######## design 1 ########
design_1/floorplan.png
Bar = 20 um. Pins as bars on the die edge. Tap cells in grey.
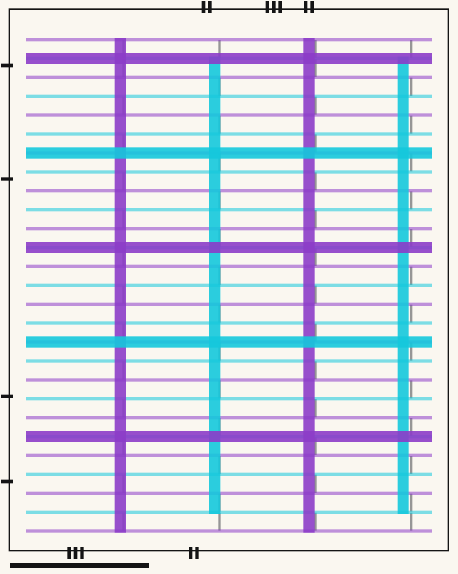
==> src/rtl/partita_pkg.sv <==
// Shared types for the rock-paper-scissors match controller.
// Move, round-result, match-result and FSM state encodings.
package partita_pkg;

   typedef enum logic [1:0] {
      NESSUNA = 2'b00,
      SASSO   = 2'b01,
      CARTA   = 2'b10,
      FORBICE = 2'b11
   } mossa_t;

   typedef enum logic [1:0] {
      M_NULLA   = 2'b00,
      M_PRIMO   = 2'b01,
      M_SECONDO = 2'b10,
      M_PARI    = 2'b11
   } manche_t;

   typedef enum logic [1:0] {
      P_CORSO   = 2'b00,
      P_PRIMO   = 2'b01,
      P_SECONDO = 2'b10,
      P_PARI    = 2'b11
   } partita_t;

   typedef enum logic [1:0] {
      IDLE  = 2'b00,
      GIOCO = 2'b01,
      FINE  = 2'b10
   } stato_t;

   function automatic logic batte(input mossa_t a, input mossa_t b);
      return (a == CARTA && b == SASSO) || (a == SASSO && b == FORBICE) ||
             (a == FORBICE && b == CARTA);
   endfunction

endpackage

==> src/rtl/manche_arbitro.sv <==
// Combinational round referee: validates a pair of moves against the
// repeat rule and decides the round winner.
module manche_arbitro
   import partita_pkg::*;
(
   input  mossa_t  primo,
   input  mossa_t  secondo,
   input  manche_t ultimo,
   input  mossa_t  mossa_ult,
   input  logic    no_repeat,
   output logic    valida,
   output manche_t esito
);

   always_comb begin
      valida = 1'b1;
      esito  = M_NULLA;
      if (primo == NESSUNA || secondo == NESSUNA)
         valida = 1'b0;
      else if (no_repeat &&
               ((ultimo == M_PRIMO   && primo   == mossa_ult) ||
                (ultimo == M_SECONDO && secondo == mossa_ult)))
         valida = 1'b0;

      if (valida) begin
         if (primo == secondo)
            esito = M_PARI;
         else if (batte(primo, secondo))
            esito = M_PRIMO;
         else
            esito = M_SECONDO;
      end
   end

endmodule

==> src/rtl/partita_param.sv <==
// Match controller: counts rounds and scores, ends on lead after
// MIN_MANCHE or unconditionally at MAX_MANCHE. All outputs registered.
module partita_param
   import partita_pkg::*;
#(
   parameter int MIN_MANCHE = 4,
   parameter int MAX_MANCHE = 19,
   parameter int SCARTO     = 2,
   parameter int NO_REPEAT  = 1
) (
   input  logic                            clk,
   input  logic                            rst_n,
   input  logic                            INIZIA,
   input  logic [1:0]                      PRIMO,
   input  logic [1:0]                      SECONDO,
   output logic [1:0]                      MANCHE,
   output logic [1:0]                      PARTITA,
   output logic [$clog2(MAX_MANCHE+1)-1:0] N_MANCHE
);

   localparam int W = $clog2(MAX_MANCHE + 1);
   localparam logic [W-1:0] UNO = W'(1);

   if (MIN_MANCHE > MAX_MANCHE || MAX_MANCHE < 1 || SCARTO < 1) begin : g_param_err
      $error("partita_param: illegal MIN_MANCHE/MAX_MANCHE/SCARTO combination");
   end

   stato_t   stato_q, stato_n;
   manche_t  manche_q, manche_n, ultimo_q, ultimo_n, esito;
   partita_t partita_q, partita_n;
   mossa_t   mossa_q, mossa_n;
   logic [W-1:0] s1_q, s1_n, s2_q, s2_n, n_q, n_n, diff;
   logic     valida;

   manche_arbitro u_arbitro (
      .primo     (mossa_t'(PRIMO)),
      .secondo   (mossa_t'(SECONDO)),
      .ultimo    (ultimo_q),
      .mossa_ult (mossa_q),
      .no_repeat (NO_REPEAT != 0),
      .valida    (valida),
      .esito     (esito)
   );

   always_ff @(posedge clk or negedge rst_n) begin
      if (!rst_n) begin
         stato_q   <= IDLE;
         manche_q  <= M_NULLA;
         partita_q <= P_CORSO;
         ultimo_q  <= M_NULLA;
         mossa_q   <= NESSUNA;
         s1_q      <= '0;
         s2_q      <= '0;
         n_q       <= '0;
      end else begin
         stato_q   <= stato_n;
         manche_q  <= manche_n;
         partita_q <= partita_n;
         ultimo_q  <= ultimo_n;
         mossa_q   <= mossa_n;
         s1_q      <= s1_n;
         s2_q      <= s2_n;
         n_q       <= n_n;
      end
   end

   always_comb begin
      stato_n   = stato_q;
      manche_n  = M_NULLA;
      partita_n = partita_q;
      ultimo_n  = ultimo_q;
      mossa_n   = mossa_q;
      s1_n      = s1_q;
      s2_n      = s2_q;
      n_n       = n_q;
      diff      = '0;

      if (INIZIA) begin
         stato_n   = GIOCO;
         partita_n = P_CORSO;
         ultimo_n  = M_NULLA;
         mossa_n   = NESSUNA;
         s1_n      = '0;
         s2_n      = '0;
         n_n       = '0;
      end else if (stato_q == GIOCO && valida) begin
         manche_n = esito;
         n_n      = n_q + UNO;
         case (esito)
            M_PRIMO: begin
               s1_n     = s1_q + UNO;
               ultimo_n = M_PRIMO;
               mossa_n  = mossa_t'(PRIMO);
            end
            M_SECONDO: begin
               s2_n     = s2_q + UNO;
               ultimo_n = M_SECONDO;
               mossa_n  = mossa_t'(SECONDO);
            end
            default: begin
               ultimo_n = M_NULLA;
               mossa_n  = NESSUNA;
            end
         endcase

         // End-of-match decision uses the post-round score and count
         diff = (s1_n > s2_n) ? (s1_n - s2_n) : (s2_n - s1_n);
         if (32'(n_n) >= MIN_MANCHE && 32'(diff) >= SCARTO) begin
            stato_n   = FINE;
            partita_n = (s1_n > s2_n) ? P_PRIMO : P_SECONDO;
         end else if (32'(n_n) == MAX_MANCHE) begin
            stato_n   = FINE;
            partita_n = (s1_n > s2_n) ? P_PRIMO :
                        (s2_n > s1_n) ? P_SECONDO : P_PARI;
         end
      end
   end

   assign MANCHE   = manche_q;
   assign PARTITA  = partita_q;
   assign N_MANCHE = n_q;

endmodule

==> config.mk <==
export PLATFORM = sky130hd
export DESIGN_NAME = partita_param
export DESIGN_NICKNAME = d
export VERILOG_FILES = /design/src/rtl/partita_pkg.sv /design/src/rtl/manche_arbitro.sv /design/src/rtl/partita_param.sv
export SDC_FILE = /design/constraint.sdc
export NUM_CORES = 1
export LEC_CHECK = 0
export CORE_ASPECT_RATIO = 1.25
export CORE_MARGIN = 2
export CORE_UTILIZATION = 50
export DETAILED_ROUTE_END_ITERATION = 10
export PLACE_DENSITY = 0.72
export SYNTH_ARGS = -nofsm -noshare
export SYNTH_HDL_FRONTEND = slang
export SYNTH_SLANG_ARGS = --single-unit
==> constraint.sdc <==
create_clock -name clk -period 11.7 [get_ports clk]
set_clock_uncertainty 0.15 [all_clocks]
set_input_delay 3.51 -clock clk [delete_from_list [all_inputs] [get_ports clk]]
set_output_delay 3.51 -clock clk [all_outputs]
set_load 0.02 [all_outputs]
==> Changelog: implementation <==
### Metrics

* DR top layer: met4
* Fp_density at 0.5257
* M1 WL at 2.151 mm
* Sequential power share at 0.337
* Overall routed net length at 4.755 mm
* CP startpoint: SECONDO[0]
* Combinational cell fraction of total power at 0.491
* Vias in the first global route at 1776
* Crit path max fanout at 10
* Routed wl met2 at approximately 2.4 mm
* Heaviest power group: combinational logic
* Placer Congestion at ~0.94
* Most numerous logic cell after layout: dfrtp_1
* HP Class: reg2reg
* Post-route DRC at 0
* Minimum clock period at 8.615 ns
* Yosys cell count at 245
* Clk power at 52.4 uW
* Clock slew at reported path FFs at approximately 0.09 ns
* Dpl cells at 306
* Final TNS setup at 0 ns
* Yosys Chip Area at 2172 um^2
* Hold Slack at 0.3558 ns
* Die Size at 4891 um^2
* Hold Path Origin: PARTITA[1]
* Outcome: completed
* Fin crit share at 0.7363
About design_1/floorplan.png:
Key: cyan = VDD; purple = VSS
5 straps on met5. 4 straps on met4.

logic make-up (layout without fill, tap and decap cells):
| family | after synthesis | count (layout) |
|---|---|---|
| simple gates | 78 | 78 |
| buf+inv | 31 | 40 |
| mux | 2 | 2 |
| fa+ha+maj | 18 | 18 |
| compound gates | 75 | 75 |
| flops | 25 | 25 |
| xor+xnor | 16 | 16 |
cell usage after synthesis (2+ instances only):
master	n	area, um^2
nand4_1	4	25.02
nor2b_1	2	12.51
o21ai_0	16	80.08
nand2_1	15	56.30
a22oi_1	2	15.01
mux2i_1	2	20.02
nor3b_1	2	15.01
nand2b_1	2	12.51
xor2_4	2	55.05
nor3_1	7	35.03
nand4_2	2	25.02
maj3_1	2	20.02
xor2_1	10	87.58
ha_1	14	175.2
clkbuf_1	6	22.52
or3_1	3	18.77
o22ai_1	2	12.51
nand3_1	9	45.04
buf_1	2	7.510
inv_1	20	75.07
nand3b_1	4	30.03
a21oi_1	17	85.08
dfrtp_1	25	625.6
o2bb2ai_1	4	35.03
and2_1	2	12.51
a211oi_1	5	37.54
and3_1	2	12.51
a32o_1	2	20.02
fa_1	2	40.04
xnor2_1	3	26.28
nor2_1	18	67.56
a31o_2	3	26.28

######## design 2 ########
design_2/util_map.png
Bar = 50 um. The die is cut into 16 by 18 equal tiles; white is low, dark blue is high, 0 to 100% covered.
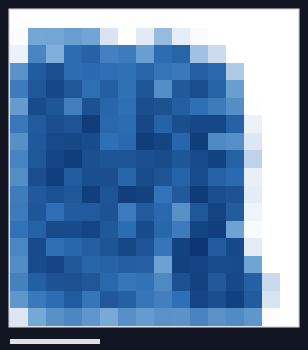
design_2/ff_map.png
Bar = 50 um. Other sequential cells in the stronger grey, the rest of the logic in the fainter grey.
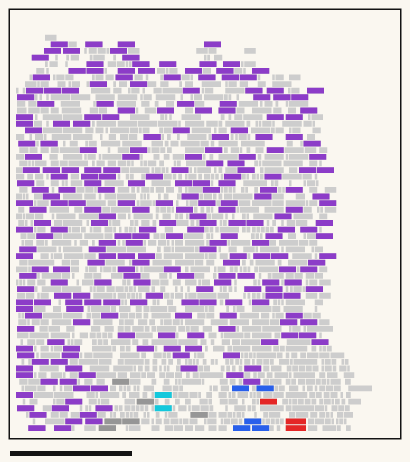
<file path="src/rtl/fft_stage_pair_sequencer_if.sv">
// ----------------------------------------------------------------------------
// fft_stage_pair_sequencer_if
//   Stream bundle for fft_stage_pair_sequencer: the sample input stream
//   (in_valid/in_ready/in_data) and the butterfly-pair output stream
//   (out_valid/out_ready/out_data_a/b, out_idx_a/b, out_last).
//
//   Modports:
//     slave  - the sequencer side: consumes samples, produces pairs
//     master - the surrounding environment: produces samples, consumes pairs
//
//   Parameters:
//     WIDTH  - sample width in bits
//     ADDR_W - pair index width ($clog2 of the frame length)
// ----------------------------------------------------------------------------
interface fft_stage_pair_sequencer_if #(
  parameter int WIDTH  = 8,
  parameter int ADDR_W = 5
);

  logic              in_valid;
  logic              in_ready;
  logic [WIDTH-1:0]  in_data;

  logic              out_valid;
  logic              out_ready;
  logic [WIDTH-1:0]  out_data_a;
  logic [WIDTH-1:0]  out_data_b;
  logic [ADDR_W-1:0] out_idx_a;
  logic [ADDR_W-1:0] out_idx_b;
  logic              out_last;

  modport slave (
    input  in_valid, in_data, out_ready,
    output in_ready, out_valid, out_data_a, out_data_b,
           out_idx_a, out_idx_b, out_last
  );

  modport master (
    output in_valid, in_data, out_ready,
    input  in_ready, out_valid, out_data_a, out_data_b,
           out_idx_a, out_idx_b, out_last
  );

endinterface

</file>
<file path="src/rtl/fft_stage_pair_sequencer.sv">
// ----------------------------------------------------------------------------
// fft_stage_pair_sequencer
//   Captures a frame of SAMPLES samples into a register buffer, then streams
//   the radix-2 butterfly pairs (l+j, l+j+2^stage) of a run-time selected
//   stage, one pair per output handshake. Pairs come out with groups
//   ascending and j ascending inside each group.
//
//   Ports:
//     clk    - clock, everything on the rising edge
//     rst_n  - synchronous active-low reset (abandons any frame in flight)
//     start  - begin a frame; only looked at in IDLE
//     stage  - stage select, latched when start is accepted
//     busy   - high whenever the sequencer is not IDLE
//     err    - one-cycle pulse after a start with an out-of-range stage
//     bus    - fft_stage_pair_sequencer_if.slave:
//                in_valid/in_ready/in_data         sample input stream
//                out_valid/out_ready               pair output handshake
//                out_idx_a/out_idx_b               lower/upper pair index
//                out_data_a/out_data_b             buffer[idx_a]/buffer[idx_b]
//                out_last                          final pair of the frame
//
//   Build option:
//     FFT_BITREV_LOAD_EN - when defined, sample n of the frame is stored at
//                          buffer[bitrev(n)] (decimation-in-time order);
//                          otherwise samples are stored in natural order.
// ----------------------------------------------------------------------------
module fft_stage_pair_sequencer #(
  parameter int SAMPLES = 32,
  parameter int WIDTH   = 8,
  parameter int ADDR_W  = $clog2(SAMPLES),
  parameter int STAGE_W = $clog2($clog2(SAMPLES))
) (
  input  logic                      clk,
  input  logic                      rst_n,
  input  logic                      start,
  input  logic [STAGE_W-1:0]        stage,
  output logic                      busy,
  output logic                      err,
  fft_stage_pair_sequencer_if.slave bus
);

  localparam int unsigned LOG2N = $clog2(SAMPLES);
  localparam int unsigned PAIRS = SAMPLES / 2;

  typedef enum logic [1:0] {
    IDLE = 2'd0,
    LOAD = 2'd1,
    EMIT = 2'd2
  } state_t;

  state_t             state;
  state_t             state_nxt;

  logic [ADDR_W-1:0]  wr_cnt;
  logic [ADDR_W-1:0]  wr_addr;
  logic [ADDR_W-1:0]  p;
  logic [STAGE_W-1:0] stage_q;
  logic               err_q;
  logic [WIDTH-1:0]   buffer [SAMPLES];

  logic               stage_ok;
  logic               start_acc;
  logic               start_rej;
  logic               in_fire;
  logic               out_fire;
  logic               load_done;
  logic               pair_last;

  logic [ADDR_W-1:0]  half;
  logic [ADDR_W-1:0]  j;
  logic [ADDR_W-1:0]  g;
  logic [ADDR_W-1:0]  idx_a;
  logic [ADDR_W-1:0]  idx_b;

`ifdef FFT_BITREV_LOAD_EN
  function automatic logic [ADDR_W-1:0] bitrev(input logic [ADDR_W-1:0] v);
    logic [ADDR_W-1:0] r;
    r = '0;
    for (int unsigned i = 0; i < ADDR_W; i++) begin
      r[i] = v[ADDR_W-1-i];
    end
    return r;
  endfunction
`endif

  // --------------------------------------------------------------------------
  // Decode of handshakes, start qualification and pair index arithmetic
  // --------------------------------------------------------------------------
  always_comb begin
    stage_ok  = (32'(stage) < LOG2N);
    start_acc = (state == IDLE) && start && stage_ok;
    start_rej = (state == IDLE) && start && !stage_ok;

    in_fire   = bus.in_valid && bus.in_ready;
    out_fire  = bus.out_valid && bus.out_ready;
    load_done = in_fire && (wr_cnt == ADDR_W'(SAMPLES - 1));
    pair_last = (p == ADDR_W'(PAIRS - 1));

`ifdef FFT_BITREV_LOAD_EN
    wr_addr = bitrev(wr_cnt);
`else
    wr_addr = wr_cnt;
`endif

    // p counts pairs; its low stage_q bits are j, the rest select the group.
    // Each group spans 2*half indices, so the group base is g << (stage_q+1).
    // The shift amount is widened to int so stage_q+1 cannot wrap.
    half  = ADDR_W'(1) << stage_q;
    j     = p & (half - ADDR_W'(1));
    g     = p >> stage_q;
    idx_a = (g << (int'(stage_q) + 1)) + j;
    idx_b = idx_a + half;
  end

  // --------------------------------------------------------------------------
  // FSM: state register
  // --------------------------------------------------------------------------
  always_ff @(posedge clk) begin
    if (!rst_n) begin
      state <= IDLE;
    end else begin
      state <= state_nxt;
    end
  end

  // --------------------------------------------------------------------------
  // FSM: next state and stream outputs
  // --------------------------------------------------------------------------
  always_comb begin
    state_nxt      = state;
    bus.in_ready   = 1'b0;
    bus.out_valid  = 1'b0;
    bus.out_last   = 1'b0;
    bus.out_idx_a  = '0;
    bus.out_idx_b  = '0;
    bus.out_data_a = '0;
    bus.out_data_b = '0;
    busy           = (state != IDLE);
    err            = err_q;

    unique case (state)
      IDLE: begin
        if (start_acc) begin
          state_nxt = LOAD;
        end
      end

      LOAD: begin
        bus.in_ready = 1'b1;
        if (load_done) begin
          state_nxt = EMIT;
        end
      end

      EMIT: begin
        // Pair outputs are forced to zero outside EMIT so the idle bus
        // shows index 0/0 rather than the (0,1) pair of stage 0.
        bus.out_valid  = 1'b1;
        bus.out_last   = pair_last;
        bus.out_idx_a  = idx_a;
        bus.out_idx_b  = idx_b;
        bus.out_data_a = buffer[idx_a];
        bus.out_data_b = buffer[idx_b];
        if (out_fire && pair_last) begin
          state_nxt = IDLE;
        end
      end

      default: begin
        state_nxt = IDLE;
      end
    endcase
  end

  // --------------------------------------------------------------------------
  // Datapath: counters, latched stage, error pulse and sample buffer
  // --------------------------------------------------------------------------
  always_ff @(posedge clk) begin
    if (!rst_n) begin
      wr_cnt  <= '0;
      p       <= '0;
      stage_q <= '0;
      err_q   <= 1'b0;
      buffer  <= '{default: '0};
    end else begin
      err_q <= start_rej;

      if (start_acc) begin
        stage_q <= stage;
        wr_cnt  <= '0;
        p       <= '0;
      end

      // wr_cnt wraps to zero on the final sample since SAMPLES is 2^ADDR_W.
      if (in_fire) begin
        buffer[wr_addr] <= bus.in_data;
        wr_cnt          <= wr_cnt + ADDR_W'(1);
      end

      if (out_fire) begin
        p <= pair_last ? '0 : p + ADDR_W'(1);
      end
    end
  end

endmodule
</file>
<file path="src/flat_wrapper.sv">
// flat-port wrapper written by rule: the top's interface ports become plain ports
module fft_stage_pair_sequencer_flat 
#(
  parameter int SAMPLES = 32,
  parameter int WIDTH   = 8,
  parameter int ADDR_W  = $clog2(SAMPLES),
  parameter int STAGE_W = $clog2($clog2(SAMPLES))
)
  (clk, rst_n, start, stage, busy, err, bus_in_valid, bus_in_data, bus_out_ready, bus_in_ready, bus_out_valid, bus_out_data_a, bus_out_data_b, bus_out_idx_a, bus_out_idx_b, bus_out_last);
  fft_stage_pair_sequencer_if #(.WIDTH(WIDTH), .ADDR_W(ADDR_W)) bus_i ();
  input  logic clk;
  input  logic rst_n;
  input  logic start;
  input  logic [STAGE_W-1:0] stage;
  output logic busy;
  output logic err;
  input wire logic [$bits(bus_i.in_valid)-1:0] bus_in_valid;
  input wire logic [$bits(bus_i.in_data)-1:0] bus_in_data;
  input wire logic [$bits(bus_i.out_ready)-1:0] bus_out_ready;
  output wire logic [$bits(bus_i.in_ready)-1:0] bus_in_ready;
  output wire logic [$bits(bus_i.out_valid)-1:0] bus_out_valid;
  output wire logic [$bits(bus_i.out_data_a)-1:0] bus_out_data_a;
  output wire logic [$bits(bus_i.out_data_b)-1:0] bus_out_data_b;
  output wire logic [$bits(bus_i.out_idx_a)-1:0] bus_out_idx_a;
  output wire logic [$bits(bus_i.out_idx_b)-1:0] bus_out_idx_b;
  output wire logic [$bits(bus_i.out_last)-1:0] bus_out_last;
  assign bus_i.in_valid = bus_in_valid;
  assign bus_i.in_data = bus_in_data;
  assign bus_i.out_ready = bus_out_ready;
  assign bus_in_ready = bus_i.in_ready;
  assign bus_out_valid = bus_i.out_valid;
  assign bus_out_data_a = bus_i.out_data_a;
  assign bus_out_data_b = bus_i.out_data_b;
  assign bus_out_idx_a = bus_i.out_idx_a;
  assign bus_out_idx_b = bus_i.out_idx_b;
  assign bus_out_last = bus_i.out_last;
  fft_stage_pair_sequencer #(.SAMPLES(SAMPLES), .WIDTH(WIDTH), .ADDR_W(ADDR_W), .STAGE_W(STAGE_W)) u_core (.clk(clk), .rst_n(rst_n), .start(start), .stage(stage), .busy(busy), .err(err), .bus(bus_i));
endmodule
</file>
<file path="config.mk">
export PLATFORM = sky130hd
export DESIGN_NAME = fft_stage_pair_sequencer_flat
export DESIGN_NICKNAME = d
export VERILOG_FILES = /design/src/rtl/fft_stage_pair_sequencer_if.sv /design/src/rtl/fft_stage_pair_sequencer.sv /design/src/flat_wrapper.sv
export SDC_FILE = /design/constraint.sdc
export NUM_CORES = 1
export LEC_CHECK = 0
export ABC_CLOCK_PERIOD_IN_PS = 5300
export CORE_ASPECT_RATIO = 1.1
export CORE_MARGIN = 2
export CORE_UTILIZATION = 55
export CTS_BUF_LIST = sky130_fd_sc_hd__clkbuf_8
export DETAILED_ROUTE_END_ITERATION = 6
export PLACE_DENSITY = 0.82
export SYNTH_ARGS = -nofsm -noshare
export SYNTH_HDL_FRONTEND = slang
export SYNTH_SLANG_ARGS = --single-unit
</file>
<file path="constraint.sdc">
create_clock -name clk -period 5.3 [get_ports clk]
set_input_delay 0.53 -clock clk [delete_from_list [all_inputs] [get_ports clk]]
set_output_delay 0.53 -clock clk [all_outputs]
set_load 0.03 [all_outputs]
</file>
==> Changelog: implementation <==
### Metrics

* Outcome: complete, but fails checks
* Violated checks: setup timing
* Adder-Cell Fraction of Synth Area at 0.01879
* Commonest flop: dfxtp_1
* P_comb at 429 uW
* Total CTS buffers at 43
* EDFF count, synth at 0
* Fin crit share at 1.061
* Ys async rst share at 0
* Clock power share at 0.444
* Final TNS setup at -2.558 ns
* Clock buf/inv share at 0.05590
* Yosys Chip Area at 14790 um^2
* Seq group at 2.05 mW
* Met2 Use GR at 0.5013
* H-tree levels at 2
* Vias in the first global route at 12060
* Worst-margin pin slew at 1.361 ns
* Headroom to the max-slew limit at 0.08968
* Syn_nets at 1443
* Setup Crit Path Kind: reg2out
* Ports at 47
* Tool Warnings at 38
* Minimum clock period at 5.621 ns
* Sink Count at 272
* Met3 Use GR at 0.06061
* Seq/total area at 0.3222
* Drt initial violations at 1613
* Yosys warns at 0
* Crit path buf inv count at 5
* Clock Buffer Count at 58
* Post_cts resized at approximately 50
* Inverters at 16
* Most numerous logic cell after layout: dfxtp_1
* WL/cell at 23.87 um
* Final tally of setup violations at 10
* Syn_area_per_cell at 10.52 um^2
* GRT busiest layer: met2
* Area delta synth->final at 14.45%
* Fillers at between 1500 and 2000
* Stages on the worst setup path at 16
* Basic Gates by Area at 0.1378
* Postcts setup bufs at 8
* Slew Viols, Final at 0
* Final worst slack at -0.3213 ns
* Total gr overflow at 0
* CP max stage delay at 0.89 ns
* Storage cell area at ~5500 um^2
* Post-route DRC at 0
* Met1 GRT Util at 0.3855
* Overall routed net length at 43.54 mm
* Switching share of power at 0.2512
* Top cell category: multi-input combinational cells
* Drt first pass iters at 6
* Worst IR Drop VDD at 0.4005 mV
* MI comb area at 8970 um^2
* Placement Setup Slack at -0.1090 ns
* Share of layout cells above drive strength 1 at 0.2473
* Clk power at 1.98 mW
* Placer Congestion at 0.9171
* Top post-synthesis cells by count: dfxtp_1, nor2_1, mux2i_1, mux4_2, nand2_1
* Worst setup path endpoint: bus_out_data_b[4]
* Clock Skew at 0.02102 ns
* AND-OR/OR-AND Cells, Area Fraction at 0.04866
* Via count at 12120
* M1 WL at 15.95 mm
* Total GRT Usage at 0.3050
* Clock slew at reported path FFs at 0.06 ns
* Maxcap violations at 0
## Picture notes: design_2/util_map.png
20% of the tiles are nearly empty. The fullest tile reaches 97%. The emptiest ninth of the die: upper right. The mean over all tiles is 58%.
fp_density: 0.5622
core area: 26300 um^2
post-layout util: 0.6435

## Picture notes: design_2/ff_map.png
Key: red = u_core.stage_q [placed flops 3]; purple = u_core.buffer [placed flops 256, where all over the die]; blue = u_core.p [placed flops 5]; cyan = u_core.state [placed flops 2]
Another 6 sequential cells are not coloured.

## state kept, by name (all words and copies together), names as in the netlist
register,flops
u_core.err,1
u_core.state,2
u_core.stage_q,3
u_core.buffer,256
u_core.wr_addr,5
u_core.p,5
## metrics by stage
step / cell area (um^2) / total power, mW
after CTS: 16870 / 4.452
after floorplan: 14850 / 2.381
after global placement: 15640 / 2.483
after detailed placement: 15640 / 2.488
final: 16920 / 4.464
after global routing: 16920 / 4.571
## how the worst min path moves through the flow
stage                        from                  to  slack [ns]  cells past startpoint
2_1_floorplan  u_core.buffer[160]  u_core.buffer[160]        0.44                      2
3_3_place_gp   u_core.buffer[162]  u_core.buffer[162]        0.45                      2
3_5_place_dp   u_core.buffer[248]  u_core.buffer[248]        0.46                      2
4_1_cts        u_core.buffer[160]  u_core.buffer[160]        0.47                      2
5_1_grt        u_core.buffer[243]  u_core.buffer[243]        0.49                      2
6_report       u_core.buffer[197]  u_core.buffer[197]        0.47                      2

######## design 3 ########
### src/rtl/mux_scan.sv
// mux_scan: NCH-channel, WIDTH-bit registered multiplexer.
//   mode=0 : manual, the channel given by sel is forwarded when enabled.
//   mode=1 : automatic round-robin scan, DWELL cycles per enabled channel,
//            disabled channels are skipped, hold freezes the scan.
// Ports:
//   clk   - clock, rising edge
//   rst   - synchronous active-high reset
//   din   - packed channel data, channel k = din[k*WIDTH +: WIDTH]
//   en    - channel enable mask
//   mode  - 0 manual, 1 auto scan
//   sel   - manual channel select
//   hold  - auto mode: freeze pointer and dwell counter
//   y     - registered selected data (zero when not valid)
//   ch    - channel index that y belongs to
//   valid - y carries an enabled channel
//   wrap  - one-cycle pulse on the first cycle of a new sweep
module mux_scan #(
    parameter  int WIDTH = 8,
    parameter  int NCH   = 4,
    parameter  int DWELL = 4,
    localparam int SW    = (NCH > 1) ? $clog2(NCH) : 1
) (
    input  logic                 clk,
    input  logic                 rst,
    input  logic [NCH*WIDTH-1:0] din,
    input  logic [NCH-1:0]       en,
    input  logic                 mode,
    input  logic [SW-1:0]        sel,
    input  logic                 hold,
    output logic [WIDTH-1:0]     y,
    output logic [SW-1:0]        ch,
    output logic                 valid,
    output logic                 wrap
);

    localparam int CW = (DWELL > 1) ? $clog2(DWELL) : 1;

    logic [SW-1:0]    r_p;
    logic [CW-1:0]    r_cnt;
    logic             r_pend;
    logic [WIDTH-1:0] r_y;
    logic [SW-1:0]    r_ch;
    logic             r_valid;
    logic             r_wrap;

    logic [WIDTH-1:0] w_din [NCH];
    logic [SW-1:0]    w_hi;
    logic             w_hi_found;
    logic [SW-1:0]    w_lo;
    logic [SW-1:0]    w_nxt;
    logic             w_sel_ok;
    logic [SW-1:0]    w_c;
    logic             w_v;
    logic [WIDTH-1:0] w_ynext;

    always_comb begin
        for (int unsigned i = 0; i < NCH; i++) begin
            w_din[i] = din[i*WIDTH +: WIDTH];
        end
    end

    // next_en(p): scanning from the top down, the last hit is the lowest
    // index; w_hi tracks the lowest enabled index strictly above p.
    always_comb begin
        w_hi       = '0;
        w_hi_found = 1'b0;
        w_lo       = '0;
        for (int unsigned i = 0; i < NCH; i++) begin
            if (en[NCH-1-i]) begin
                w_lo = SW'(NCH-1-i);
                if (SW'(NCH-1-i) > r_p) begin
                    w_hi       = SW'(NCH-1-i);
                    w_hi_found = 1'b1;
                end
            end
        end
        w_nxt = w_hi_found ? w_hi : w_lo;
    end

    // sel may exceed NCH-1 when NCH is not a power of two; such values
    // never match here, so they select nothing.
    always_comb begin
        w_sel_ok = 1'b0;
        for (int unsigned i = 0; i < NCH; i++) begin
            if (sel == SW'(i) && en[i]) begin
                w_sel_ok = 1'b1;
            end
        end
    end

    always_comb begin
        if (!mode) begin
            w_c = sel;
            w_v = w_sel_ok;
        end else begin
            w_c = r_p;
            w_v = en[r_p];
        end
        w_ynext = '0;
        for (int unsigned i = 0; i < NCH; i++) begin
            if (w_v && w_c == SW'(i)) begin
                w_ynext = w_din[i];
            end
        end
    end

    always_ff @(posedge clk) begin
        if (rst) begin
            r_p     <= '0;
            r_cnt   <= '0;
            r_pend  <= 1'b0;
            r_y     <= '0;
            r_ch    <= '0;
            r_valid <= 1'b0;
            r_wrap  <= 1'b0;
        end else begin
            r_ch    <= w_c;
            r_valid <= w_v;
            r_y     <= w_ynext;
            if (!mode) begin
                if (w_sel_ok) begin
                    r_p <= sel;
                end
                r_cnt  <= '0;
                r_pend <= 1'b0;
                r_wrap <= 1'b0;
            end else if (en == '0) begin
                r_pend <= 1'b0;
                r_wrap <= 1'b0;
            end else if (!en[r_p]) begin
                // Disabled pointer: skip ahead without flagging a sweep.
                r_p    <= w_nxt;
                r_cnt  <= '0;
                r_pend <= 1'b0;
                r_wrap <= r_pend;
            end else begin
                // r_pend is set on the advancing edge so that wrap rises
                // together with ch showing the new channel.
                r_wrap <= r_pend;
                r_pend <= 1'b0;
                if (!hold) begin
                    if (r_cnt == CW'(DWELL-1)) begin
                        r_p    <= w_nxt;
                        r_cnt  <= '0;
                        r_pend <= !w_hi_found;
                    end else begin
                        r_cnt <= r_cnt + CW'(1);
                    end
                end
            end
        end
    end

    assign y     = r_y;
    assign ch    = r_ch;
    assign valid = r_valid;
    assign wrap  = r_wrap;

endmodule

### config.mk
export PLATFORM = sky130hd
export DESIGN_NAME = mux_scan
export DESIGN_NICKNAME = d
export VERILOG_FILES = /design/src/rtl/mux_scan.sv
export SDC_FILE = /design/constraint.sdc
export NUM_CORES = 1
export LEC_CHECK = 0
export ABC_AREA = 1
export CELL_PAD_IN_SITES_DETAIL_PLACEMENT = 1
export CELL_PAD_IN_SITES_GLOBAL_PLACEMENT = 1
export CORE_UTILIZATION = 28
export CTS_CLUSTER_DIAMETER = 150
export DETAILED_ROUTE_END_ITERATION = 6
export PLACE_DENSITY = 0.94
export SETUP_SLACK_MARGIN = 0.2
export SYNTH_ARGS = -nofsm -noshare
export SYNTH_HDL_FRONTEND = slang
export SYNTH_SLANG_ARGS = --single-unit
### constraint.sdc
create_clock -name clk -period 2.8 [get_ports clk]
set_input_delay 0.42 -clock clk [delete_from_list [all_inputs] [get_ports clk]]
set_output_delay 0.42 -clock clk [all_outputs]
set_load 0.02 [all_outputs]
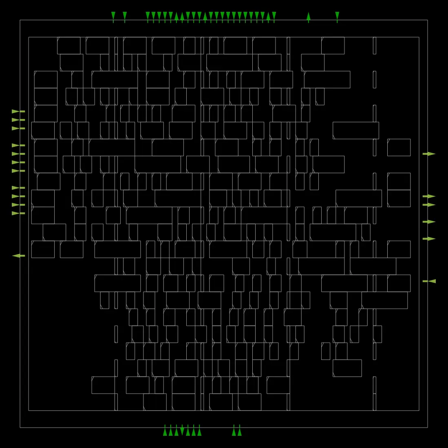
design_3/placed.png
Final Non-Filler Cells: 281
fillers: 522

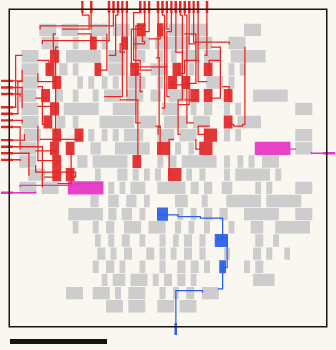
design_3/port_trees.png
Bar = 20 um.
Key: red = din [bits 32, direction input, end cells 32, wire 670 um]; blue = hold [bits 1, direction input, end cells 3, wire 47.0 um]; magenta = ch [bits 2, direction output, end cells 2, wire 27.5 um]
Ports: 54
port bufs: 53

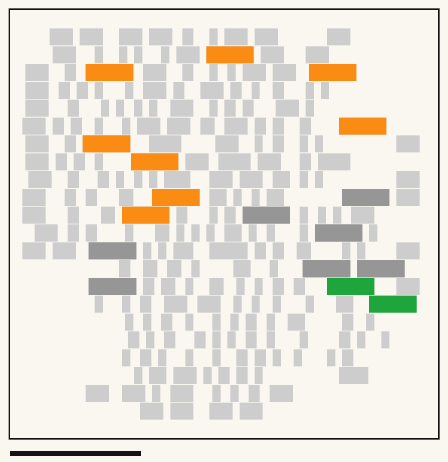
design_3/ff_map.png
Bar = 20 um. Other sequential cells in the stronger grey, the rest of the logic in the fainter grey.
Key: orange = y [placed flops 8]; green = r_cnt [placed flops 2]
Another 7 sequential cells are not coloured.

==> Changelog: implementation <==
### Metrics

* Yosys cell count at 180
* Cell taking the most area after synthesis: dfxtp_1
* Comb area leader: simple AND/OR/NAND/NOR gates
* Comb/total area at 0.3883
* Sw Pwr at approximately 270 uW
* Final-report hold violation count at 0
* Total GRT Usage at 0.1832
* Share of layout cells above drive strength 1 at 0.06438
* Worst R2R Path Depth at 9
* Postcts setup bufs at 0
* Crit path max fanout at 30
* Yosys warns at 0
* Most numerous cell in the Yosys netlist: nand3_1
* Buffering overhead at 0.3055
* Hold buffers post-CTS at 0
* Ys async rst share at 0
* Fp_density at 0.2998
* Placer Congestion at 0.8392
* Unrepaired setup endpoints after global routing: false
* CP max-delay cell: clkdlybuf4s50_1
* Worst reg2reg setup slack at 1.00 ns
* Outcome: completed
* Minimum clock period at 1.989 ns
* Crit-path cells: clkdlybuf4s50_1 -> inv_1 -> nand2_1 -> nand3_1 -> nand3_1 -> nand2_2 -> nand2_2 -> nor2_1 -> nor2_1 -> nor2_1
* Clock Skew at 0.003060 ns
* Clk power at between 150 and 200 uW
* Heaviest power group: combinational logic
* Largest type area fraction at 0.3032
* EDFF count, synth at 0
* Clock power share at 0.234
* Top cell category: multi-input combinational cells
* Fmax achieved at approximately 500 MHz
* Die Size at approximately 4300 um^2
* Crit path DAT at between 2 and 2.5 ns
* PwrDens at 442.4 nW/um^2
* Worst setup path endpoint: y[7]
* Clock Buffer Count at 4
* Seq share, synth at 0.3032
* Final tally of setup violations at 0
* Via count at around 1300
* Clock slew at reported path FFs at around 0.06 ns
* Chip Width at between 60 and 70 um
* AND-OR/OR-AND Cells, Area Fraction at 0.09142
* Seq group at 281 uW
* Yosys reg bits at 17
* Initial antenna violation count at 0
* Tool Warnings at 26
* Max reg flops at 8
* Hold Path End: wrap
* CTS tree: yes
* Core area at approximately 3700 um^2
* Commonest flop: dfxtp_1
* Total CTS buffers at 3
* Startpoint types: input pin
* Dpl cells at about 280
* Vias/cell at 4.794
* Inverters at 23
* Critical Path Most Common Cell: nor2_1
* N_diodes at 0
* Hold Path Origin: r_pend
* Storage cell area at ~340 um^2
[routing by layer]
metal | routed length [um] | vias to the layer above | GRT usage
met1 | 1656 | 627 | 0.2310
met5 | 0 | - | 0
met3 | 94 | 2 | 0.03125
met4 | 14 | 0 | 0.02989
li1 | - | 692 | -
met2 | 1874 | 26 | 0.3273
[placed cells by master (no fill, tap or decap), drive strengths merged]
master and count:
a21boi 2, a21oi 6, and3 2, clkbuf 4, clkdlybuf4s50 53, clkinv 1, dfxtp 17, ha 1
inv 22, nand2 35, nand3 42, nand3b 5, nand4 1, nor2 32, nor3 1, nor4 1
o211ai 1, o21ai 7
[stage by stage]
| stage | area (um^2) | total power, mW | utilization | setup WS [ns] |
|---|---|---|---|---|
| 2_1_floorplan | 1122 | 0.4621 | - | 1.494 |
| 3_3_place_gp | 1692 | 0.5827 | 0.4519 | 0.6143 |
| 3_5_place_dp | 1692 | 0.5942 | 0.4519 | 0.5431 |
| 4_1_cts | 1737 | 0.7788 | 0.4639 | 0.8072 |
| 5_1_grt | 1737 | 0.8213 | 0.4639 | 0.5573 |
| 6_report | 1737 | 0.7683 | 0.4639 | 0.8110 |

######## design 4 ########
$ cat config.mk
export PLATFORM = sky130hd
export DESIGN_NAME = uart_tx_fifo
export DESIGN_NICKNAME = d
export VERILOG_FILES = /design/src/rtl/uart_tx_fifo.sv
export SDC_FILE = /design/constraint.sdc
export NUM_CORES = 1
export LEC_CHECK = 0
export CAP_MARGIN = 20
export CORE_ASPECT_RATIO = 1.2
export CORE_MARGIN = 3
export CORE_UTILIZATION = 60
export DETAILED_ROUTE_END_ITERATION = 7
export PLACE_DENSITY_LB_ADDON = 0.08
export RECOVER_POWER = 100
export SLEW_MARGIN = 40
export SYNTH_ARGS = -nofsm -noshare
export SYNTH_HDL_FRONTEND = slang
export SYNTH_SLANG_ARGS = --single-unit
$ cat constraint.sdc
create_clock -name i_clk -period 3.21 [get_ports i_clk]
set_input_delay 0.8025 -clock i_clk [delete_from_list [all_inputs] [get_ports i_clk]]
set_output_delay 0.8025 -clock i_clk [all_outputs]
set_load 0.02 [all_outputs]
$ cat src/rtl/uart_tx_fifo.sv
// -----------------------------------------------------------------------------
// uart_tx_fifo
//   Buffered UART transmitter. A byte FIFO with a valid/ready write port feeds
//   an 8N1 serializer (LSB first, idle high). Upstream logic can push bytes
//   without waiting for the frame in flight to finish.
//
//   Optional feature: define UART_TX_PARITY_EN to insert an even-parity bit
//   between the last data bit and the stop bit (11-bit frame). With the macro
//   undefined the frame is strict 8N1 and no parity logic exists.
//
// Parameters
//   CLOCK_FREQUENCY  i_clk frequency in Hz
//   BAUD_RATE        line rate in bit/s (CLOCK_FREQUENCY/BAUD_RATE must be >= 2)
//   FIFO_DEPTH       byte entries, power of 2, >= 2
//
// Ports
//   i_clk         system clock, rising edge
//   i_rst         asynchronous active-high reset
//   i_wr_valid    write request
//   i_wr_byte     byte to enqueue
//   o_wr_ready    FIFO can accept (count < FIFO_DEPTH)
//   o_fifo_count  bytes held in the FIFO (excludes the byte being sent)
//   o_tx_serial   registered serial line
//   o_tx_active   high from start bit through stop bit
//   o_tx_done     one-cycle pulse during the last stop-bit cycle
// -----------------------------------------------------------------------------
module uart_tx_fifo #(
  parameter int CLOCK_FREQUENCY = 100_000_000,
  parameter int BAUD_RATE       = 9600,
  parameter int FIFO_DEPTH      = 16
) (
  input  logic                          i_clk,
  input  logic                          i_rst,
  input  logic                          i_wr_valid,
  input  logic [7:0]                    i_wr_byte,
  output logic                          o_wr_ready,
  output logic [$clog2(FIFO_DEPTH):0]   o_fifo_count,
  output logic                          o_tx_serial,
  output logic                          o_tx_active,
  output logic                          o_tx_done
);

  localparam int CLKS_PER_BIT = CLOCK_FREQUENCY / BAUD_RATE;
  localparam int AW           = $clog2(FIFO_DEPTH);
  localparam int CW           = $clog2(CLKS_PER_BIT);

  localparam logic [CW-1:0] BAUD_LAST = CW'(CLKS_PER_BIT - 1);
  // o_tx_done is registered, so it is scheduled one cycle ahead of the
  // last stop-bit cycle.
  localparam logic [CW-1:0] BAUD_DONE = CW'(CLKS_PER_BIT - 2);
  localparam logic [CW-1:0] BAUD_ONE  = CW'(1);
  localparam logic [AW:0]   CNT_FULL  = (AW+1)'(FIFO_DEPTH);
  localparam logic [AW:0]   CNT_ONE   = (AW+1)'(1);
  localparam logic [AW-1:0] PTR_ONE   = AW'(1);

`ifdef UART_TX_PARITY_EN
  typedef enum logic [2:0] {
    S_IDLE   = 3'd0,
    S_START  = 3'd1,
    S_DATA   = 3'd2,
    S_PARITY = 3'd3,
    S_STOP   = 3'd4
  } state_t;
`else
  typedef enum logic [2:0] {
    S_IDLE  = 3'd0,
    S_START = 3'd1,
    S_DATA  = 3'd2,
    S_STOP  = 3'd4
  } state_t;
`endif

  // FIFO storage and bookkeeping
  logic [7:0]    r_mem [FIFO_DEPTH];
  logic [AW-1:0] r_wr_ptr;
  logic [AW-1:0] r_rd_ptr;
  logic [AW:0]   r_count;

  // Serializer state
  state_t        r_state;
  logic [CW-1:0] r_baud_cnt;
  logic [2:0]    r_bit_idx;
  logic [7:0]    r_shift;
  logic          r_tx_serial;
  logic          r_tx_active;
  logic          r_tx_done;

  logic w_full;
  logic w_push;
  logic w_pop;
  logic w_baud_last;

  // Ready depends on count only: a pop in the same cycle does not make room
  // for a write while full.
  assign w_full      = (r_count == CNT_FULL);
  assign w_push      = i_wr_valid && !w_full;
  assign w_pop       = (r_state == S_IDLE) && (r_count != '0);
  assign w_baud_last = (r_baud_cnt == BAUD_LAST);

  assign o_wr_ready   = !w_full;
  assign o_fifo_count = r_count;
  assign o_tx_serial  = r_tx_serial;
  assign o_tx_active  = r_tx_active;
  assign o_tx_done    = r_tx_done;

  // Storage array has no reset so it can map onto RAM; its contents are
  // meaningless after reset because the pointers and count are cleared.
  always_ff @(posedge i_clk) begin
    if (w_push) begin
      r_mem[r_wr_ptr] <= i_wr_byte;
    end
  end

  always_ff @(posedge i_clk or posedge i_rst) begin
    if (i_rst) begin
      r_wr_ptr <= '0;
      r_rd_ptr <= '0;
      r_count  <= '0;
    end else begin
      if (w_push) begin
        r_wr_ptr <= r_wr_ptr + PTR_ONE;
      end
      if (w_pop) begin
        r_rd_ptr <= r_rd_ptr + PTR_ONE;
      end
      if (w_push && !w_pop) begin
        r_count <= r_count + CNT_ONE;
      end else if (w_pop && !w_push) begin
        r_count <= r_count - CNT_ONE;
      end
    end
  end

  always_ff @(posedge i_clk or posedge i_rst) begin
    if (i_rst) begin
      r_state     <= S_IDLE;
      r_baud_cnt  <= '0;
      r_bit_idx   <= '0;
      r_shift     <= '0;
      r_tx_serial <= 1'b1;
      r_tx_active <= 1'b0;
      r_tx_done   <= 1'b0;
    end else begin
      r_tx_done <= 1'b0;
      case (r_state)
        S_IDLE: begin
          r_tx_serial <= 1'b1;
          r_baud_cnt  <= '0;
          r_bit_idx   <= '0;
          if (w_pop) begin
            // The start bit goes out on the same edge as the pop.
            r_shift     <= r_mem[r_rd_ptr];
            r_tx_serial <= 1'b0;
            r_tx_active <= 1'b1;
            r_state     <= S_START;
          end
        end

        S_START: begin
          if (w_baud_last) begin
            r_baud_cnt  <= '0;
            r_tx_serial <= r_shift[0];
            r_state     <= S_DATA;
          end else begin
            r_baud_cnt <= r_baud_cnt + BAUD_ONE;
          end
        end

        S_DATA: begin
          if (w_baud_last) begin
            r_baud_cnt <= '0;
            if (r_bit_idx == 3'd7) begin
`ifdef UART_TX_PARITY_EN
              r_tx_serial <= ^r_shift;
              r_state     <= S_PARITY;
`else
              r_tx_serial <= 1'b1;
              r_state     <= S_STOP;
`endif
            end else begin
              r_bit_idx   <= r_bit_idx + 3'd1;
              r_tx_serial <= r_shift[r_bit_idx + 3'd1];
            end
          end else begin
            r_baud_cnt <= r_baud_cnt + BAUD_ONE;
          end
        end

`ifdef UART_TX_PARITY_EN
        S_PARITY: begin
          if (w_baud_last) begin
            r_baud_cnt  <= '0;
            r_tx_serial <= 1'b1;
            r_state     <= S_STOP;
          end else begin
            r_baud_cnt <= r_baud_cnt + BAUD_ONE;
          end
        end
`endif

        S_STOP: begin
          if (r_baud_cnt == BAUD_DONE) begin
            r_tx_done <= 1'b1;
          end
          if (w_baud_last) begin
            r_baud_cnt  <= '0;
            r_tx_active <= 1'b0;
            r_state     <= S_IDLE;
          end else begin
            r_baud_cnt <= r_baud_cnt + BAUD_ONE;
          end
        end

        default: begin
          r_state     <= S_IDLE;
          r_tx_serial <= 1'b1;
          r_tx_active <= 1'b0;
          r_baud_cnt  <= '0;
        end
      endcase
    end
  end

endmodule

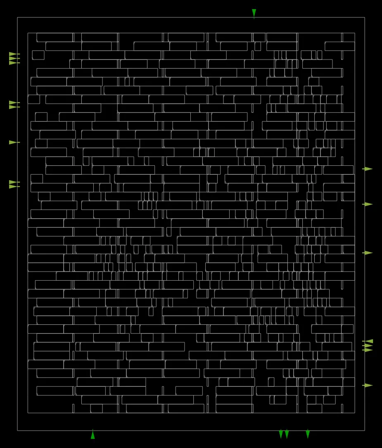
design_4/placed.png
flip-flops: 172
Final Non-Filler Cells: 653
fillers: 807

==> Changelog: implementation <==
### Metrics

* Maxcap violations at 1
* Worst R2R Path Depth at 12
* Outcome: complete, but fails checks
* Sequential power share at 0.527
* Core area at 11780 um^2
* GRT busiest layer: met2
* Met2 Use GR at 0.3695
* Post_cts resized at 0
* Storage cell area at 4946 um^2
* Combinational cell fraction of total power at 0.124
* Port bufs at 19
* Synth cell types at ~53
* EDFF count, synth at roughly 130
* Comb/total area at 0.2640
* Fp_density at 0.6236
* Worst IR Drop VDD at 0.3844 mV
* Hold Path Origin: r_shift[4]
* Worst EP required at 2.41 ns
* Cell taking the most area after synthesis: edfxtp_1
* Setup crit end kind: output pin
* Worst reg2reg path startpoint: o_fifo_count[0]
* Most numerous logic cell after layout: edfxtp_1
* Violated checks: capacitance limit, slew limit
* Total CTS buffers at 17
* PwrDens at 637.1 nW/um^2
* Overall routed net length at around 13 mm
* Minimum clock period at ~2.8 ns
* Slew Viols, Final at 45
* Switching share of power at 0.2556
* CP max-delay cell: dlygate4sd3_1
* Vias in the first global route at 4021
* Ports at 20
* Crit path max fanout at 5
* Met3 Use GR at 0.04548
* Heaviest power group: sequential cells
* Largest type area fraction at 0.5232
* Final-report hold violation count at 0
* Syn_nets at 470
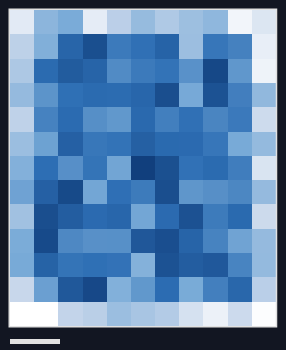
design_4/util_map.png
Bar = 20 um. The die is cut into 11 by 13 equal tiles; white is low, dark blue is high, 0 to 100% covered.
The densest ninth of the die: centre. The fullest tile reaches 94%. 30% of the tiles are over 75% full. The mean over all tiles is 58%. 2.1% of the tiles are nearly empty.

[through the flow]
step	util	setup slack (ns)	instances	total power [mW]	hold WS (ns)
after floorplan	-	0.4234	445	3.182	0.4632
after global placement	0.6569	0.3224	621	3.435	0.4736
after detailed placement	0.6571	0.2734	621	3.470	0.4818
after CTS	0.7018	0.3722	653	5.292	0.4987
after global routing	0.6918	0.1044	653	5.433	0.5114
final	0.6918	0.3612	653	5.194	0.4928
[cell families (layout without fill, tap and decap cells)]
group / Yosys count / count (layout) / share of synthesized area
AOI/OAI and AO/OA: 46 / 46 / 0.04309
xor gates and xnor gates: 24 / 24 / 0.02861
adders and majority gates: 14 / 14 / 0.02486
buffers and inverters: 33 / 84 / 0.02776
DFF: 172 / 172 / 0.6732
muxes: 46 / 46 / 0.1206
and+or+nand+nor: 110 / 110 / 0.08192
[state kept, by name, indices dropped and copies added (netlist names)]
signal / count
r_state: 3
r_rd_ptr: 4
r_wr_ptr: 4
r_mem: 128
o_tx_serial: 1
o_fifo_count: 5
r_shift: 8
r_bit_idx: 3
o_tx_done: 1
o_tx_active: 1
r_baud_cnt: 14

######## design 5 ########
[src/rtl/mii_pkg.sv]
// Shared types and constants for the MII/RMII/GMII receive deframer.
// Sub-word width is a parameter of the users; helpers here take it as an argument.
package mii_pkg;

    typedef enum logic [1:0] {
        ST_IDLE     = 2'd0,
        ST_PREAMBLE = 2'd1,
        ST_PAYLOAD  = 2'd2,
        ST_DROP     = 2'd3
    } rx_state_e;

    localparam logic [7:0] SFD_BYTE      = 8'hD5;
    localparam logic [7:0] PREAMBLE_BYTE = 8'h55;
    localparam int         LAST_TAG_BIT  = 8;

    function automatic int subwords_per_byte(input int data_width);
        return 8 / data_width;
    endfunction

endpackage

[src/rtl/mii_sample_strobe.sv]
// Sample strobe generator: every clock at full speed, or one strobe per SLOW_DIVIDE
// clocks (centred in the sub-word) in 10 Mb/s mode, phase-locked to the rising edge of DV.
module mii_sample_strobe #(
    parameter int SLOW_DIVIDE = 10
) (
    input  logic clock,
    input  logic reset_n,
    input  logic slow_mode,
    input  logic rx_dv,
    output logic strobe
);

    localparam int             CW   = $clog2(SLOW_DIVIDE + 1);
    localparam logic [CW-1:0]  HALF = CW'(SLOW_DIVIDE / 2);
    localparam logic [CW-1:0]  LAST = CW'(SLOW_DIVIDE - 1);

    logic [CW-1:0] cnt_q, cnt_d, cnt_eff;
    logic          dv_q;

    // NOTE: every signal written here gets a value before any branch, so no latch can be inferred.
    always_comb begin
        cnt_eff = (rx_dv && !dv_q) ? '0 : cnt_q;
        cnt_d   = '0;
        if (rx_dv) begin
            cnt_d = (cnt_eff == LAST) ? '0 : cnt_eff + CW'(1);
        end
        strobe = rx_dv && (!slow_mode || (cnt_eff == HALF));
    end

    // NOTE: state registers use non-blocking assignment so all flops update from pre-edge values.
    always_ff @(posedge clock or negedge reset_n) begin
        if (!reset_n) begin
            cnt_q <= '0;
            dv_q  <= 1'b0;
        end else begin
            cnt_q <= cnt_d;
            dv_q  <= rx_dv;
        end
    end

endmodule

[src/rtl/mii_frame_receiver.sv]
// Width-generic PHY receive deframer: strips preamble/SFD, packs sub-words LSB-first into
// bytes, and emits them through a one-byte holdback so the final byte can carry the last tag.
module mii_frame_receiver
    import mii_pkg::*;
#(
    parameter int DATA_WIDTH            = 2,
    parameter int SLOW_DIVIDE           = 10,
    parameter int MAX_FRAME_BYTES       = 1522,
    parameter int MAX_PREAMBLE_SUBWORDS = 64
) (
    input  logic                  clock,
    input  logic                  reset_n,
    input  logic                  enable,
    input  logic                  speed_10,
    input  logic [DATA_WIDTH-1:0] rx_data,
    input  logic                  rx_data_enable,
    input  logic                  rx_data_error,
    output logic [8:0]            packaged_data,
    output logic                  packaged_data_valid,
    output logic                  frame_error,
    output logic [15:0]           frame_length,
    output logic                  busy
);

    localparam int             SPB       = subwords_per_byte(DATA_WIDTH);
    localparam logic [1:0]     SUB_LAST  = 2'(SPB - 1);
    localparam int             PCW       = $clog2(MAX_PREAMBLE_SUBWORDS + 2);
    localparam logic [PCW-1:0] PRE_LIMIT = PCW'(MAX_PREAMBLE_SUBWORDS);
    localparam logic [15:0]    MAX_BYTES = 16'(MAX_FRAME_BYTES);

    rx_state_e      state_q, state_d;
    logic           speed_q, speed_d;
    logic [7:0]     sr_q, sr_d;
    logic [1:0]     sub_cnt_q, sub_cnt_d;
    logic [PCW-1:0] pre_cnt_q, pre_cnt_d;
    logic [7:0]     hold_q, hold_d;
    logic           hold_full_q, hold_full_d;
    logic [15:0]    byte_cnt_q, byte_cnt_d;
    logic [8:0]     pdata_q, pdata_d;
    logic           pvalid_q, pvalid_d;
    logic           ferr_q, ferr_d;
    logic [15:0]    flen_q, flen_d;

    logic           strobe;
    logic           slow_mode;
    logic [7:0]     sr_shift;
    logic           sub_wrap;
    logic [1:0]     sub_next;

    // New sub-word enters at the top, so the first one received ends up in the low bits.
    function automatic logic [7:0] shift_in(input logic [7:0] sr, input logic [DATA_WIDTH-1:0] d);
        logic [DATA_WIDTH+7:0] cat;
        cat = {d, sr};
        return cat[DATA_WIDTH+7:DATA_WIDTH];
    endfunction

    // Speed is live while idle so the very first DV clock already uses the right mode.
    assign slow_mode = (state_q == ST_IDLE) ? speed_10 : speed_q;

    mii_sample_strobe #(
        .SLOW_DIVIDE(SLOW_DIVIDE)
    ) u_strobe (
        .clock    (clock),
        .reset_n  (reset_n),
        .slow_mode(slow_mode),
        .rx_dv    (rx_data_enable),
        .strobe   (strobe)
    );

    always_comb begin
        state_d     = state_q;
        speed_d     = speed_q;
        sr_d        = sr_q;
        sub_cnt_d   = sub_cnt_q;
        pre_cnt_d   = pre_cnt_q;
        hold_d      = hold_q;
        hold_full_d = hold_full_q;
        byte_cnt_d  = byte_cnt_q;
        pdata_d     = pdata_q;
        pvalid_d    = 1'b0;
        ferr_d      = ferr_q;
        flen_d      = flen_q;

        sr_shift = shift_in(sr_q, rx_data);
        sub_wrap = (sub_cnt_q == SUB_LAST);
        sub_next = sub_wrap ? 2'd0 : sub_cnt_q + 2'd1;

        unique case (state_q)
            ST_IDLE: begin
                speed_d   = speed_10;
                sr_d      = '0;
                sub_cnt_d = '0;
                pre_cnt_d = '0;
                if (enable && rx_data_enable) begin
                    state_d = ST_PREAMBLE;
                    if (strobe) begin
                        sr_d      = sr_shift;
                        sub_cnt_d = sub_next;
                        pre_cnt_d = PCW'(1);
                    end
                end
            end

            ST_PREAMBLE: begin
                if (!rx_data_enable) begin
                    state_d = ST_IDLE;
                end else if (rx_data_error) begin
                    state_d = ST_DROP;
                end else if (strobe) begin
                    sr_d      = sr_shift;
                    sub_cnt_d = sub_next;
                    pre_cnt_d = pre_cnt_q + PCW'(1);
                    if (sub_wrap && (sr_shift == SFD_BYTE)) begin
                        state_d     = ST_PAYLOAD;
                        sr_d        = '0;
                        sub_cnt_d   = '0;
                        byte_cnt_d  = '0;
                        hold_full_d = 1'b0;
                    end else if (pre_cnt_q >= PRE_LIMIT) begin
                        state_d = ST_DROP;
                    end
                end
            end

            ST_PAYLOAD: begin
                if (!rx_data_enable) begin
                    // Leftover sub-words at DV drop mean the frame ended off a byte boundary.
                    if (hold_full_q) begin
                        pdata_d  = {1'b1, hold_q};
                        pvalid_d = 1'b1;
                        ferr_d   = (sub_cnt_q != 2'd0);
                        flen_d   = byte_cnt_q;
                    end
                    state_d = ST_IDLE;
                end else if (rx_data_error) begin
                    pdata_d  = {1'b1, (hold_full_q ? hold_q : 8'h00)};
                    pvalid_d = 1'b1;
                    ferr_d   = 1'b1;
                    flen_d   = byte_cnt_q;
                    state_d  = ST_DROP;
                end else if (strobe) begin
                    sr_d      = sr_shift;
                    sub_cnt_d = sub_next;
                    if (sub_wrap) begin
                        if (byte_cnt_q >= MAX_BYTES) begin
                            pdata_d  = {1'b1, hold_q};
                            pvalid_d = 1'b1;
                            ferr_d   = 1'b1;
                            flen_d   = byte_cnt_q;
                            state_d  = ST_DROP;
                        end else begin
                            if (hold_full_q) begin
                                pdata_d  = {1'b0, hold_q};
                                pvalid_d = 1'b1;
                            end
                            hold_d      = sr_shift;
                            hold_full_d = 1'b1;
                            if (byte_cnt_q != 16'hFFFF) begin
                                byte_cnt_d = byte_cnt_q + 16'd1;
                            end
                        end
                    end
                end
            end

            ST_DROP: begin
                if (!rx_data_enable) begin
                    state_d = ST_IDLE;
                end
            end

            default: state_d = ST_IDLE;
        endcase
    end

    always_ff @(posedge clock or negedge reset_n) begin
        if (!reset_n) begin
            state_q     <= ST_IDLE;
            speed_q     <= 1'b0;
            sr_q        <= '0;
            sub_cnt_q   <= '0;
            pre_cnt_q   <= '0;
            hold_q      <= '0;
            hold_full_q <= 1'b0;
            byte_cnt_q  <= '0;
            pdata_q     <= '0;
            pvalid_q    <= 1'b0;
            ferr_q      <= 1'b0;
            flen_q      <= '0;
        end else begin
            state_q     <= state_d;
            speed_q     <= speed_d;
            sr_q        <= sr_d;
            sub_cnt_q   <= sub_cnt_d;
            pre_cnt_q   <= pre_cnt_d;
            hold_q      <= hold_d;
            hold_full_q <= hold_full_d;
            byte_cnt_q  <= byte_cnt_d;
            pdata_q     <= pdata_d;
            pvalid_q    <= pvalid_d;
            ferr_q      <= ferr_d;
            flen_q      <= flen_d;
        end
    end

    assign packaged_data       = pdata_q;
    assign packaged_data_valid = pvalid_q;
    assign frame_error         = ferr_q;
    assign frame_length        = flen_q;
    assign busy                = (state_q != ST_IDLE);

endmodule

[config.mk]
export PLATFORM = sky130hd
export DESIGN_NAME = mii_frame_receiver
export DESIGN_NICKNAME = d
export VERILOG_FILES = /design/src/rtl/mii_pkg.sv /design/src/rtl/mii_sample_strobe.sv /design/src/rtl/mii_frame_receiver.sv
export SDC_FILE = /design/constraint.sdc
export NUM_CORES = 1
export LEC_CHECK = 0
export CORE_MARGIN = 5
export CORE_UTILIZATION = 40
export DETAILED_ROUTE_END_ITERATION = 16
export GPL_TIMING_DRIVEN = 0
export PLACE_DENSITY = 0.59
export SYNTH_ARGS = -nofsm -noshare
export SYNTH_HDL_FRONTEND = slang
export SYNTH_SLANG_ARGS = --single-unit
[constraint.sdc]
create_clock -name clock -period 3.7 [get_ports clock]
set_input_delay 0.555 -clock clock [delete_from_list [all_inputs] [get_ports clock]]
set_output_delay 0.555 -clock clock [all_outputs]
set_load 0.02 [all_outputs]
==> Changelog: implementation <==
### Metrics

* Fillers at 822
* Vias in the first global route at 2759
* Dpl cells at 486
* Outcome: completed
* Crit path max fanout at 10
* First-pass GRT wire length at ~13 mm
* Worst setup path endpoint: sub_cnt_q[1]
* Area share of xor/xnor cells in the synthesized design at 0.01658
* Post-route DRC at 0
* Drt first pass iters at 4
* Clock buf/inv share at 0.05396
* Placer Congestion at 0.8001
* Die Size at ~11000 um^2
* Flip-flops at 75
* Unrepaired setup endpoints after global routing: false
* Top cell category: flip-flops and latches
* Overall routed net length at 7.612 mm
* Final worst slack at 0.5438 ns
* Met1 GRT Util at 0.1821
* EDFF count, synth at 0
* Tapcells at 111
* WL/cell at 15.16 um
[power by group]
group          switching, mW  leakage, nW  internal (mW)
clock network          0.304        0.121          0.451
registers             0.0863        0.985          0.939
logic                  0.497        0.846          0.354
[cells in the final DEF, fill, tap and decap left out, types with 4 or more instances in the layout]
cell type	Yosys	final
nand4_1	7	7
clkdlybuf4s50_1	0	34
buf_2	4	4
clkbuf_8	0	9
a21oi_1	8	8
nor2_1	17	17
o2bb2ai_1	4	4
mux2_2	26	26
nor4_1	4	4
nand3_1	7	7
dfrtp_1	75	75
nor3_1	8	8
o22ai_1	5	5
a22o_1	9	9
a31oi_1	11	11
nand2_1	28	28
ha_1	11	11
inv_1	28	28
clkbuf_1	7	8
mux2i_1	10	10
o21ai_0	6	6
xnor2_1	4	4
and2_1	5	5
[flip-flops by register name, indices dropped and copies added (netlist names)]
| signal | cells |
|---|---|
| hold_full_q | 1 |
| u_strobe.cnt_q | 4 |
| sr_q | 6 |
| hold_q | 8 |
| pre_cnt_q | 7 |
| u_strobe.dv_q | 1 |
| packaged_data_valid | 1 |
| packaged_data | 9 |
| frame_length | 16 |
| state_q | 2 |
| speed_q | 1 |
| byte_cnt_q | 16 |
| frame_error | 1 |
| sub_cnt_q | 2 |
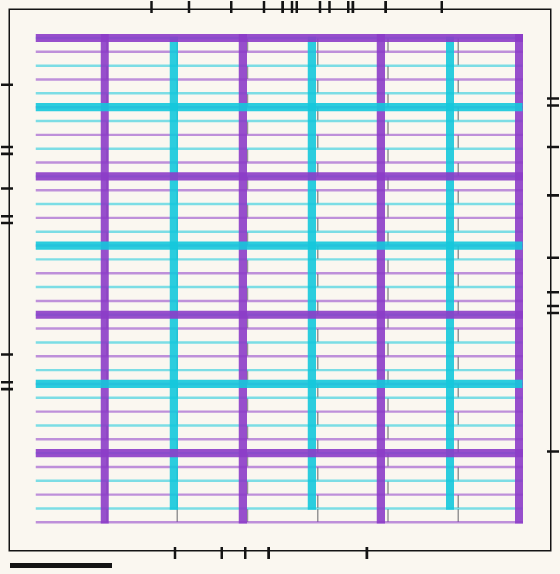
design_5/floorplan.png
Bar = 20 um. Pins as bars on the die edge. Tap cells in grey.
Key: purple = VSS; cyan = VDD
The core has 35 rows. 111 tap cells.


######## design 6 ########
<file path="src/rtl/sample_index_sequencer_pkg.sv">
// Shared interpolation definitions: sequencer state encoding and default widths
// that the fetch stage reuses.
package sample_index_sequencer_pkg;

  localparam int DEF_IDX_W  = 4;
  localparam int DEF_STEP_W = 4;

  typedef enum logic [1:0] {
    ST_IDLE = 2'd0,
    ST_RUN  = 2'd1,
    ST_DONE = 2'd2
  } state_t;

endpackage

</file>
<file path="src/rtl/sample_index_sequencer_idx_step_adder.sv">
// Combinational index advance: idx + step_e at IDX_W+1 bits, with modulo (limit+1)
// fold-back. Assumes idx <= limit and step_e <= limit+1, so the folded value
// always fits in IDX_W bits.
module idx_step_adder
  import sample_index_sequencer_pkg::*;
#(
  parameter int IDX_W = DEF_IDX_W
) (
  input  logic [IDX_W-1:0] idx,
  input  logic [IDX_W:0]   step_e,
  input  logic [IDX_W-1:0] limit,
  output logic [IDX_W-1:0] nxt_idx,
  output logic             over
);

  logic [IDX_W:0] sum;

  // Wide sum; the low bits minus (limit+1) are exact modulo 2^IDX_W when over is set.
  always_comb begin
    sum     = {1'b0, idx} + step_e;
    over    = (sum > {1'b0, limit});
    nxt_idx = over ? (sum[IDX_W-1:0] - limit - IDX_W'(1)) : sum[IDX_W-1:0];
  end

endmodule

</file>
<file path="src/rtl/sample_index_sequencer.sv">
// Sample index sequencer: issues 0, step, 2*step, ... up to a latched limit,
// single-pass or wrapping, over a valid/ready handshake.
//
// state   | meaning
// IDLE    | waiting for start; outputs quiet
// RUN     | offering idx with idx_valid, advancing on each handshake
// DONE    | one-cycle done pulse after a single pass completes
module sample_index_sequencer
  import sample_index_sequencer_pkg::*;
#(
  parameter int IDX_W  = DEF_IDX_W,
  parameter int STEP_W = DEF_STEP_W
) (
  input  logic              clk,
  input  logic              rst_n,
  input  logic              start,
  input  logic              abort,
  input  logic [IDX_W-1:0]  cfg_limit,
  input  logic [STEP_W-1:0] cfg_step,
  input  logic              cfg_wrap,
  output logic [IDX_W-1:0]  idx,
  output logic              idx_valid,
  input  logic              idx_ready,
  output logic              last,
  output logic              busy,
  output logic              done
);

  state_t state, state_n;

  logic [IDX_W-1:0]  limit_q, limit_n;
  logic [STEP_W-1:0] step_q, step_n;
  logic              wrap_q, wrap_n;
  logic [IDX_W-1:0]  idx_n;
  logic              idx_valid_n, busy_n, done_n;

  logic [IDX_W:0]    step_raw, limit_p1, step_e;
  logic [IDX_W-1:0]  adv_idx;
  logic              over;

  // Effective step: zero behaves as one, and never exceeds limit+1.
  always_comb begin
    step_raw = (IDX_W+1)'(step_q);
    limit_p1 = (IDX_W+1)'(limit_q) + (IDX_W+1)'(1);
    step_e   = (step_raw == '0) ? (IDX_W+1)'(1) : step_raw;
    if (step_e > limit_p1) begin
      step_e = limit_p1;
    end
  end

  idx_step_adder #(
    .IDX_W (IDX_W)
  ) u_adder (
    .idx     (idx),
    .step_e  (step_e),
    .limit   (limit_q),
    .nxt_idx (adv_idx),
    .over    (over)
  );

  assign last = idx_valid && over;

  // State, outputs and latched configuration registers.
  always_ff @(posedge clk or negedge rst_n) begin
    if (!rst_n) begin
      state     <= ST_IDLE;
      idx       <= '0;
      idx_valid <= 1'b0;
      busy      <= 1'b0;
      done      <= 1'b0;
      limit_q   <= '0;
      step_q    <= '0;
      wrap_q    <= 1'b0;
    end else begin
      state     <= state_n;
      idx       <= idx_n;
      idx_valid <= idx_valid_n;
      busy      <= busy_n;
      done      <= done_n;
      limit_q   <= limit_n;
      step_q    <= step_n;
      wrap_q    <= wrap_n;
    end
  end

  // Next-state and next-output decode; abort outranks a same-cycle handshake.
  always_comb begin
    state_n     = state;
    idx_n       = idx;
    idx_valid_n = idx_valid;
    busy_n      = busy;
    done_n      = 1'b0;
    limit_n     = limit_q;
    step_n      = step_q;
    wrap_n      = wrap_q;

    case (state)
      ST_IDLE: begin
        if (start) begin
          limit_n     = cfg_limit;
          step_n      = cfg_step;
          wrap_n      = cfg_wrap;
          idx_n       = '0;
          idx_valid_n = 1'b1;
          busy_n      = 1'b1;
          state_n     = ST_RUN;
        end
      end
      ST_RUN: begin
        if (abort) begin
          idx_n       = '0;
          idx_valid_n = 1'b0;
          busy_n      = 1'b0;
          state_n     = ST_IDLE;
        end else if (idx_valid && idx_ready) begin
          if (!over || wrap_q) begin
            idx_n = adv_idx;
          end else begin
            idx_valid_n = 1'b0;
            busy_n      = 1'b0;
            done_n      = 1'b1;
            state_n     = ST_DONE;
          end
        end
      end
      ST_DONE: begin
        state_n = ST_IDLE;
      end
      default: begin
        idx_n       = '0;
        idx_valid_n = 1'b0;
        busy_n      = 1'b0;
        state_n     = ST_IDLE;
      end
    endcase
  end

endmodule

</file>
<file path="config.mk">
export PLATFORM = sky130hd
export DESIGN_NAME = sample_index_sequencer
export DESIGN_NICKNAME = d
export VERILOG_FILES = /design/src/rtl/sample_index_sequencer_pkg.sv /design/src/rtl/sample_index_sequencer_idx_step_adder.sv /design/src/rtl/sample_index_sequencer.sv
export SDC_FILE = /design/constraint.sdc
export NUM_CORES = 1
export LEC_CHECK = 0
export CORE_ASPECT_RATIO = 0.8
export CORE_MARGIN = 1
export CORE_UTILIZATION = 40
export DETAILED_ROUTE_END_ITERATION = 10
export GPL_ROUTABILITY_DRIVEN = 0
export SETUP_SLACK_MARGIN = 0.5
export SLEW_MARGIN = 30
export SYNTH_ARGS = -nofsm -noshare
export SYNTH_HDL_FRONTEND = slang
export SYNTH_SLANG_ARGS = --single-unit
</file>
<file path="constraint.sdc">
create_clock -name clk -period 8.3 [get_ports clk]
set_input_delay 1.245 -clock clk [delete_from_list [all_inputs] [get_ports clk]]
set_output_delay 1.245 -clock clk [all_outputs]
set_load 0.005 [all_outputs]
</file>
==> Changelog: implementation <==
### Metrics

* Outcome: completed
* Largest net degree at the start of global routing at 18
* Crit-path cells: ha_1 -> inv_1 -> ha_1 -> nor2b_1 -> o21a_1 -> o21a_1 -> o211ai_2 -> mux2_1 -> ha_1 -> a21o_1 -> a21oi_1 -> xnor2_1 -> ha_1 -> o21a_1 -> o21ai_2 -> o21bai_4 -> and2_1 -> clkdlybuf4s50_1
* Area share of xor/xnor cells in the synthesized design at 0.03372
* Maxcap violations at 0
* Adder-Cell Fraction of Synth Area at 0.1657
* N_diodes at 0
* DR top layer: met4
* Vias in the first global route at 991
* Total GRT Usage at 0.1866
* CP max stage delay at 0.50 ns
* Final TNS setup at 0 ns
* CTS Root Cell: clkbuf_8
* Worst-margin pin slew at 0.8045 ns
* Clock Skew at 0.006389 ns
* Overall routed net length at 2.811 mm
* Met2 Use GR at 0.2789
* Setup crit end kind: output pin
* First-pass GRT wire length at 4.692 mm
* CP max-delay cell: clkdlybuf4s50_1
* Met1 GRT Util at 0.2546
* Slew Viols, Final at 0
* Ports at 22
* Syn_nets at 160
* Worst reg2reg path startpoint: limit_q[0]
* Placement Setup Slack at 2.660 ns
* Via count at 1007
* Top cells by area: dfrtp_1, ha_1, mux2i_1
* Largest delay share family, worst path: AND-OR/OR-AND gates
* CTS tree: yes
* Setup Crit Path Kind: reg2out
* Met3 Wirelength at between 100 and 150 um
* Unrepaired setup endpoints after global routing: false
* Post-layout util at 0.5150
* Area delta synth->final at 22.35%
* MI comb area at between 800 and 900 um^2
* CP startpoint: limit_q[0]
* Commonest flop: dfrtp_1
* Vias/cell at ~5.3
* Seq share, synth at 0.3276
* Total gr overflow at 0
* Worst EP required at 7.05 ns
* Post-Syn Area at ~1300 um^2
* Top post-synthesis cells by count: dfrtp_1, ha_1, inv_1, nand2_1
* Comb area leader: AND-OR/OR-AND gates
* Final tally of setup violations at 0
* Total CTS buffers at 3
* Yosys warns at 0
* Hold buffers post-CTS at 0
* Drt first pass iters at 4
* Final worst slack at between 2 and 2.5 ns
[final cells by class]
class	instances	area share
multi-input combinational	99	0.5181
sequential	17	0.2677
timing repair buffer	21	0.1323
tap	40	0.03150
clock buffer	3	0.02598
inverter	9	0.02126
clock inverter	1	0.003150
[state kept, by name, summed over array words and instances, names as in the netlist]
| register | cells |
|---|---|
| done | 1 |
| busy | 1 |
| step_q | 4 |
| idx | 4 |
| limit_q | 4 |
| wrap_q | 1 |
| state | 2 |
[kinds of logic after synthesis]
family	Yosys count
AND-OR/OR-AND	34
flip-flops	17
XOR/XNOR	5
multiplexers	11
AND/OR/NAND/NOR	33
buffers and inverters	14
adder cells (fa/ha/maj)	16
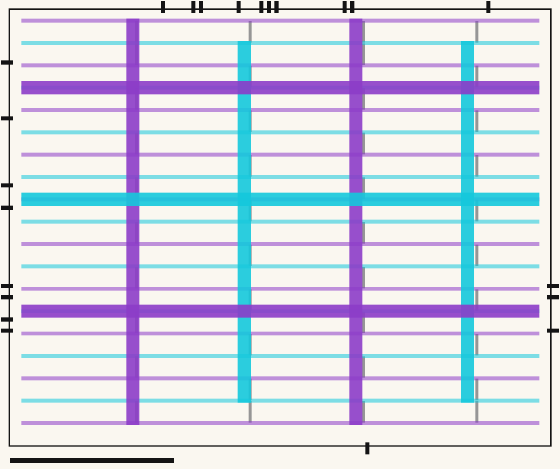
design_6/floorplan.png
Bar = 20 um. Pins as bars on the die edge. Tap cells in grey.
Key: purple = VSS; cyan = VDD
4 straps on met4. The core has 18 rows. 40 tap cells.
core area: 3085 um^2
Chip Width: 65.71 um
Chip Height: 52.97 um

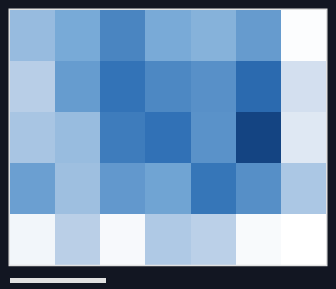
design_6/util_map.png
Bar = 20 um. The die is cut into 7 by 5 equal tiles; white is low, dark blue is high, 0 to 100% covered.
5.7% of the tiles are over 75% full. The densest ninth of the die: centre. The mean over all tiles is 44%. The emptiest ninth of the die: lower right. 5.7% of the tiles are nearly empty. The fullest tile reaches 92%.


######## design 7 ########
design_7/placed.png
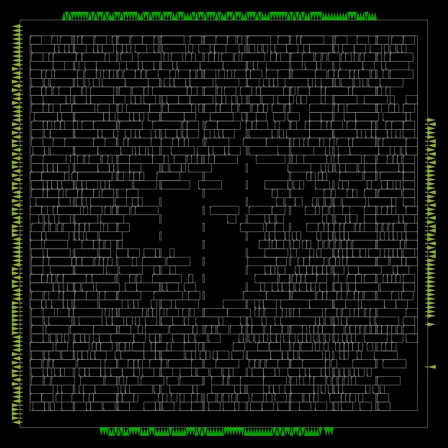
design_7/ff_map.png
Bar = 50 um. Other cells in grey.
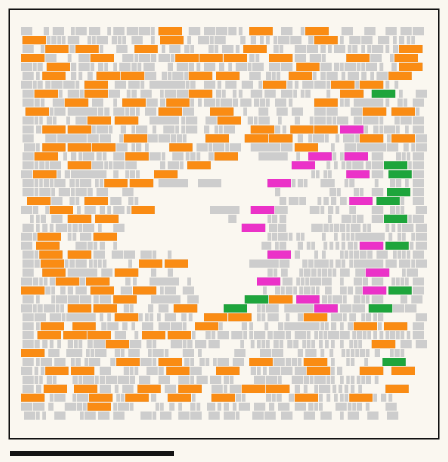
design_7/port_trees.png
Bar = 50 um.
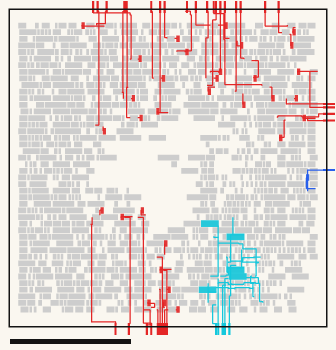
==> src/rtl/id_ex_stage_pkg.sv <==
// Shared constants for the ID/EX stage: datapath widths, ALU opcodes and the
// bit layout of the registered control bundle.
package id_ex_stage_pkg;

    localparam int DATA_W      = 32;
    localparam int REG_ADDR_W  = 5;
    localparam int ALU_OPR_LEN = 4;
    localparam int CNT_W       = 16;

    localparam int REG_RA = 31;

    localparam logic [ALU_OPR_LEN-1:0] ALU_NO_OPERATION = 4'hF;
    localparam logic [ALU_OPR_LEN-1:0] ALU_ADD          = 4'h2;
    localparam logic [ALU_OPR_LEN-1:0] ALU_SUB          = 4'h6;

    // Control bundle layout: single-bit flags first, ALU opcode in the top field.
    localparam int CTRL_VALID      = 0;
    localparam int CTRL_REG_WRITE  = 1;
    localparam int CTRL_MEM_TO_REG = 2;
    localparam int CTRL_MEM_WRITE  = 3;
    localparam int CTRL_ALU_SRC    = 4;
    localparam int CTRL_BRANCH     = 5;
    localparam int CTRL_IS_EQ      = 6;
    localparam int CTRL_JAL        = 7;
    localparam int CTRL_ALU_OP_LSB = 8;

endpackage

==> src/rtl/id_ex_stage_if.sv <==
// Decode-to-execute bundle plus pipeline control handshake of the ID/EX stage.
interface id_ex_stage_if #(
    parameter int DATA_W     = 32,
    parameter int REG_ADDR_W = 5,
    parameter int ALU_OP_W   = 4,
    parameter int CNT_W      = 16
);
    logic                  id_valid;
    logic                  id_reg_write, id_mem_to_reg, id_mem_write, id_reg_dst;
    logic                  id_alu_src, id_branch, id_is_eq, id_jal;
    logic [ALU_OP_W-1:0]   id_alu_op;
    logic [REG_ADDR_W-1:0] id_rs, id_rt, id_rd;
    logic [DATA_W-1:0]     id_rs_data, id_rt_data, id_imm, id_pc_plus4;
    logic                  hold_i, flush_i, stall_o;
    logic                  ex_valid, ex_reg_write, ex_mem_to_reg, ex_mem_write;
    logic                  ex_alu_src, ex_branch, ex_is_eq, ex_jal;
    logic [ALU_OP_W-1:0]   ex_alu_op;
    logic [REG_ADDR_W-1:0] ex_rs, ex_rt, ex_dst;
    logic [DATA_W-1:0]     ex_rs_data, ex_rt_data, ex_imm, ex_pc_plus4;
    logic [CNT_W-1:0]      bubble_cnt;

    modport master (
        output id_valid, id_reg_write, id_mem_to_reg, id_mem_write, id_reg_dst,
               id_alu_src, id_branch, id_is_eq, id_jal, id_alu_op,
               id_rs, id_rt, id_rd, id_rs_data, id_rt_data, id_imm, id_pc_plus4,
               hold_i, flush_i,
        input  stall_o, ex_valid, ex_reg_write, ex_mem_to_reg, ex_mem_write,
               ex_alu_src, ex_branch, ex_is_eq, ex_jal, ex_alu_op,
               ex_rs, ex_rt, ex_dst, ex_rs_data, ex_rt_data, ex_imm, ex_pc_plus4,
               bubble_cnt
    );

    modport slave (
        input  id_valid, id_reg_write, id_mem_to_reg, id_mem_write, id_reg_dst,
               id_alu_src, id_branch, id_is_eq, id_jal, id_alu_op,
               id_rs, id_rt, id_rd, id_rs_data, id_rt_data, id_imm, id_pc_plus4,
               hold_i, flush_i,
        output stall_o, ex_valid, ex_reg_write, ex_mem_to_reg, ex_mem_write,
               ex_alu_src, ex_branch, ex_is_eq, ex_jal, ex_alu_op,
               ex_rs, ex_rt, ex_dst, ex_rs_data, ex_rt_data, ex_imm, ex_pc_plus4,
               bubble_cnt
    );
endinterface

==> src/rtl/id_ex_stage_pipe_reg.sv <==
// Pipeline register bank with enable and synchronous clear; reset and clear
// both load RST_VAL so a cleared bundle is identical to the reset bundle.
module pipe_reg #(
    parameter int           W       = 8,
    parameter logic [W-1:0] RST_VAL = '0
) (
    input  logic         clk,
    input  logic         rst,
    input  logic         en,
    input  logic         clr,
    input  logic [W-1:0] d,
    output logic [W-1:0] q
);
    logic [W-1:0] q_reg;

    always_ff @(posedge clk) begin
        if (rst) begin
            q_reg <= RST_VAL;
        end else if (en) begin
            q_reg <= clr ? RST_VAL : d;
        end
    end

    assign q = q_reg;
endmodule

==> src/rtl/id_ex_stage.sv <==
// ID/EX pipeline stage: registers the decode bundle into EX, detects load-use
// hazards, squashes on flush and counts inserted bubbles.
module id_ex_stage
    import id_ex_stage_pkg::*;
#(
    parameter int DATA_W     = id_ex_stage_pkg::DATA_W,
    parameter int REG_ADDR_W = id_ex_stage_pkg::REG_ADDR_W,
    parameter int ALU_OP_W   = ALU_OPR_LEN,
    parameter int CNT_W      = id_ex_stage_pkg::CNT_W
) (
    input  logic          clk,
    input  logic          rst,
    id_ex_stage_if.slave  bus
);
    localparam int CTRL_W = CTRL_ALU_OP_LSB + ALU_OP_W;
    localparam int DBUS_W = 3 * REG_ADDR_W + 4 * DATA_W;
    localparam logic [CTRL_W-1:0] CTRL_BUBBLE =
        {ALU_OP_W'(ALU_NO_OPERATION), {CTRL_ALU_OP_LSB{1'b0}}};

    logic                  uses_rt, lu, bubble, kill_ctrl, en;
    logic [REG_ADDR_W-1:0] id_dst;
    logic [CTRL_W-1:0]     ctrl_d, ctrl_q;
    logic [DBUS_W-1:0]     data_d, data_q;
    logic [CNT_W-1:0]      bubble_cnt_reg;

    always_comb begin
        uses_rt = bus.id_reg_dst | bus.id_mem_write | bus.id_branch;
        if (bus.id_jal) begin
            id_dst = REG_ADDR_W'(REG_RA);
        end else if (bus.id_reg_dst) begin
            id_dst = bus.id_rd;
        end else begin
            id_dst = bus.id_rt;
        end
        // Hazard only against a load whose result lands in a real register.
        lu = bus.ex_valid & bus.ex_mem_to_reg & bus.ex_reg_write
           & (bus.ex_dst != '0) & bus.id_valid
           & ((bus.ex_dst == bus.id_rs) | (uses_rt & (bus.ex_dst == bus.id_rt)));
    end

    assign bus.stall_o = lu & ~bus.flush_i;
    assign bubble      = bus.flush_i | lu;
    assign kill_ctrl   = bubble | ~bus.id_valid;
    assign en          = ~bus.hold_i;

    always_comb begin
        ctrl_d                                 = '0;
        ctrl_d[CTRL_VALID]                     = bus.id_valid;
        ctrl_d[CTRL_REG_WRITE]                 = bus.id_reg_write;
        ctrl_d[CTRL_MEM_TO_REG]                = bus.id_mem_to_reg;
        ctrl_d[CTRL_MEM_WRITE]                 = bus.id_mem_write;
        ctrl_d[CTRL_ALU_SRC]                   = bus.id_alu_src;
        ctrl_d[CTRL_BRANCH]                    = bus.id_branch;
        ctrl_d[CTRL_IS_EQ]                     = bus.id_is_eq;
        ctrl_d[CTRL_JAL]                       = bus.id_jal;
        ctrl_d[CTRL_ALU_OP_LSB +: ALU_OP_W]    = bus.id_alu_op;
    end

    assign data_d = {bus.id_rs, bus.id_rt, id_dst, bus.id_rs_data,
                     bus.id_rt_data, bus.id_imm, bus.id_pc_plus4};

    // An invalid decode slot keeps its data but never carries live controls.
    pipe_reg #(.W(CTRL_W), .RST_VAL(CTRL_BUBBLE)) u_ctrl_reg (
        .clk(clk), .rst(rst), .en(en), .clr(kill_ctrl), .d(ctrl_d), .q(ctrl_q)
    );

    pipe_reg #(.W(DBUS_W), .RST_VAL('0)) u_data_reg (
        .clk(clk), .rst(rst), .en(en), .clr(bubble), .d(data_d), .q(data_q)
    );

    assign bus.ex_valid      = ctrl_q[CTRL_VALID];
    assign bus.ex_reg_write  = ctrl_q[CTRL_REG_WRITE];
    assign bus.ex_mem_to_reg = ctrl_q[CTRL_MEM_TO_REG];
    assign bus.ex_mem_write  = ctrl_q[CTRL_MEM_WRITE];
    assign bus.ex_alu_src    = ctrl_q[CTRL_ALU_SRC];
    assign bus.ex_branch     = ctrl_q[CTRL_BRANCH];
    assign bus.ex_is_eq      = ctrl_q[CTRL_IS_EQ];
    assign bus.ex_jal        = ctrl_q[CTRL_JAL];
    assign bus.ex_alu_op     = ctrl_q[CTRL_ALU_OP_LSB +: ALU_OP_W];
    assign {bus.ex_rs, bus.ex_rt, bus.ex_dst, bus.ex_rs_data,
            bus.ex_rt_data, bus.ex_imm, bus.ex_pc_plus4} = data_q;

    always_ff @(posedge clk) begin
        if (rst) begin
            bubble_cnt_reg <= '0;
        end else if (en && bubble && (bubble_cnt_reg != '1)) begin
            bubble_cnt_reg <= bubble_cnt_reg + 1'b1;
        end
    end

    assign bus.bubble_cnt = bubble_cnt_reg;
endmodule

==> src/flat_wrapper.sv <==
// flat-port wrapper written by rule: the top's interface ports become plain ports
module id_ex_stage_flat import id_ex_stage_pkg::*;
#(
    parameter int DATA_W     = id_ex_stage_pkg::DATA_W,
    parameter int REG_ADDR_W = id_ex_stage_pkg::REG_ADDR_W,
    parameter int ALU_OP_W   = ALU_OPR_LEN,
    parameter int CNT_W      = id_ex_stage_pkg::CNT_W
)
  (clk, rst, bus_id_valid, bus_id_reg_write, bus_id_mem_to_reg, bus_id_mem_write, bus_id_reg_dst, bus_id_alu_src, bus_id_branch, bus_id_is_eq, bus_id_jal, bus_id_alu_op, bus_id_rs, bus_id_rt, bus_id_rd, bus_id_rs_data, bus_id_rt_data, bus_id_imm, bus_id_pc_plus4, bus_hold_i, bus_flush_i, bus_stall_o, bus_ex_valid, bus_ex_reg_write, bus_ex_mem_to_reg, bus_ex_mem_write, bus_ex_alu_src, bus_ex_branch, bus_ex_is_eq, bus_ex_jal, bus_ex_alu_op, bus_ex_rs, bus_ex_rt, bus_ex_dst, bus_ex_rs_data, bus_ex_rt_data, bus_ex_imm, bus_ex_pc_plus4, bus_bubble_cnt);
  id_ex_stage_if #(.DATA_W(DATA_W), .REG_ADDR_W(REG_ADDR_W), .ALU_OP_W(ALU_OP_W), .CNT_W(CNT_W)) bus_i ();
  input  logic clk;
  input  logic rst;
  input wire logic [$bits(bus_i.id_valid)-1:0] bus_id_valid;
  input wire logic [$bits(bus_i.id_reg_write)-1:0] bus_id_reg_write;
  input wire logic [$bits(bus_i.id_mem_to_reg)-1:0] bus_id_mem_to_reg;
  input wire logic [$bits(bus_i.id_mem_write)-1:0] bus_id_mem_write;
  input wire logic [$bits(bus_i.id_reg_dst)-1:0] bus_id_reg_dst;
  input wire logic [$bits(bus_i.id_alu_src)-1:0] bus_id_alu_src;
  input wire logic [$bits(bus_i.id_branch)-1:0] bus_id_branch;
  input wire logic [$bits(bus_i.id_is_eq)-1:0] bus_id_is_eq;
  input wire logic [$bits(bus_i.id_jal)-1:0] bus_id_jal;
  input wire logic [$bits(bus_i.id_alu_op)-1:0] bus_id_alu_op;
  input wire logic [$bits(bus_i.id_rs)-1:0] bus_id_rs;
  input wire logic [$bits(bus_i.id_rt)-1:0] bus_id_rt;
  input wire logic [$bits(bus_i.id_rd)-1:0] bus_id_rd;
  input wire logic [$bits(bus_i.id_rs_data)-1:0] bus_id_rs_data;
  input wire logic [$bits(bus_i.id_rt_data)-1:0] bus_id_rt_data;
  input wire logic [$bits(bus_i.id_imm)-1:0] bus_id_imm;
  input wire logic [$bits(bus_i.id_pc_plus4)-1:0] bus_id_pc_plus4;
  input wire logic [$bits(bus_i.hold_i)-1:0] bus_hold_i;
  input wire logic [$bits(bus_i.flush_i)-1:0] bus_flush_i;
  output wire logic [$bits(bus_i.stall_o)-1:0] bus_stall_o;
  output wire logic [$bits(bus_i.ex_valid)-1:0] bus_ex_valid;
  output wire logic [$bits(bus_i.ex_reg_write)-1:0] bus_ex_reg_write;
  output wire logic [$bits(bus_i.ex_mem_to_reg)-1:0] bus_ex_mem_to_reg;
  output wire logic [$bits(bus_i.ex_mem_write)-1:0] bus_ex_mem_write;
  output wire logic [$bits(bus_i.ex_alu_src)-1:0] bus_ex_alu_src;
  output wire logic [$bits(bus_i.ex_branch)-1:0] bus_ex_branch;
  output wire logic [$bits(bus_i.ex_is_eq)-1:0] bus_ex_is_eq;
  output wire logic [$bits(bus_i.ex_jal)-1:0] bus_ex_jal;
  output wire logic [$bits(bus_i.ex_alu_op)-1:0] bus_ex_alu_op;
  output wire logic [$bits(bus_i.ex_rs)-1:0] bus_ex_rs;
  output wire logic [$bits(bus_i.ex_rt)-1:0] bus_ex_rt;
  output wire logic [$bits(bus_i.ex_dst)-1:0] bus_ex_dst;
  output wire logic [$bits(bus_i.ex_rs_data)-1:0] bus_ex_rs_data;
  output wire logic [$bits(bus_i.ex_rt_data)-1:0] bus_ex_rt_data;
  output wire logic [$bits(bus_i.ex_imm)-1:0] bus_ex_imm;
  output wire logic [$bits(bus_i.ex_pc_plus4)-1:0] bus_ex_pc_plus4;
  output wire logic [$bits(bus_i.bubble_cnt)-1:0] bus_bubble_cnt;
  assign bus_i.id_valid = bus_id_valid;
  assign bus_i.id_reg_write = bus_id_reg_write;
  assign bus_i.id_mem_to_reg = bus_id_mem_to_reg;
  assign bus_i.id_mem_write = bus_id_mem_write;
  assign bus_i.id_reg_dst = bus_id_reg_dst;
  assign bus_i.id_alu_src = bus_id_alu_src;
  assign bus_i.id_branch = bus_id_branch;
  assign bus_i.id_is_eq = bus_id_is_eq;
  assign bus_i.id_jal = bus_id_jal;
  assign bus_i.id_alu_op = bus_id_alu_op;
  assign bus_i.id_rs = bus_id_rs;
  assign bus_i.id_rt = bus_id_rt;
  assign bus_i.id_rd = bus_id_rd;
  assign bus_i.id_rs_data = bus_id_rs_data;
  assign bus_i.id_rt_data = bus_id_rt_data;
  assign bus_i.id_imm = bus_id_imm;
  assign bus_i.id_pc_plus4 = bus_id_pc_plus4;
  assign bus_i.hold_i = bus_hold_i;
  assign bus_i.flush_i = bus_flush_i;
  assign bus_stall_o = bus_i.stall_o;
  assign bus_ex_valid = bus_i.ex_valid;
  assign bus_ex_reg_write = bus_i.ex_reg_write;
  assign bus_ex_mem_to_reg = bus_i.ex_mem_to_reg;
  assign bus_ex_mem_write = bus_i.ex_mem_write;
  assign bus_ex_alu_src = bus_i.ex_alu_src;
  assign bus_ex_branch = bus_i.ex_branch;
  assign bus_ex_is_eq = bus_i.ex_is_eq;
  assign bus_ex_jal = bus_i.ex_jal;
  assign bus_ex_alu_op = bus_i.ex_alu_op;
  assign bus_ex_rs = bus_i.ex_rs;
  assign bus_ex_rt = bus_i.ex_rt;
  assign bus_ex_dst = bus_i.ex_dst;
  assign bus_ex_rs_data = bus_i.ex_rs_data;
  assign bus_ex_rt_data = bus_i.ex_rt_data;
  assign bus_ex_imm = bus_i.ex_imm;
  assign bus_ex_pc_plus4 = bus_i.ex_pc_plus4;
  assign bus_bubble_cnt = bus_i.bubble_cnt;
  id_ex_stage #(.DATA_W(DATA_W), .REG_ADDR_W(REG_ADDR_W), .ALU_OP_W(ALU_OP_W), .CNT_W(CNT_W)) u_core (.clk(clk), .rst(rst), .bus(bus_i));
endmodule
==> config.mk <==
export PLATFORM = sky130hd
export DESIGN_NAME = id_ex_stage_flat
export DESIGN_NICKNAME = d
export VERILOG_FILES = /design/src/rtl/id_ex_stage_pkg.sv /design/src/rtl/id_ex_stage_if.sv /design/src/rtl/id_ex_stage_pipe_reg.sv /design/src/rtl/id_ex_stage.sv /design/src/flat_wrapper.sv
export SDC_FILE = /design/constraint.sdc
export NUM_CORES = 1
export LEC_CHECK = 0
export ABC_AREA = 1
export CAP_MARGIN = 20
export CORE_MARGIN = 3
export CORE_UTILIZATION = 43
export DETAILED_ROUTE_END_ITERATION = 12
export PLACE_DENSITY = 0.85
export SLEW_MARGIN = 10
export SYNTH_ARGS = -nofsm -noshare
export SYNTH_HDL_FRONTEND = slang
export SYNTH_SLANG_ARGS = --single-unit
==> constraint.sdc <==
create_clock -name clk -period 4.2 [get_ports clk]
set_input_delay 0.42 -clock clk [delete_from_list [all_inputs] [get_ports clk]]
set_output_delay 0.42 -clock clk [all_outputs]
set_load 0.005 [all_outputs]
==> Changelog: implementation <==
### Metrics

* Outcome: completed
* Crit path max fanout at 11
* Minimum clock period at 2.632 ns
* Post-DRT Antenna Nets at 0
* Total GRT Usage at 0.2466
* Area delta synth->final at 59.42%
* Headroom to the max-slew limit at 0.4170
* Placer Congestion at 0.8856
* Tool Warnings at 26
* Setup crit end kind: output pin
* Clock Skew at about 0.011 ns
* Synth cell types at 23
* Largest type area fraction at 0.5162
* Postcts setup bufs at 0
* Fp_density at 0.4478
* Post-Syn Area at 6631 um^2
* Ports at 332
* Worst R2R Path Depth at 7
* Detailed placement HPWL at 15.21 mm
* Int Power at 2.924 mW
* GRT busiest layer: met2
* CP startpoint: bus_id_reg_dst
* Placement Setup Slack at 1.338 ns
* Final tally of setup violations at 0
* Top cells by area: dfxtp_1, nand2_1, a21oi_1
* Final TNS setup at 0 ns
* Drt first pass iters at 5
* Met1 GRT Util at 0.2773
* Unrepaired setup endpoints after global routing: false
* M1 WL at 8.331 mm
Notes on design_7/placed.png above:
Final Non-Filler Cells: 1403
Seq/total area: 0.3238
post-layout util: 0.7138

Notes on design_7/ff_map.png above:
Key: green = u_core.u_ctrl_reg.q [placed flops 12, where middle right]; magenta = u_core.bus.bubble_cnt [placed flops 16, where middle right]; orange = u_core.u_data_reg.q [placed flops 143, where all over the die]
Seq group: 1.71 mW
Storage cell area: 3423 um^2

Notes on design_7/port_trees.png above:
Key: red = bus_id_rs_data [bits 32, direction input, end cells 32, wire 969 um]; cyan = bus_ex_dst [bits 5, direction output, end cells 5, wire 302 um]; blue = bus_id_is_eq [bits 1, direction input, end cells 1, wire 24.1 um]

cell usage after synthesis, types with 5 or more instances:
cell type	instances
buf_2	9
o21ai_0	10
clkbuf_1	38
dfxtp_1	171
xnor2_1	5
a21oi_1	163
inv_1	45
xor2_1	7
nand2_1	359
buf_4	9
nor2_1	48
nor3_1	8
nand3_1	11
nand4_1	17
final cells by class:
| class | count | area share |
|---|---|---|
| clock buffer | 20 | 0.04320 |
| clock inverter | 12 | 0.01527 |
| inverter | 45 | 0.01598 |
| multi-input combinational | 636 | 0.2630 |
| sequential | 171 | 0.3238 |
| tap | 184 | 0.02178 |
| timing repair buffer | 335 | 0.3170 |
cell families after synthesis:
kind of cell,synth area share
simple gates,0.2709
compound gates,0.1306
flops,0.5162
buf+inv,0.06453
xor+xnor,0.01585
fa+ha+maj,0.001886
power by group through the flow:
stage               Combinational [mW]  Sequential (mW)  Clock, mW
global placement                 0.457             1.75          0
finish                           0.462             1.71       1.63
CTS                              0.465             1.71       1.66
global route                     0.501             1.72       1.72
detailed placement               0.461             1.75          0
floorplan                        0.155             1.75          0

######## design 8 ########
design_8/placed.png
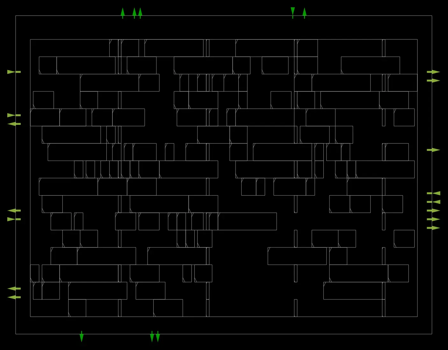
design_8/floorplan.png
Bar = 20 um. Pins as bars on the die edge. Tap cells in grey.
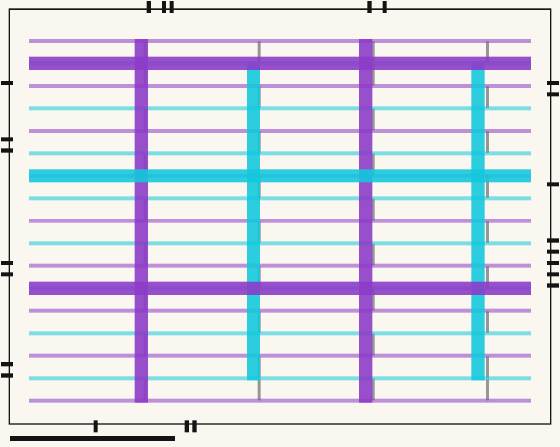
`src/rtl/multi_debouncer_if.sv`:
```
// multi_debouncer_if: raw input bank and debounced outputs / event pulses
// of multi_debouncer. The producer of x uses master; the debouncer uses slave.
interface multi_debouncer_if #(
    parameter int unsigned N = 4
);
    logic [N-1:0] x;
    logic [N-1:0] z;
    logic [N-1:0] rise;
    logic [N-1:0] fall;
    logic [N-1:0] hold;
    logic         busy;

    modport master (output x, input z, rise, fall, hold, busy);
    modport slave  (input x, output z, rise, fall, hold, busy);
endinterface

```
`src/rtl/multi_debouncer.sv`:
```
// multi_debouncer: N-channel counter-based debouncer with per-channel
// rise/fall/hold event pulses and a global settling flag. All outputs are
// registered. Define MULTI_DEBOUNCER_SYNC_EN to place a 2-flop synchronizer
// per channel ahead of the counters (latency becomes DELAY+2 edges).
module multi_debouncer #(
    parameter int unsigned N         = 4,
    parameter int unsigned DELAY     = 5,
    parameter int unsigned HOLD      = 0,
    parameter bit          PULSE_POL = 1'b1,
    parameter bit          INIT      = 1'b0
) (
    input logic             ck,
    input logic             rst_n,
    multi_debouncer_if.slave bus
);
    localparam int unsigned   CW       = (DELAY > 1) ? $clog2(DELAY) : 1;
    localparam logic [CW-1:0] CNT_LAST = CW'(DELAY - 1);

    logic [N-1:0]  xs;
    logic [N-1:0]  z_q;
    logic [N-1:0]  z_nx;
    logic [N-1:0]  rise_ev;
    logic [N-1:0]  fall_ev;
    logic [N-1:0]  hold_ev;
    logic [N-1:0]  rise_q;
    logic [N-1:0]  fall_q;
    logic [N-1:0]  hold_q;
    logic          busy_q;
    logic          busy_nx;
    logic [CW-1:0] cnt_q  [N];
    logic [CW-1:0] cnt_nx [N];

`ifdef MULTI_DEBOUNCER_SYNC_EN
    logic [N-1:0] sync1_q;
    logic [N-1:0] sync2_q;

    // Two-flop synchronizer per channel, reset to the idle level INIT
    always_ff @(posedge ck or negedge rst_n) begin
        if (!rst_n) begin
            sync1_q <= {N{INIT}};
            sync2_q <= {N{INIT}};
        end else begin
            sync1_q <= bus.x;
            sync2_q <= sync1_q;
        end
    end

    assign xs = sync2_q;
`else
    assign xs = bus.x;
`endif

    // Per-channel acceptance: count consecutive samples differing from z.
    // With DELAY=1 CNT_LAST is 0, so every differing sample is accepted and
    // the counter is constant zero (removed by synthesis).
    always_comb begin
        z_nx    = z_q;
        rise_ev = '0;
        fall_ev = '0;
        busy_nx = 1'b0;
        for (int unsigned i = 0; i < N; i++) begin
            cnt_nx[i] = '0;
            if (xs[i] != z_q[i]) begin
                if (cnt_q[i] == CNT_LAST) begin
                    z_nx[i]    = xs[i];
                    rise_ev[i] = xs[i];
                    fall_ev[i] = ~xs[i];
                end else begin
                    cnt_nx[i] = cnt_q[i] + 1'b1;
                end
            end
            busy_nx = busy_nx | (cnt_nx[i] != '0);
        end
    end

    generate
        if (HOLD > 0) begin : g_hold
            localparam int unsigned   HW       = $clog2(HOLD + 1);
            localparam logic [HW-1:0] HOLD_MAX = HW'(HOLD);

            logic [HW-1:0] hcnt_q  [N];
            logic [HW-1:0] hcnt_nx [N];

            // High-time counter: cleared on any accepted edge, saturates at HOLD
            always_comb begin
                hold_ev = '0;
                for (int unsigned i = 0; i < N; i++) begin
                    hcnt_nx[i] = hcnt_q[i];
                    if (rise_ev[i] || fall_ev[i]) begin
                        hcnt_nx[i] = '0;
                    end else if (z_q[i] && (hcnt_q[i] != HOLD_MAX)) begin
                        hcnt_nx[i] = hcnt_q[i] + 1'b1;
                        hold_ev[i] = (hcnt_q[i] == HOLD_MAX - 1'b1);
                    end
                end
            end

            // A channel that resets high has no rise yet, so its counter
            // starts saturated and no hold pulse follows reset release.
            always_ff @(posedge ck or negedge rst_n) begin
                if (!rst_n) begin
                    for (int unsigned i = 0; i < N; i++) begin
                        hcnt_q[i] <= INIT ? HOLD_MAX : '0;
                    end
                end else begin
                    for (int unsigned i = 0; i < N; i++) begin
                        hcnt_q[i] <= hcnt_nx[i];
                    end
                end
            end
        end else begin : g_no_hold
            // No hold logic at all when HOLD is zero
            always_comb begin
                hold_ev = '0;
            end
        end
    endgenerate

    // State and output registers; pulse polarity is applied before the flops
    always_ff @(posedge ck or negedge rst_n) begin
        if (!rst_n) begin
            z_q    <= {N{INIT}};
            rise_q <= {N{~PULSE_POL}};
            fall_q <= {N{~PULSE_POL}};
            hold_q <= {N{~PULSE_POL}};
            busy_q <= 1'b0;
            for (int unsigned i = 0; i < N; i++) begin
                cnt_q[i] <= '0;
            end
        end else begin
            z_q    <= z_nx;
            rise_q <= rise_ev ^ {N{~PULSE_POL}};
            fall_q <= fall_ev ^ {N{~PULSE_POL}};
            hold_q <= hold_ev ^ {N{~PULSE_POL}};
            busy_q <= busy_nx;
            for (int unsigned i = 0; i < N; i++) begin
                cnt_q[i] <= cnt_nx[i];
            end
        end
    end

    assign bus.z    = z_q;
    assign bus.rise = rise_q;
    assign bus.fall = fall_q;
    assign bus.hold = hold_q;
    assign bus.busy = busy_q;
endmodule

```
`src/flat_wrapper.sv`:
```
// flat-port wrapper written by rule: the top's interface ports become plain ports
module multi_debouncer_flat 
#(
    parameter int unsigned N         = 4,
    parameter int unsigned DELAY     = 5,
    parameter int unsigned HOLD      = 0,
    parameter bit          PULSE_POL = 1'b1,
    parameter bit          INIT      = 1'b0
)
  (ck, rst_n, bus_x, bus_z, bus_rise, bus_fall, bus_hold, bus_busy);
  multi_debouncer_if #(.N(N)) bus_i ();
  input logic ck;
  input logic rst_n;
  input wire logic [$bits(bus_i.x)-1:0] bus_x;
  output wire logic [$bits(bus_i.z)-1:0] bus_z;
  output wire logic [$bits(bus_i.rise)-1:0] bus_rise;
  output wire logic [$bits(bus_i.fall)-1:0] bus_fall;
  output wire logic [$bits(bus_i.hold)-1:0] bus_hold;
  output wire logic [$bits(bus_i.busy)-1:0] bus_busy;
  assign bus_i.x = bus_x;
  assign bus_z = bus_i.z;
  assign bus_rise = bus_i.rise;
  assign bus_fall = bus_i.fall;
  assign bus_hold = bus_i.hold;
  assign bus_busy = bus_i.busy;
  multi_debouncer #(.N(N), .DELAY(DELAY), .HOLD(HOLD), .PULSE_POL(PULSE_POL), .INIT(INIT)) u_core (.ck(ck), .rst_n(rst_n), .bus(bus_i));
endmodule
```
`config.mk`:
```
export PLATFORM = sky130hd
export DESIGN_NAME = multi_debouncer_flat
export DESIGN_NICKNAME = d
export VERILOG_FILES = /design/src/rtl/multi_debouncer_if.sv /design/src/rtl/multi_debouncer.sv /design/src/flat_wrapper.sv
export SDC_FILE = /design/constraint.sdc
export NUM_CORES = 1
export LEC_CHECK = 0
export CAP_MARGIN = 40
export CORE_ASPECT_RATIO = 0.75
export CORE_MARGIN = 2
export CORE_UTILIZATION = 40
export CTS_CLUSTER_DIAMETER = 200
export DETAILED_ROUTE_END_ITERATION = 7
export GPL_TIMING_DRIVEN = 0
export PLACE_DENSITY = 0.67
export SLEW_MARGIN = 20
export SYNTH_ARGS = -nofsm -noshare
export SYNTH_HDL_FRONTEND = slang
export SYNTH_SLANG_ARGS = --single-unit
```
`constraint.sdc`:
```
create_clock -name ck -period 2 [get_ports ck]
set_input_delay 0.6 -clock ck [delete_from_list [all_inputs] [get_ports ck]]
set_output_delay 0.6 -clock ck [all_outputs]
set_load 0.05 [all_outputs]
```
==> Changelog: implementation <==
### Metrics

* Outcome: completed
* AND-OR/OR-AND Cells, Area Fraction at 0.04218
* Crit path max fanout at 4
* Post-Syn Area at 1127 um^2
* Dpl cells at around 160
* Postcts setup bufs at 0
* Worst EP required at 2.13 ns
* Via count at 736
* Vias in the first global route at 687
* HP Class: reg2reg
* Sink Count at 25
* Met2 Use GR at 0.1990
* Leak pwr at 0.8147 nW
* Startpoint types: input pin
* Placement Setup Slack at -0.4357 ns
* EDFF count, synth at 0
* Fmax achieved at 517.7 MHz
* Initial antenna violation count at 0
* Max reg flops at 12
* Met3 Use GR at 0.04795
* Worst-margin pin slew at approximately 0.55 ns
* First-pass GRT wire length at 3.111 mm
* Hold buffers post-CTS at 0
* Final tally of setup violations at 0
* Storage cell area at 625.6 um^2
* Share of layout cells above drive strength 1 at 0.1040
* Overall routed net length at 1.797 mm
## Picture notes: design_8/placed.png
post-layout util: 0.5393
flip-flops: 25
Tapcells: 36
Final Non-Filler Cells: 161

## Picture notes: design_8/floorplan.png
Key: cyan = VDD; purple = VSS
3 straps on met5. The core has 16 rows.
Chip Height: 49.98 um
Chip Width: 65.30 um

## final timing paths
kind,depth (start not counted),endpoint,from
min in group asynchronous,1,u_core.bus.z[2],rst_n
min reg2reg,1,u_core.cnt_q[9],u_core.cnt_q[9]
max reg2reg,5,u_core.bus.busy,u_core.cnt_q[6]
max in group asynchronous,2,u_core.cnt_q[0],rst_n
min,1,u_core.cnt_q[9],u_core.cnt_q[9]
max,5,u_core.bus.busy,bus_x[1]
## final cells by class
class / instances / share of cell area
inverter: 12 / 0.03161
buffer: 4 / 0.02107
multi-input combinational: 61 / 0.3073
sequential: 25 / 0.4390
tap: 36 / 0.03161
clock buffer: 4 / 0.03161
timing repair buffer: 19 / 0.1378
## logic make-up (layout without fill, tap and decap cells)
kind of cell	after synthesis	count (layout)
and+or+nand+nor	33	33
muxes	4	4
DFF	25	25
other	1	4
buffers and inverters	16	39
xor gates and xnor gates	5	5
AOI/OAI and AO/OA	7	7
adders and majority gates	8	8
## power breakdown
part | switching (mW) | leakage [nW] | internal, mW
combinational | 0.477 | 0.467 | 0.304
clock | 0.151 | 0.0228 | 0.142
sequential | 0.119 | 0.325 | 0.643

######## design 9 ########
`src/rtl/can_regif_pkg.sv`:
```
// can_regif_pkg: shared constants for the CAN host register slave.
//   - Register word addresses and the FLUSH bit position in CTRL.
//   - Access FSM state encoding (IDLE, ACCESS, HOLD).
//   - reg_perm(): decodes an address into legal/readable/writable flags.
package can_regif_pkg;

  // Access FSM encoding
  localparam logic [1:0] ST_IDLE   = 2'd0;
  localparam logic [1:0] ST_ACCESS = 2'd1;
  localparam logic [1:0] ST_HOLD   = 2'd2;

  // Register word addresses
  localparam int unsigned ADDR_CTRL    = 0;
  localparam int unsigned ADDR_STATUS  = 1;
  localparam int unsigned ADDR_ISR     = 2;
  localparam int unsigned ADDR_IER     = 3;
  localparam int unsigned ADDR_TXDATA  = 4;
  localparam int unsigned ADDR_TXLEVEL = 5;
  localparam int unsigned ADDR_SCRATCH = 6;

  localparam int unsigned CTRL_FLUSH_BIT = 0;

  typedef struct packed {
    logic valid;
    logic readable;
    logic writable;
  } reg_perm_t;

  // Static access rights per address; the scratch word only exists when enabled.
  function automatic reg_perm_t reg_perm(input int unsigned addr, input logic scratch_en);
    reg_perm_t p;
    p = '0;
    case (addr)
      ADDR_CTRL, ADDR_ISR, ADDR_IER: p = '{valid: 1'b1, readable: 1'b1, writable: 1'b1};
      ADDR_STATUS, ADDR_TXLEVEL:     p = '{valid: 1'b1, readable: 1'b1, writable: 1'b0};
      ADDR_TXDATA:                   p = '{valid: 1'b1, readable: 1'b0, writable: 1'b1};
      ADDR_SCRATCH: begin
        if (scratch_en) p = '{valid: 1'b1, readable: 1'b1, writable: 1'b1};
      end
      default: p = '0;
    endcase
    return p;
  endfunction

endpackage

```
`src/rtl/can_tx_fifo.sv`:
```
// can_tx_fifo: word FIFO carrying host TX data toward the CAN core.
// Ports:
//   clk, rst        clock, asynchronous active-high reset
//   push, push_data enqueue request and word (ignored when full)
//   pop             dequeue request (ignored when empty)
//   flush           empties the FIFO; wins over a coincident pop or push
//   full, empty     status, evaluated on the pre-update occupancy
//   level           entry count, clog2(FIFO_DEPTH)+1 bits
//   head            oldest entry, zero while empty
// FIFO_DEPTH must be a power of two (pointers wrap by overflow).
module can_tx_fifo #(
  parameter int unsigned DATA_W     = 32,
  parameter int unsigned FIFO_DEPTH = 4
) (
  input  logic                          clk,
  input  logic                          rst,
  input  logic                          push,
  input  logic                          pop,
  input  logic                          flush,
  input  logic [DATA_W-1:0]             push_data,
  output logic                          full,
  output logic                          empty,
  output logic [$clog2(FIFO_DEPTH):0]   level,
  output logic [DATA_W-1:0]             head
);

  localparam int unsigned PTR_W = $clog2(FIFO_DEPTH);
  localparam int unsigned CNT_W = PTR_W + 1;

  logic [DATA_W-1:0] mem [FIFO_DEPTH];
  logic [PTR_W-1:0]  wr_ptr_q, wr_ptr_d;
  logic [PTR_W-1:0]  rd_ptr_q, rd_ptr_d;
  logic [CNT_W-1:0]  count_q, count_d;
  logic              push_ok;
  logic              pop_ok;

  assign full    = (count_q == CNT_W'(FIFO_DEPTH));
  assign empty   = (count_q == '0);
  assign level   = count_q;
  assign push_ok = push && !full && !flush;
  assign pop_ok  = pop && !empty && !flush;
  assign head    = empty ? '0 : mem[rd_ptr_q];

  always_comb begin
    wr_ptr_d = wr_ptr_q;
    rd_ptr_d = rd_ptr_q;
    count_d  = count_q;
    if (flush) begin
      wr_ptr_d = '0;
      rd_ptr_d = '0;
      count_d  = '0;
    end else begin
      if (push_ok) wr_ptr_d = wr_ptr_q + PTR_W'(1);
      if (pop_ok)  rd_ptr_d = rd_ptr_q + PTR_W'(1);
      count_d = count_q + CNT_W'(push_ok) - CNT_W'(pop_ok);
    end
  end

  always_ff @(posedge clk or posedge rst) begin
    if (rst) begin
      wr_ptr_q <= '0;
      rd_ptr_q <= '0;
      count_q  <= '0;
    end else begin
      wr_ptr_q <= wr_ptr_d;
      rd_ptr_q <= rd_ptr_d;
      count_q  <= count_d;
    end
  end

  // Storage needs no reset: head is masked while empty.
  always_ff @(posedge clk) begin
    if (push_ok) mem[wr_ptr_q] <= push_data;
  end

endmodule

```
`src/rtl/can_bus_regif.sv`:
```
// can_bus_regif: host-side register slave for the CAN controller.
// One register access per chip-select assertion; ack one cycle after cs is first sampled.
// Ports:
//   sys_clk, bus2ip_reset        clock, asynchronous active-high reset
//   bus2ip_cs/rnw/addr/data      host request (addr/data use bit 0 = MSB numbering)
//   ip2bus_data/ack/error        one-cycle response; data is zero outside ack or on error
//   ip2bus_intrevent             registered OR of (ISR & IER)
//   irq_src                      interrupt event strobes from the core
//   core_status                  live status word, read at STATUS
//   tx_data/tx_valid/tx_ready    TX FIFO head toward the core
// Build option: define CAN_REGIF_SCRATCH_EN to add a RW scratch word at address 6.
module can_bus_regif
  import can_regif_pkg::*;
#(
  parameter int unsigned DATA_W     = 32,
  parameter int unsigned ADDR_W     = 6,
  parameter int unsigned FIFO_DEPTH = 4,
  parameter int unsigned NUM_IRQ    = 4
) (
  input  logic                sys_clk,
  input  logic                bus2ip_reset,
  input  logic                bus2ip_cs,
  input  logic                bus2ip_rnw,
  input  logic [0:ADDR_W-1]   bus2ip_addr,
  input  logic [0:DATA_W-1]   bus2ip_data,
  output logic [0:DATA_W-1]   ip2bus_data,
  output logic                ip2bus_ack,
  output logic                ip2bus_error,
  output logic                ip2bus_intrevent,
  input  logic [NUM_IRQ-1:0]  irq_src,
  input  logic [DATA_W-1:0]   core_status,
  output logic [DATA_W-1:0]   tx_data,
  output logic                tx_valid,
  input  logic                tx_ready
);

`ifdef CAN_REGIF_SCRATCH_EN
  localparam logic SCRATCH_EN = 1'b1;
`else
  localparam logic SCRATCH_EN = 1'b0;
`endif
  localparam int unsigned CNT_W = $clog2(FIFO_DEPTH) + 1;

  // Host vectors are MSB-first; plain assignment keeps the numeric value.
  logic [ADDR_W-1:0]  addr;
  logic [DATA_W-1:0]  wdata;
  int unsigned        addr_idx;

  logic [1:0]         state_q, state_d;
  logic [DATA_W-1:0]  ctrl_q, ctrl_d;
  logic [NUM_IRQ-1:0] isr_q, isr_d;
  logic [NUM_IRQ-1:0] ier_q, ier_d;
  logic [DATA_W-1:0]  scratch_q;
  logic [DATA_W-1:0]  rdata_q;
  logic               ack_q;
  logic               err_q;
  logic               intr_q;

  reg_perm_t          perm;
  logic               start;
  logic               acc_err;
  logic               wr_en;
  logic               rd_en;
  logic [DATA_W-1:0]  rd_mux;

  logic               fifo_push;
  logic               fifo_pop;
  logic               fifo_flush;
  logic               fifo_full;
  logic               fifo_empty;
  logic [CNT_W-1:0]   fifo_level;
  logic [DATA_W-1:0]  fifo_head;

  assign addr     = bus2ip_addr;
  assign wdata    = bus2ip_data;
  assign addr_idx = 32'(addr);

  // The register action happens on the same edge that accepts the access.
  assign start   = (state_q == ST_IDLE) && bus2ip_cs;
  assign perm    = reg_perm(addr_idx, SCRATCH_EN);
  assign wr_en   = start && !bus2ip_rnw && !acc_err;
  assign rd_en   = start && bus2ip_rnw && !acc_err;

  always_comb begin
    acc_err = 1'b0;
    if (!perm.valid) begin
      acc_err = 1'b1;
    end else if (bus2ip_rnw) begin
      acc_err = !perm.readable;
    end else begin
      // Fullness is taken before any same-cycle pop, so a push into a full FIFO is refused.
      acc_err = !perm.writable || ((addr_idx == ADDR_TXDATA) && fifo_full);
    end
  end

  // Access FSM
  always_comb begin
    state_d = state_q;
    case (state_q)
      ST_IDLE:   if (bus2ip_cs) state_d = ST_ACCESS;
      // A cs already released during the ack cycle skips HOLD.
      ST_ACCESS: state_d = bus2ip_cs ? ST_HOLD : ST_IDLE;
      ST_HOLD:   if (!bus2ip_cs) state_d = ST_IDLE;
      default:   state_d = ST_IDLE;
    endcase
  end

  // Register next-state
  always_comb begin
    ctrl_d     = ctrl_q;
    ier_d      = ier_q;
    isr_d      = isr_q;
    fifo_push  = 1'b0;
    fifo_flush = 1'b0;
    if (wr_en) begin
      case (addr_idx)
        ADDR_CTRL: begin
          ctrl_d                 = wdata;
          ctrl_d[CTRL_FLUSH_BIT] = 1'b0;
          fifo_flush             = wdata[CTRL_FLUSH_BIT];
        end
        ADDR_ISR:    isr_d     = isr_q & ~wdata[NUM_IRQ-1:0];
        ADDR_IER:    ier_d     = wdata[NUM_IRQ-1:0];
        ADDR_TXDATA: fifo_push = 1'b1;
        default: ;
      endcase
    end
    // New events win over a coincident host clear.
    isr_d = isr_d | irq_src;
  end

  always_comb begin
    rd_mux = '0;
    case (addr_idx)
      ADDR_CTRL:    rd_mux = ctrl_q;
      ADDR_STATUS:  rd_mux = core_status;
      ADDR_ISR:     rd_mux[NUM_IRQ-1:0] = isr_q;
      ADDR_IER:     rd_mux[NUM_IRQ-1:0] = ier_q;
      ADDR_TXLEVEL: rd_mux[CNT_W-1:0] = fifo_level;
      ADDR_SCRATCH: rd_mux = scratch_q;
      default: ;
    endcase
  end

  always_ff @(posedge sys_clk or posedge bus2ip_reset) begin
    if (bus2ip_reset) begin
      state_q <= ST_IDLE;
      ctrl_q  <= '0;
      isr_q   <= '0;
      ier_q   <= '0;
      rdata_q <= '0;
      ack_q   <= 1'b0;
      err_q   <= 1'b0;
      intr_q  <= 1'b0;
    end else begin
      state_q <= state_d;
      ctrl_q  <= ctrl_d;
      isr_q   <= isr_d;
      ier_q   <= ier_d;
      rdata_q <= rd_en ? rd_mux : '0;
      ack_q   <= start;
      err_q   <= start && acc_err;
      intr_q  <= |(isr_q & ier_q);
    end
  end

`ifdef CAN_REGIF_SCRATCH_EN
  always_ff @(posedge sys_clk or posedge bus2ip_reset) begin
    if (bus2ip_reset) begin
      scratch_q <= '0;
    end else if (wr_en && (addr_idx == ADDR_SCRATCH)) begin
      scratch_q <= wdata;
    end
  end
`else
  assign scratch_q = '0;
`endif

  assign fifo_pop = tx_ready && !fifo_empty;

  can_tx_fifo #(
    .DATA_W     (DATA_W),
    .FIFO_DEPTH (FIFO_DEPTH)
  ) u_tx_fifo (
    .clk       (sys_clk),
    .rst       (bus2ip_reset),
    .push      (fifo_push),
    .pop       (fifo_pop),
    .flush     (fifo_flush),
    .push_data (wdata),
    .full      (fifo_full),
    .empty     (fifo_empty),
    .level     (fifo_level),
    .head      (fifo_head)
  );

  assign ip2bus_data      = rdata_q;
  assign ip2bus_ack       = ack_q;
  assign ip2bus_error     = err_q;
  assign ip2bus_intrevent = intr_q;
  assign tx_data          = fifo_head;
  assign tx_valid         = !fifo_empty;

endmodule

```
`config.mk`:
```
export PLATFORM = sky130hd
export DESIGN_NAME = can_bus_regif
export DESIGN_NICKNAME = d
export VERILOG_FILES = /design/src/rtl/can_regif_pkg.sv /design/src/rtl/can_tx_fifo.sv /design/src/rtl/can_bus_regif.sv
export SDC_FILE = /design/constraint.sdc
export NUM_CORES = 1
export LEC_CHECK = 0
export CAP_MARGIN = 25
export CORE_MARGIN = 2
export CORE_UTILIZATION = 50
export DETAILED_ROUTE_END_ITERATION = 10
export DONT_BUFFER_PORTS = 1
export GPL_TIMING_DRIVEN = 0
export HOLD_SLACK_MARGIN = 0.12
export PLACE_DENSITY = 0.68
export RECOVER_POWER = 25
export SYNTH_ARGS = -nofsm -noshare
export SYNTH_HDL_FRONTEND = slang
export SYNTH_SLANG_ARGS = --single-unit
export TNS_END_PERCENT = 5
```
`constraint.sdc`:
```
create_clock -name sys_clk -period 3.1 [get_ports sys_clk]
set_input_delay 0.93 -clock sys_clk [delete_from_list [all_inputs] [get_ports sys_clk]]
set_output_delay 0.93 -clock sys_clk [all_outputs]
set_load 0.01 [all_outputs]
```
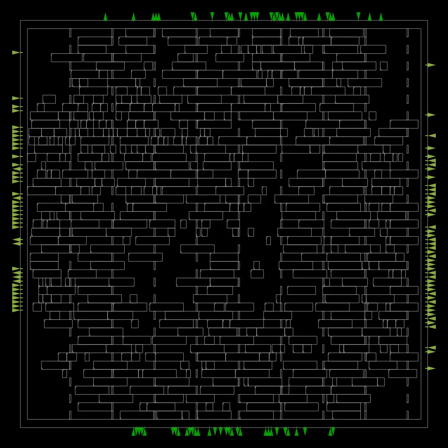
design_9/placed.png
Seq/total area: 0.6173
core area: 16470 um^2

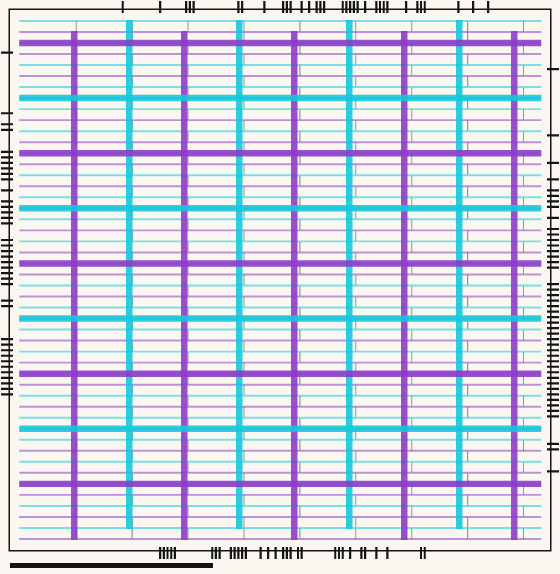
design_9/floorplan.png
Bar = 50 um. Pins as bars on the die edge. Tap cells in grey.
Key: cyan = VDD; purple = VSS
48 met1 rails follow the rows. 147 signal pins sit on the boundary. The core has 47 rows. 9 straps on met5.
Chip Height: 133.3 um
Worst IR Drop VDD: 0.4675 mV
Chip Width: 133.3 um

==> Changelog: implementation <==
### Metrics

* Top cells excl fill/tap: edfxtp_1, dfrtp_1, mux4_2
* Overall routed net length at 18.06 mm
* Cells after Synth at 487
* PwrDens at 757.6 nW/um^2
* Nets@finish at 610
* Hold Slack at 0.3381 ns
* Dpl cells at roughly 700
* Post-Place Cell Area at around 8700 um^2
* Total GRT Usage at 0.2039
* Port bufs at 0
* Cell taking the most area after synthesis: edfxtp_1
* Commonest flop: edfxtp_1
* Minimum clock period at 2.991 ns
* Largest type area fraction at 0.4601
* Worst reg2reg path startpoint: state_q[1]
* Post_cts resized at 15
* Reg with most FFs: u_tx_fifo.mem
* Placement Setup Slack at -0.7940 ns
* Synth cell types at 40
* Startpoint types: register
* Total CTS buffers at 22
* H-tree levels at 1
* Worst R2R Path Depth at 12
* Final Cell Area at 9593 um^2
* Vias in the first global route at 4746
* WL/cell at 23.76 um
* Share of layout cells above drive strength 1 at 0.2389
* Ys async rst share at 0.3934
* Worst-margin pin slew at 0.6494 ns
* Outcome: completed
* MI comb area at roughly 2200 um^2
* Int Power at 5.387 mW
* Post-route DRC at 0
* Most numerous logic cell after layout: edfxtp_1
* Worst reg2reg setup slack at 0.20 ns
* Crit path max fanout at 10
* N_diodes at 0
* Max reg flops at between 100 and 150
* M1 WL at 7.101 mm
* Initial antenna violation count at 0
* Yosys warns at 0
* Syn_area_per_cell at 17.15 um^2
* Headroom to the max-slew limit at 0.5671
* GRT busiest layer: met2
* Syn_nets at 573
* EDFF count, synth at 128
* Worst EP required at 2.17 ns
* Met3 Wirelength at 1.569 mm
* Post-Syn Area at 8354 um^2
* Via count at 4449
* Site row count at 47
* Fp_density at 0.5074
* Fin crit share at 0.9649
* Most numerous cell in the Yosys netlist: edfxtp_1
* Final tally of setup violations at 0
* CTS tree: yes
* Tool Warnings at 31
* Top post-synthesis cells by count: edfxtp_1, dfrtp_1, and2_1, mux4_2, a22o_1
* HP Class: in2async
* Drt first pass iters at 5
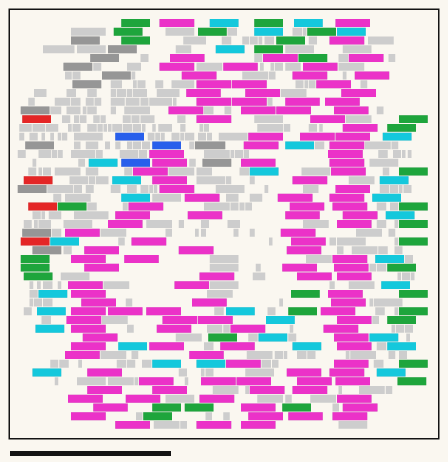
design_9/ff_map.png
Bar = 50 um. Other sequential cells in the stronger grey, the rest of the logic in the fainter grey.
Key: cyan = ctrl_q [placed flops 31, where all over the die]; red = isr_q [placed flops 4, where middle left]; magenta = u_tx_fifo.mem [placed flops 128]; blue = u_tx_fifo.level [placed flops 3]; green = ip2bus_data [placed flops 32, where all over the die]
Another 13 sequential cells are not coloured.
Seq group: 3.16 mW
post-layout util: 0.5826

power groups by stage:
stage	Sequential [mW]	Clock (mW)	Combinational, mW
floorplan	3.18	0	1.15
global placement	3.19	0	1.43
finish	3.16	2.67	1.43
detailed placement	3.19	0	1.46
global route	3.18	2.82	1.55
CTS	3.16	2.72	1.46
layout make-up:
cell class / instances / share of cell area
buffer: 30 / 0.02009
clock buffer: 34 / 0.06952
clock inverter: 6 / 0.008478
inverter: 7 / 0.003000
multi-input combinational: 236 / 0.2327
sequential: 211 / 0.6173
tap: 220 / 0.02869
timing repair buffer: 16 / 0.02022
kinds of logic (layout without fill, tap and decap cells):
family / Yosys count / count (layout) / synth area share
and+or+nand+nor: 103 / 103 / 0.07144
adders and majority gates: 7 / 7 / 0.01138
buffers and inverters: 40 / 93 / 0.02636
DFF: 211 / 211 / 0.7087
xor gates and xnor gates: 6 / 6 / 0.006290
muxes: 42 / 42 / 0.1035
AOI/OAI and AO/OA: 78 / 78 / 0.07234
worst max-delay path: stages, from the launching register on:
cell and delay, ns:
dfrtp_1 0.45, or3_1 0.38, clkbuf_1 0.21, clkbuf_2 0.27
and2_1 0.24


==> screenshots <==
Floorplan with the power grid.
(a)
Bar = 20 um. Pins as bars on the die edge. Tap cells in grey.
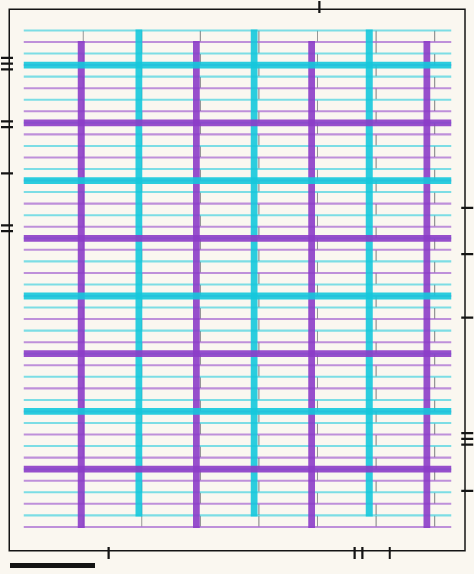
(b)
Bar = 50 um. Pins as bars on the die edge. Tap cells in grey.
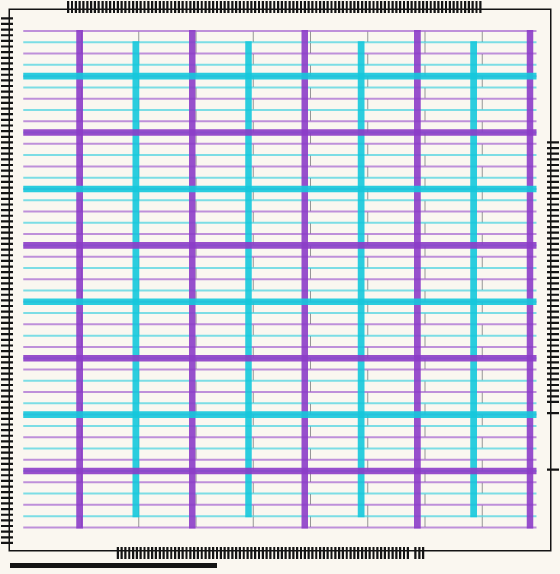
(c)
Bar = 50 um. Pins as bars on the die edge. Tap cells in grey.
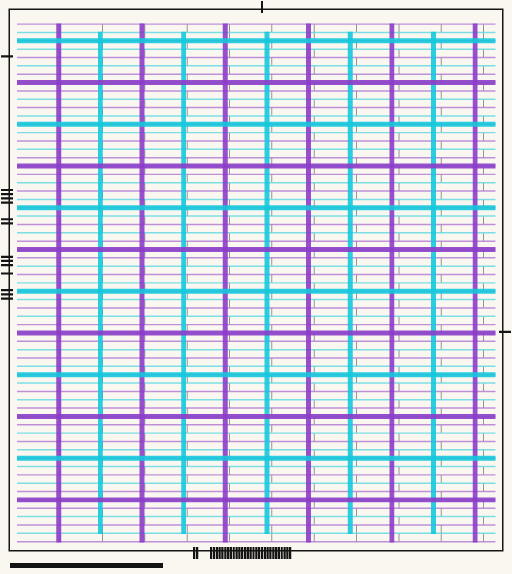
(d)
Bar = 20 um. Pins as bars on the die edge. Tap cells in grey.
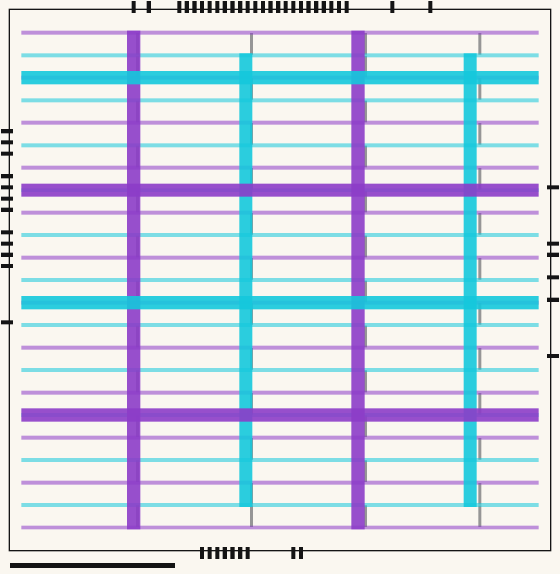
- fewest pins: (a)
(c): design 2
(d): design 3
(b): design 7
(a): design 4


## Gallery

I/O nets highlighted.
shot_01.png
Bar = 20 um.
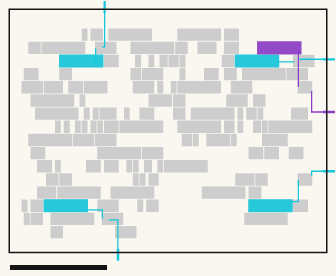
shot_02.png
Bar = 20 um.
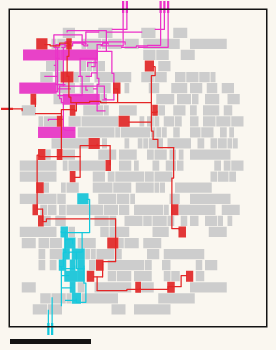
shot_03.png
Bar = 20 um.
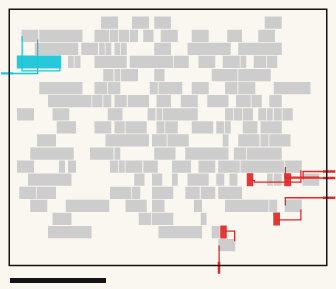
shot_04.png
Bar = 20 um.
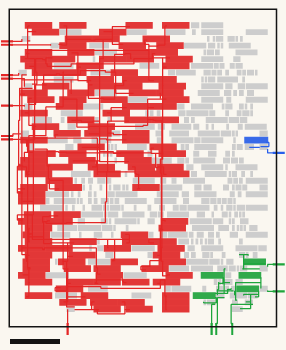
shot_05.png
Bar = 20 um.
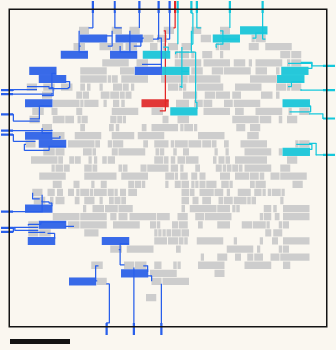
shot_06.png
Bar = 50 um.
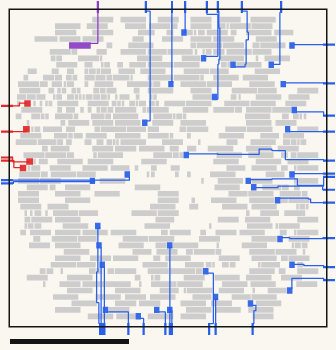
shot_04.png -> design 4
shot_03.png -> design 6
shot_02.png -> design 1
shot_01.png -> design 8
shot_06.png -> design 9
shot_05.png -> design 5
The one with the fewest cells is shot_01.png.
The one with the largest die is shot_06.png.

Key to shot_06.png:
Key: purple = ip2bus_error [bits 1, direction output, end cells 1, wire 17.0 um]; blue = tx_data [bits 32, direction output, end cells 32, wire 803 um]; red = irq_src [bits 4, direction input, end cells 4, wire 32.4 um]

Power and IR drop assume default switching activity.
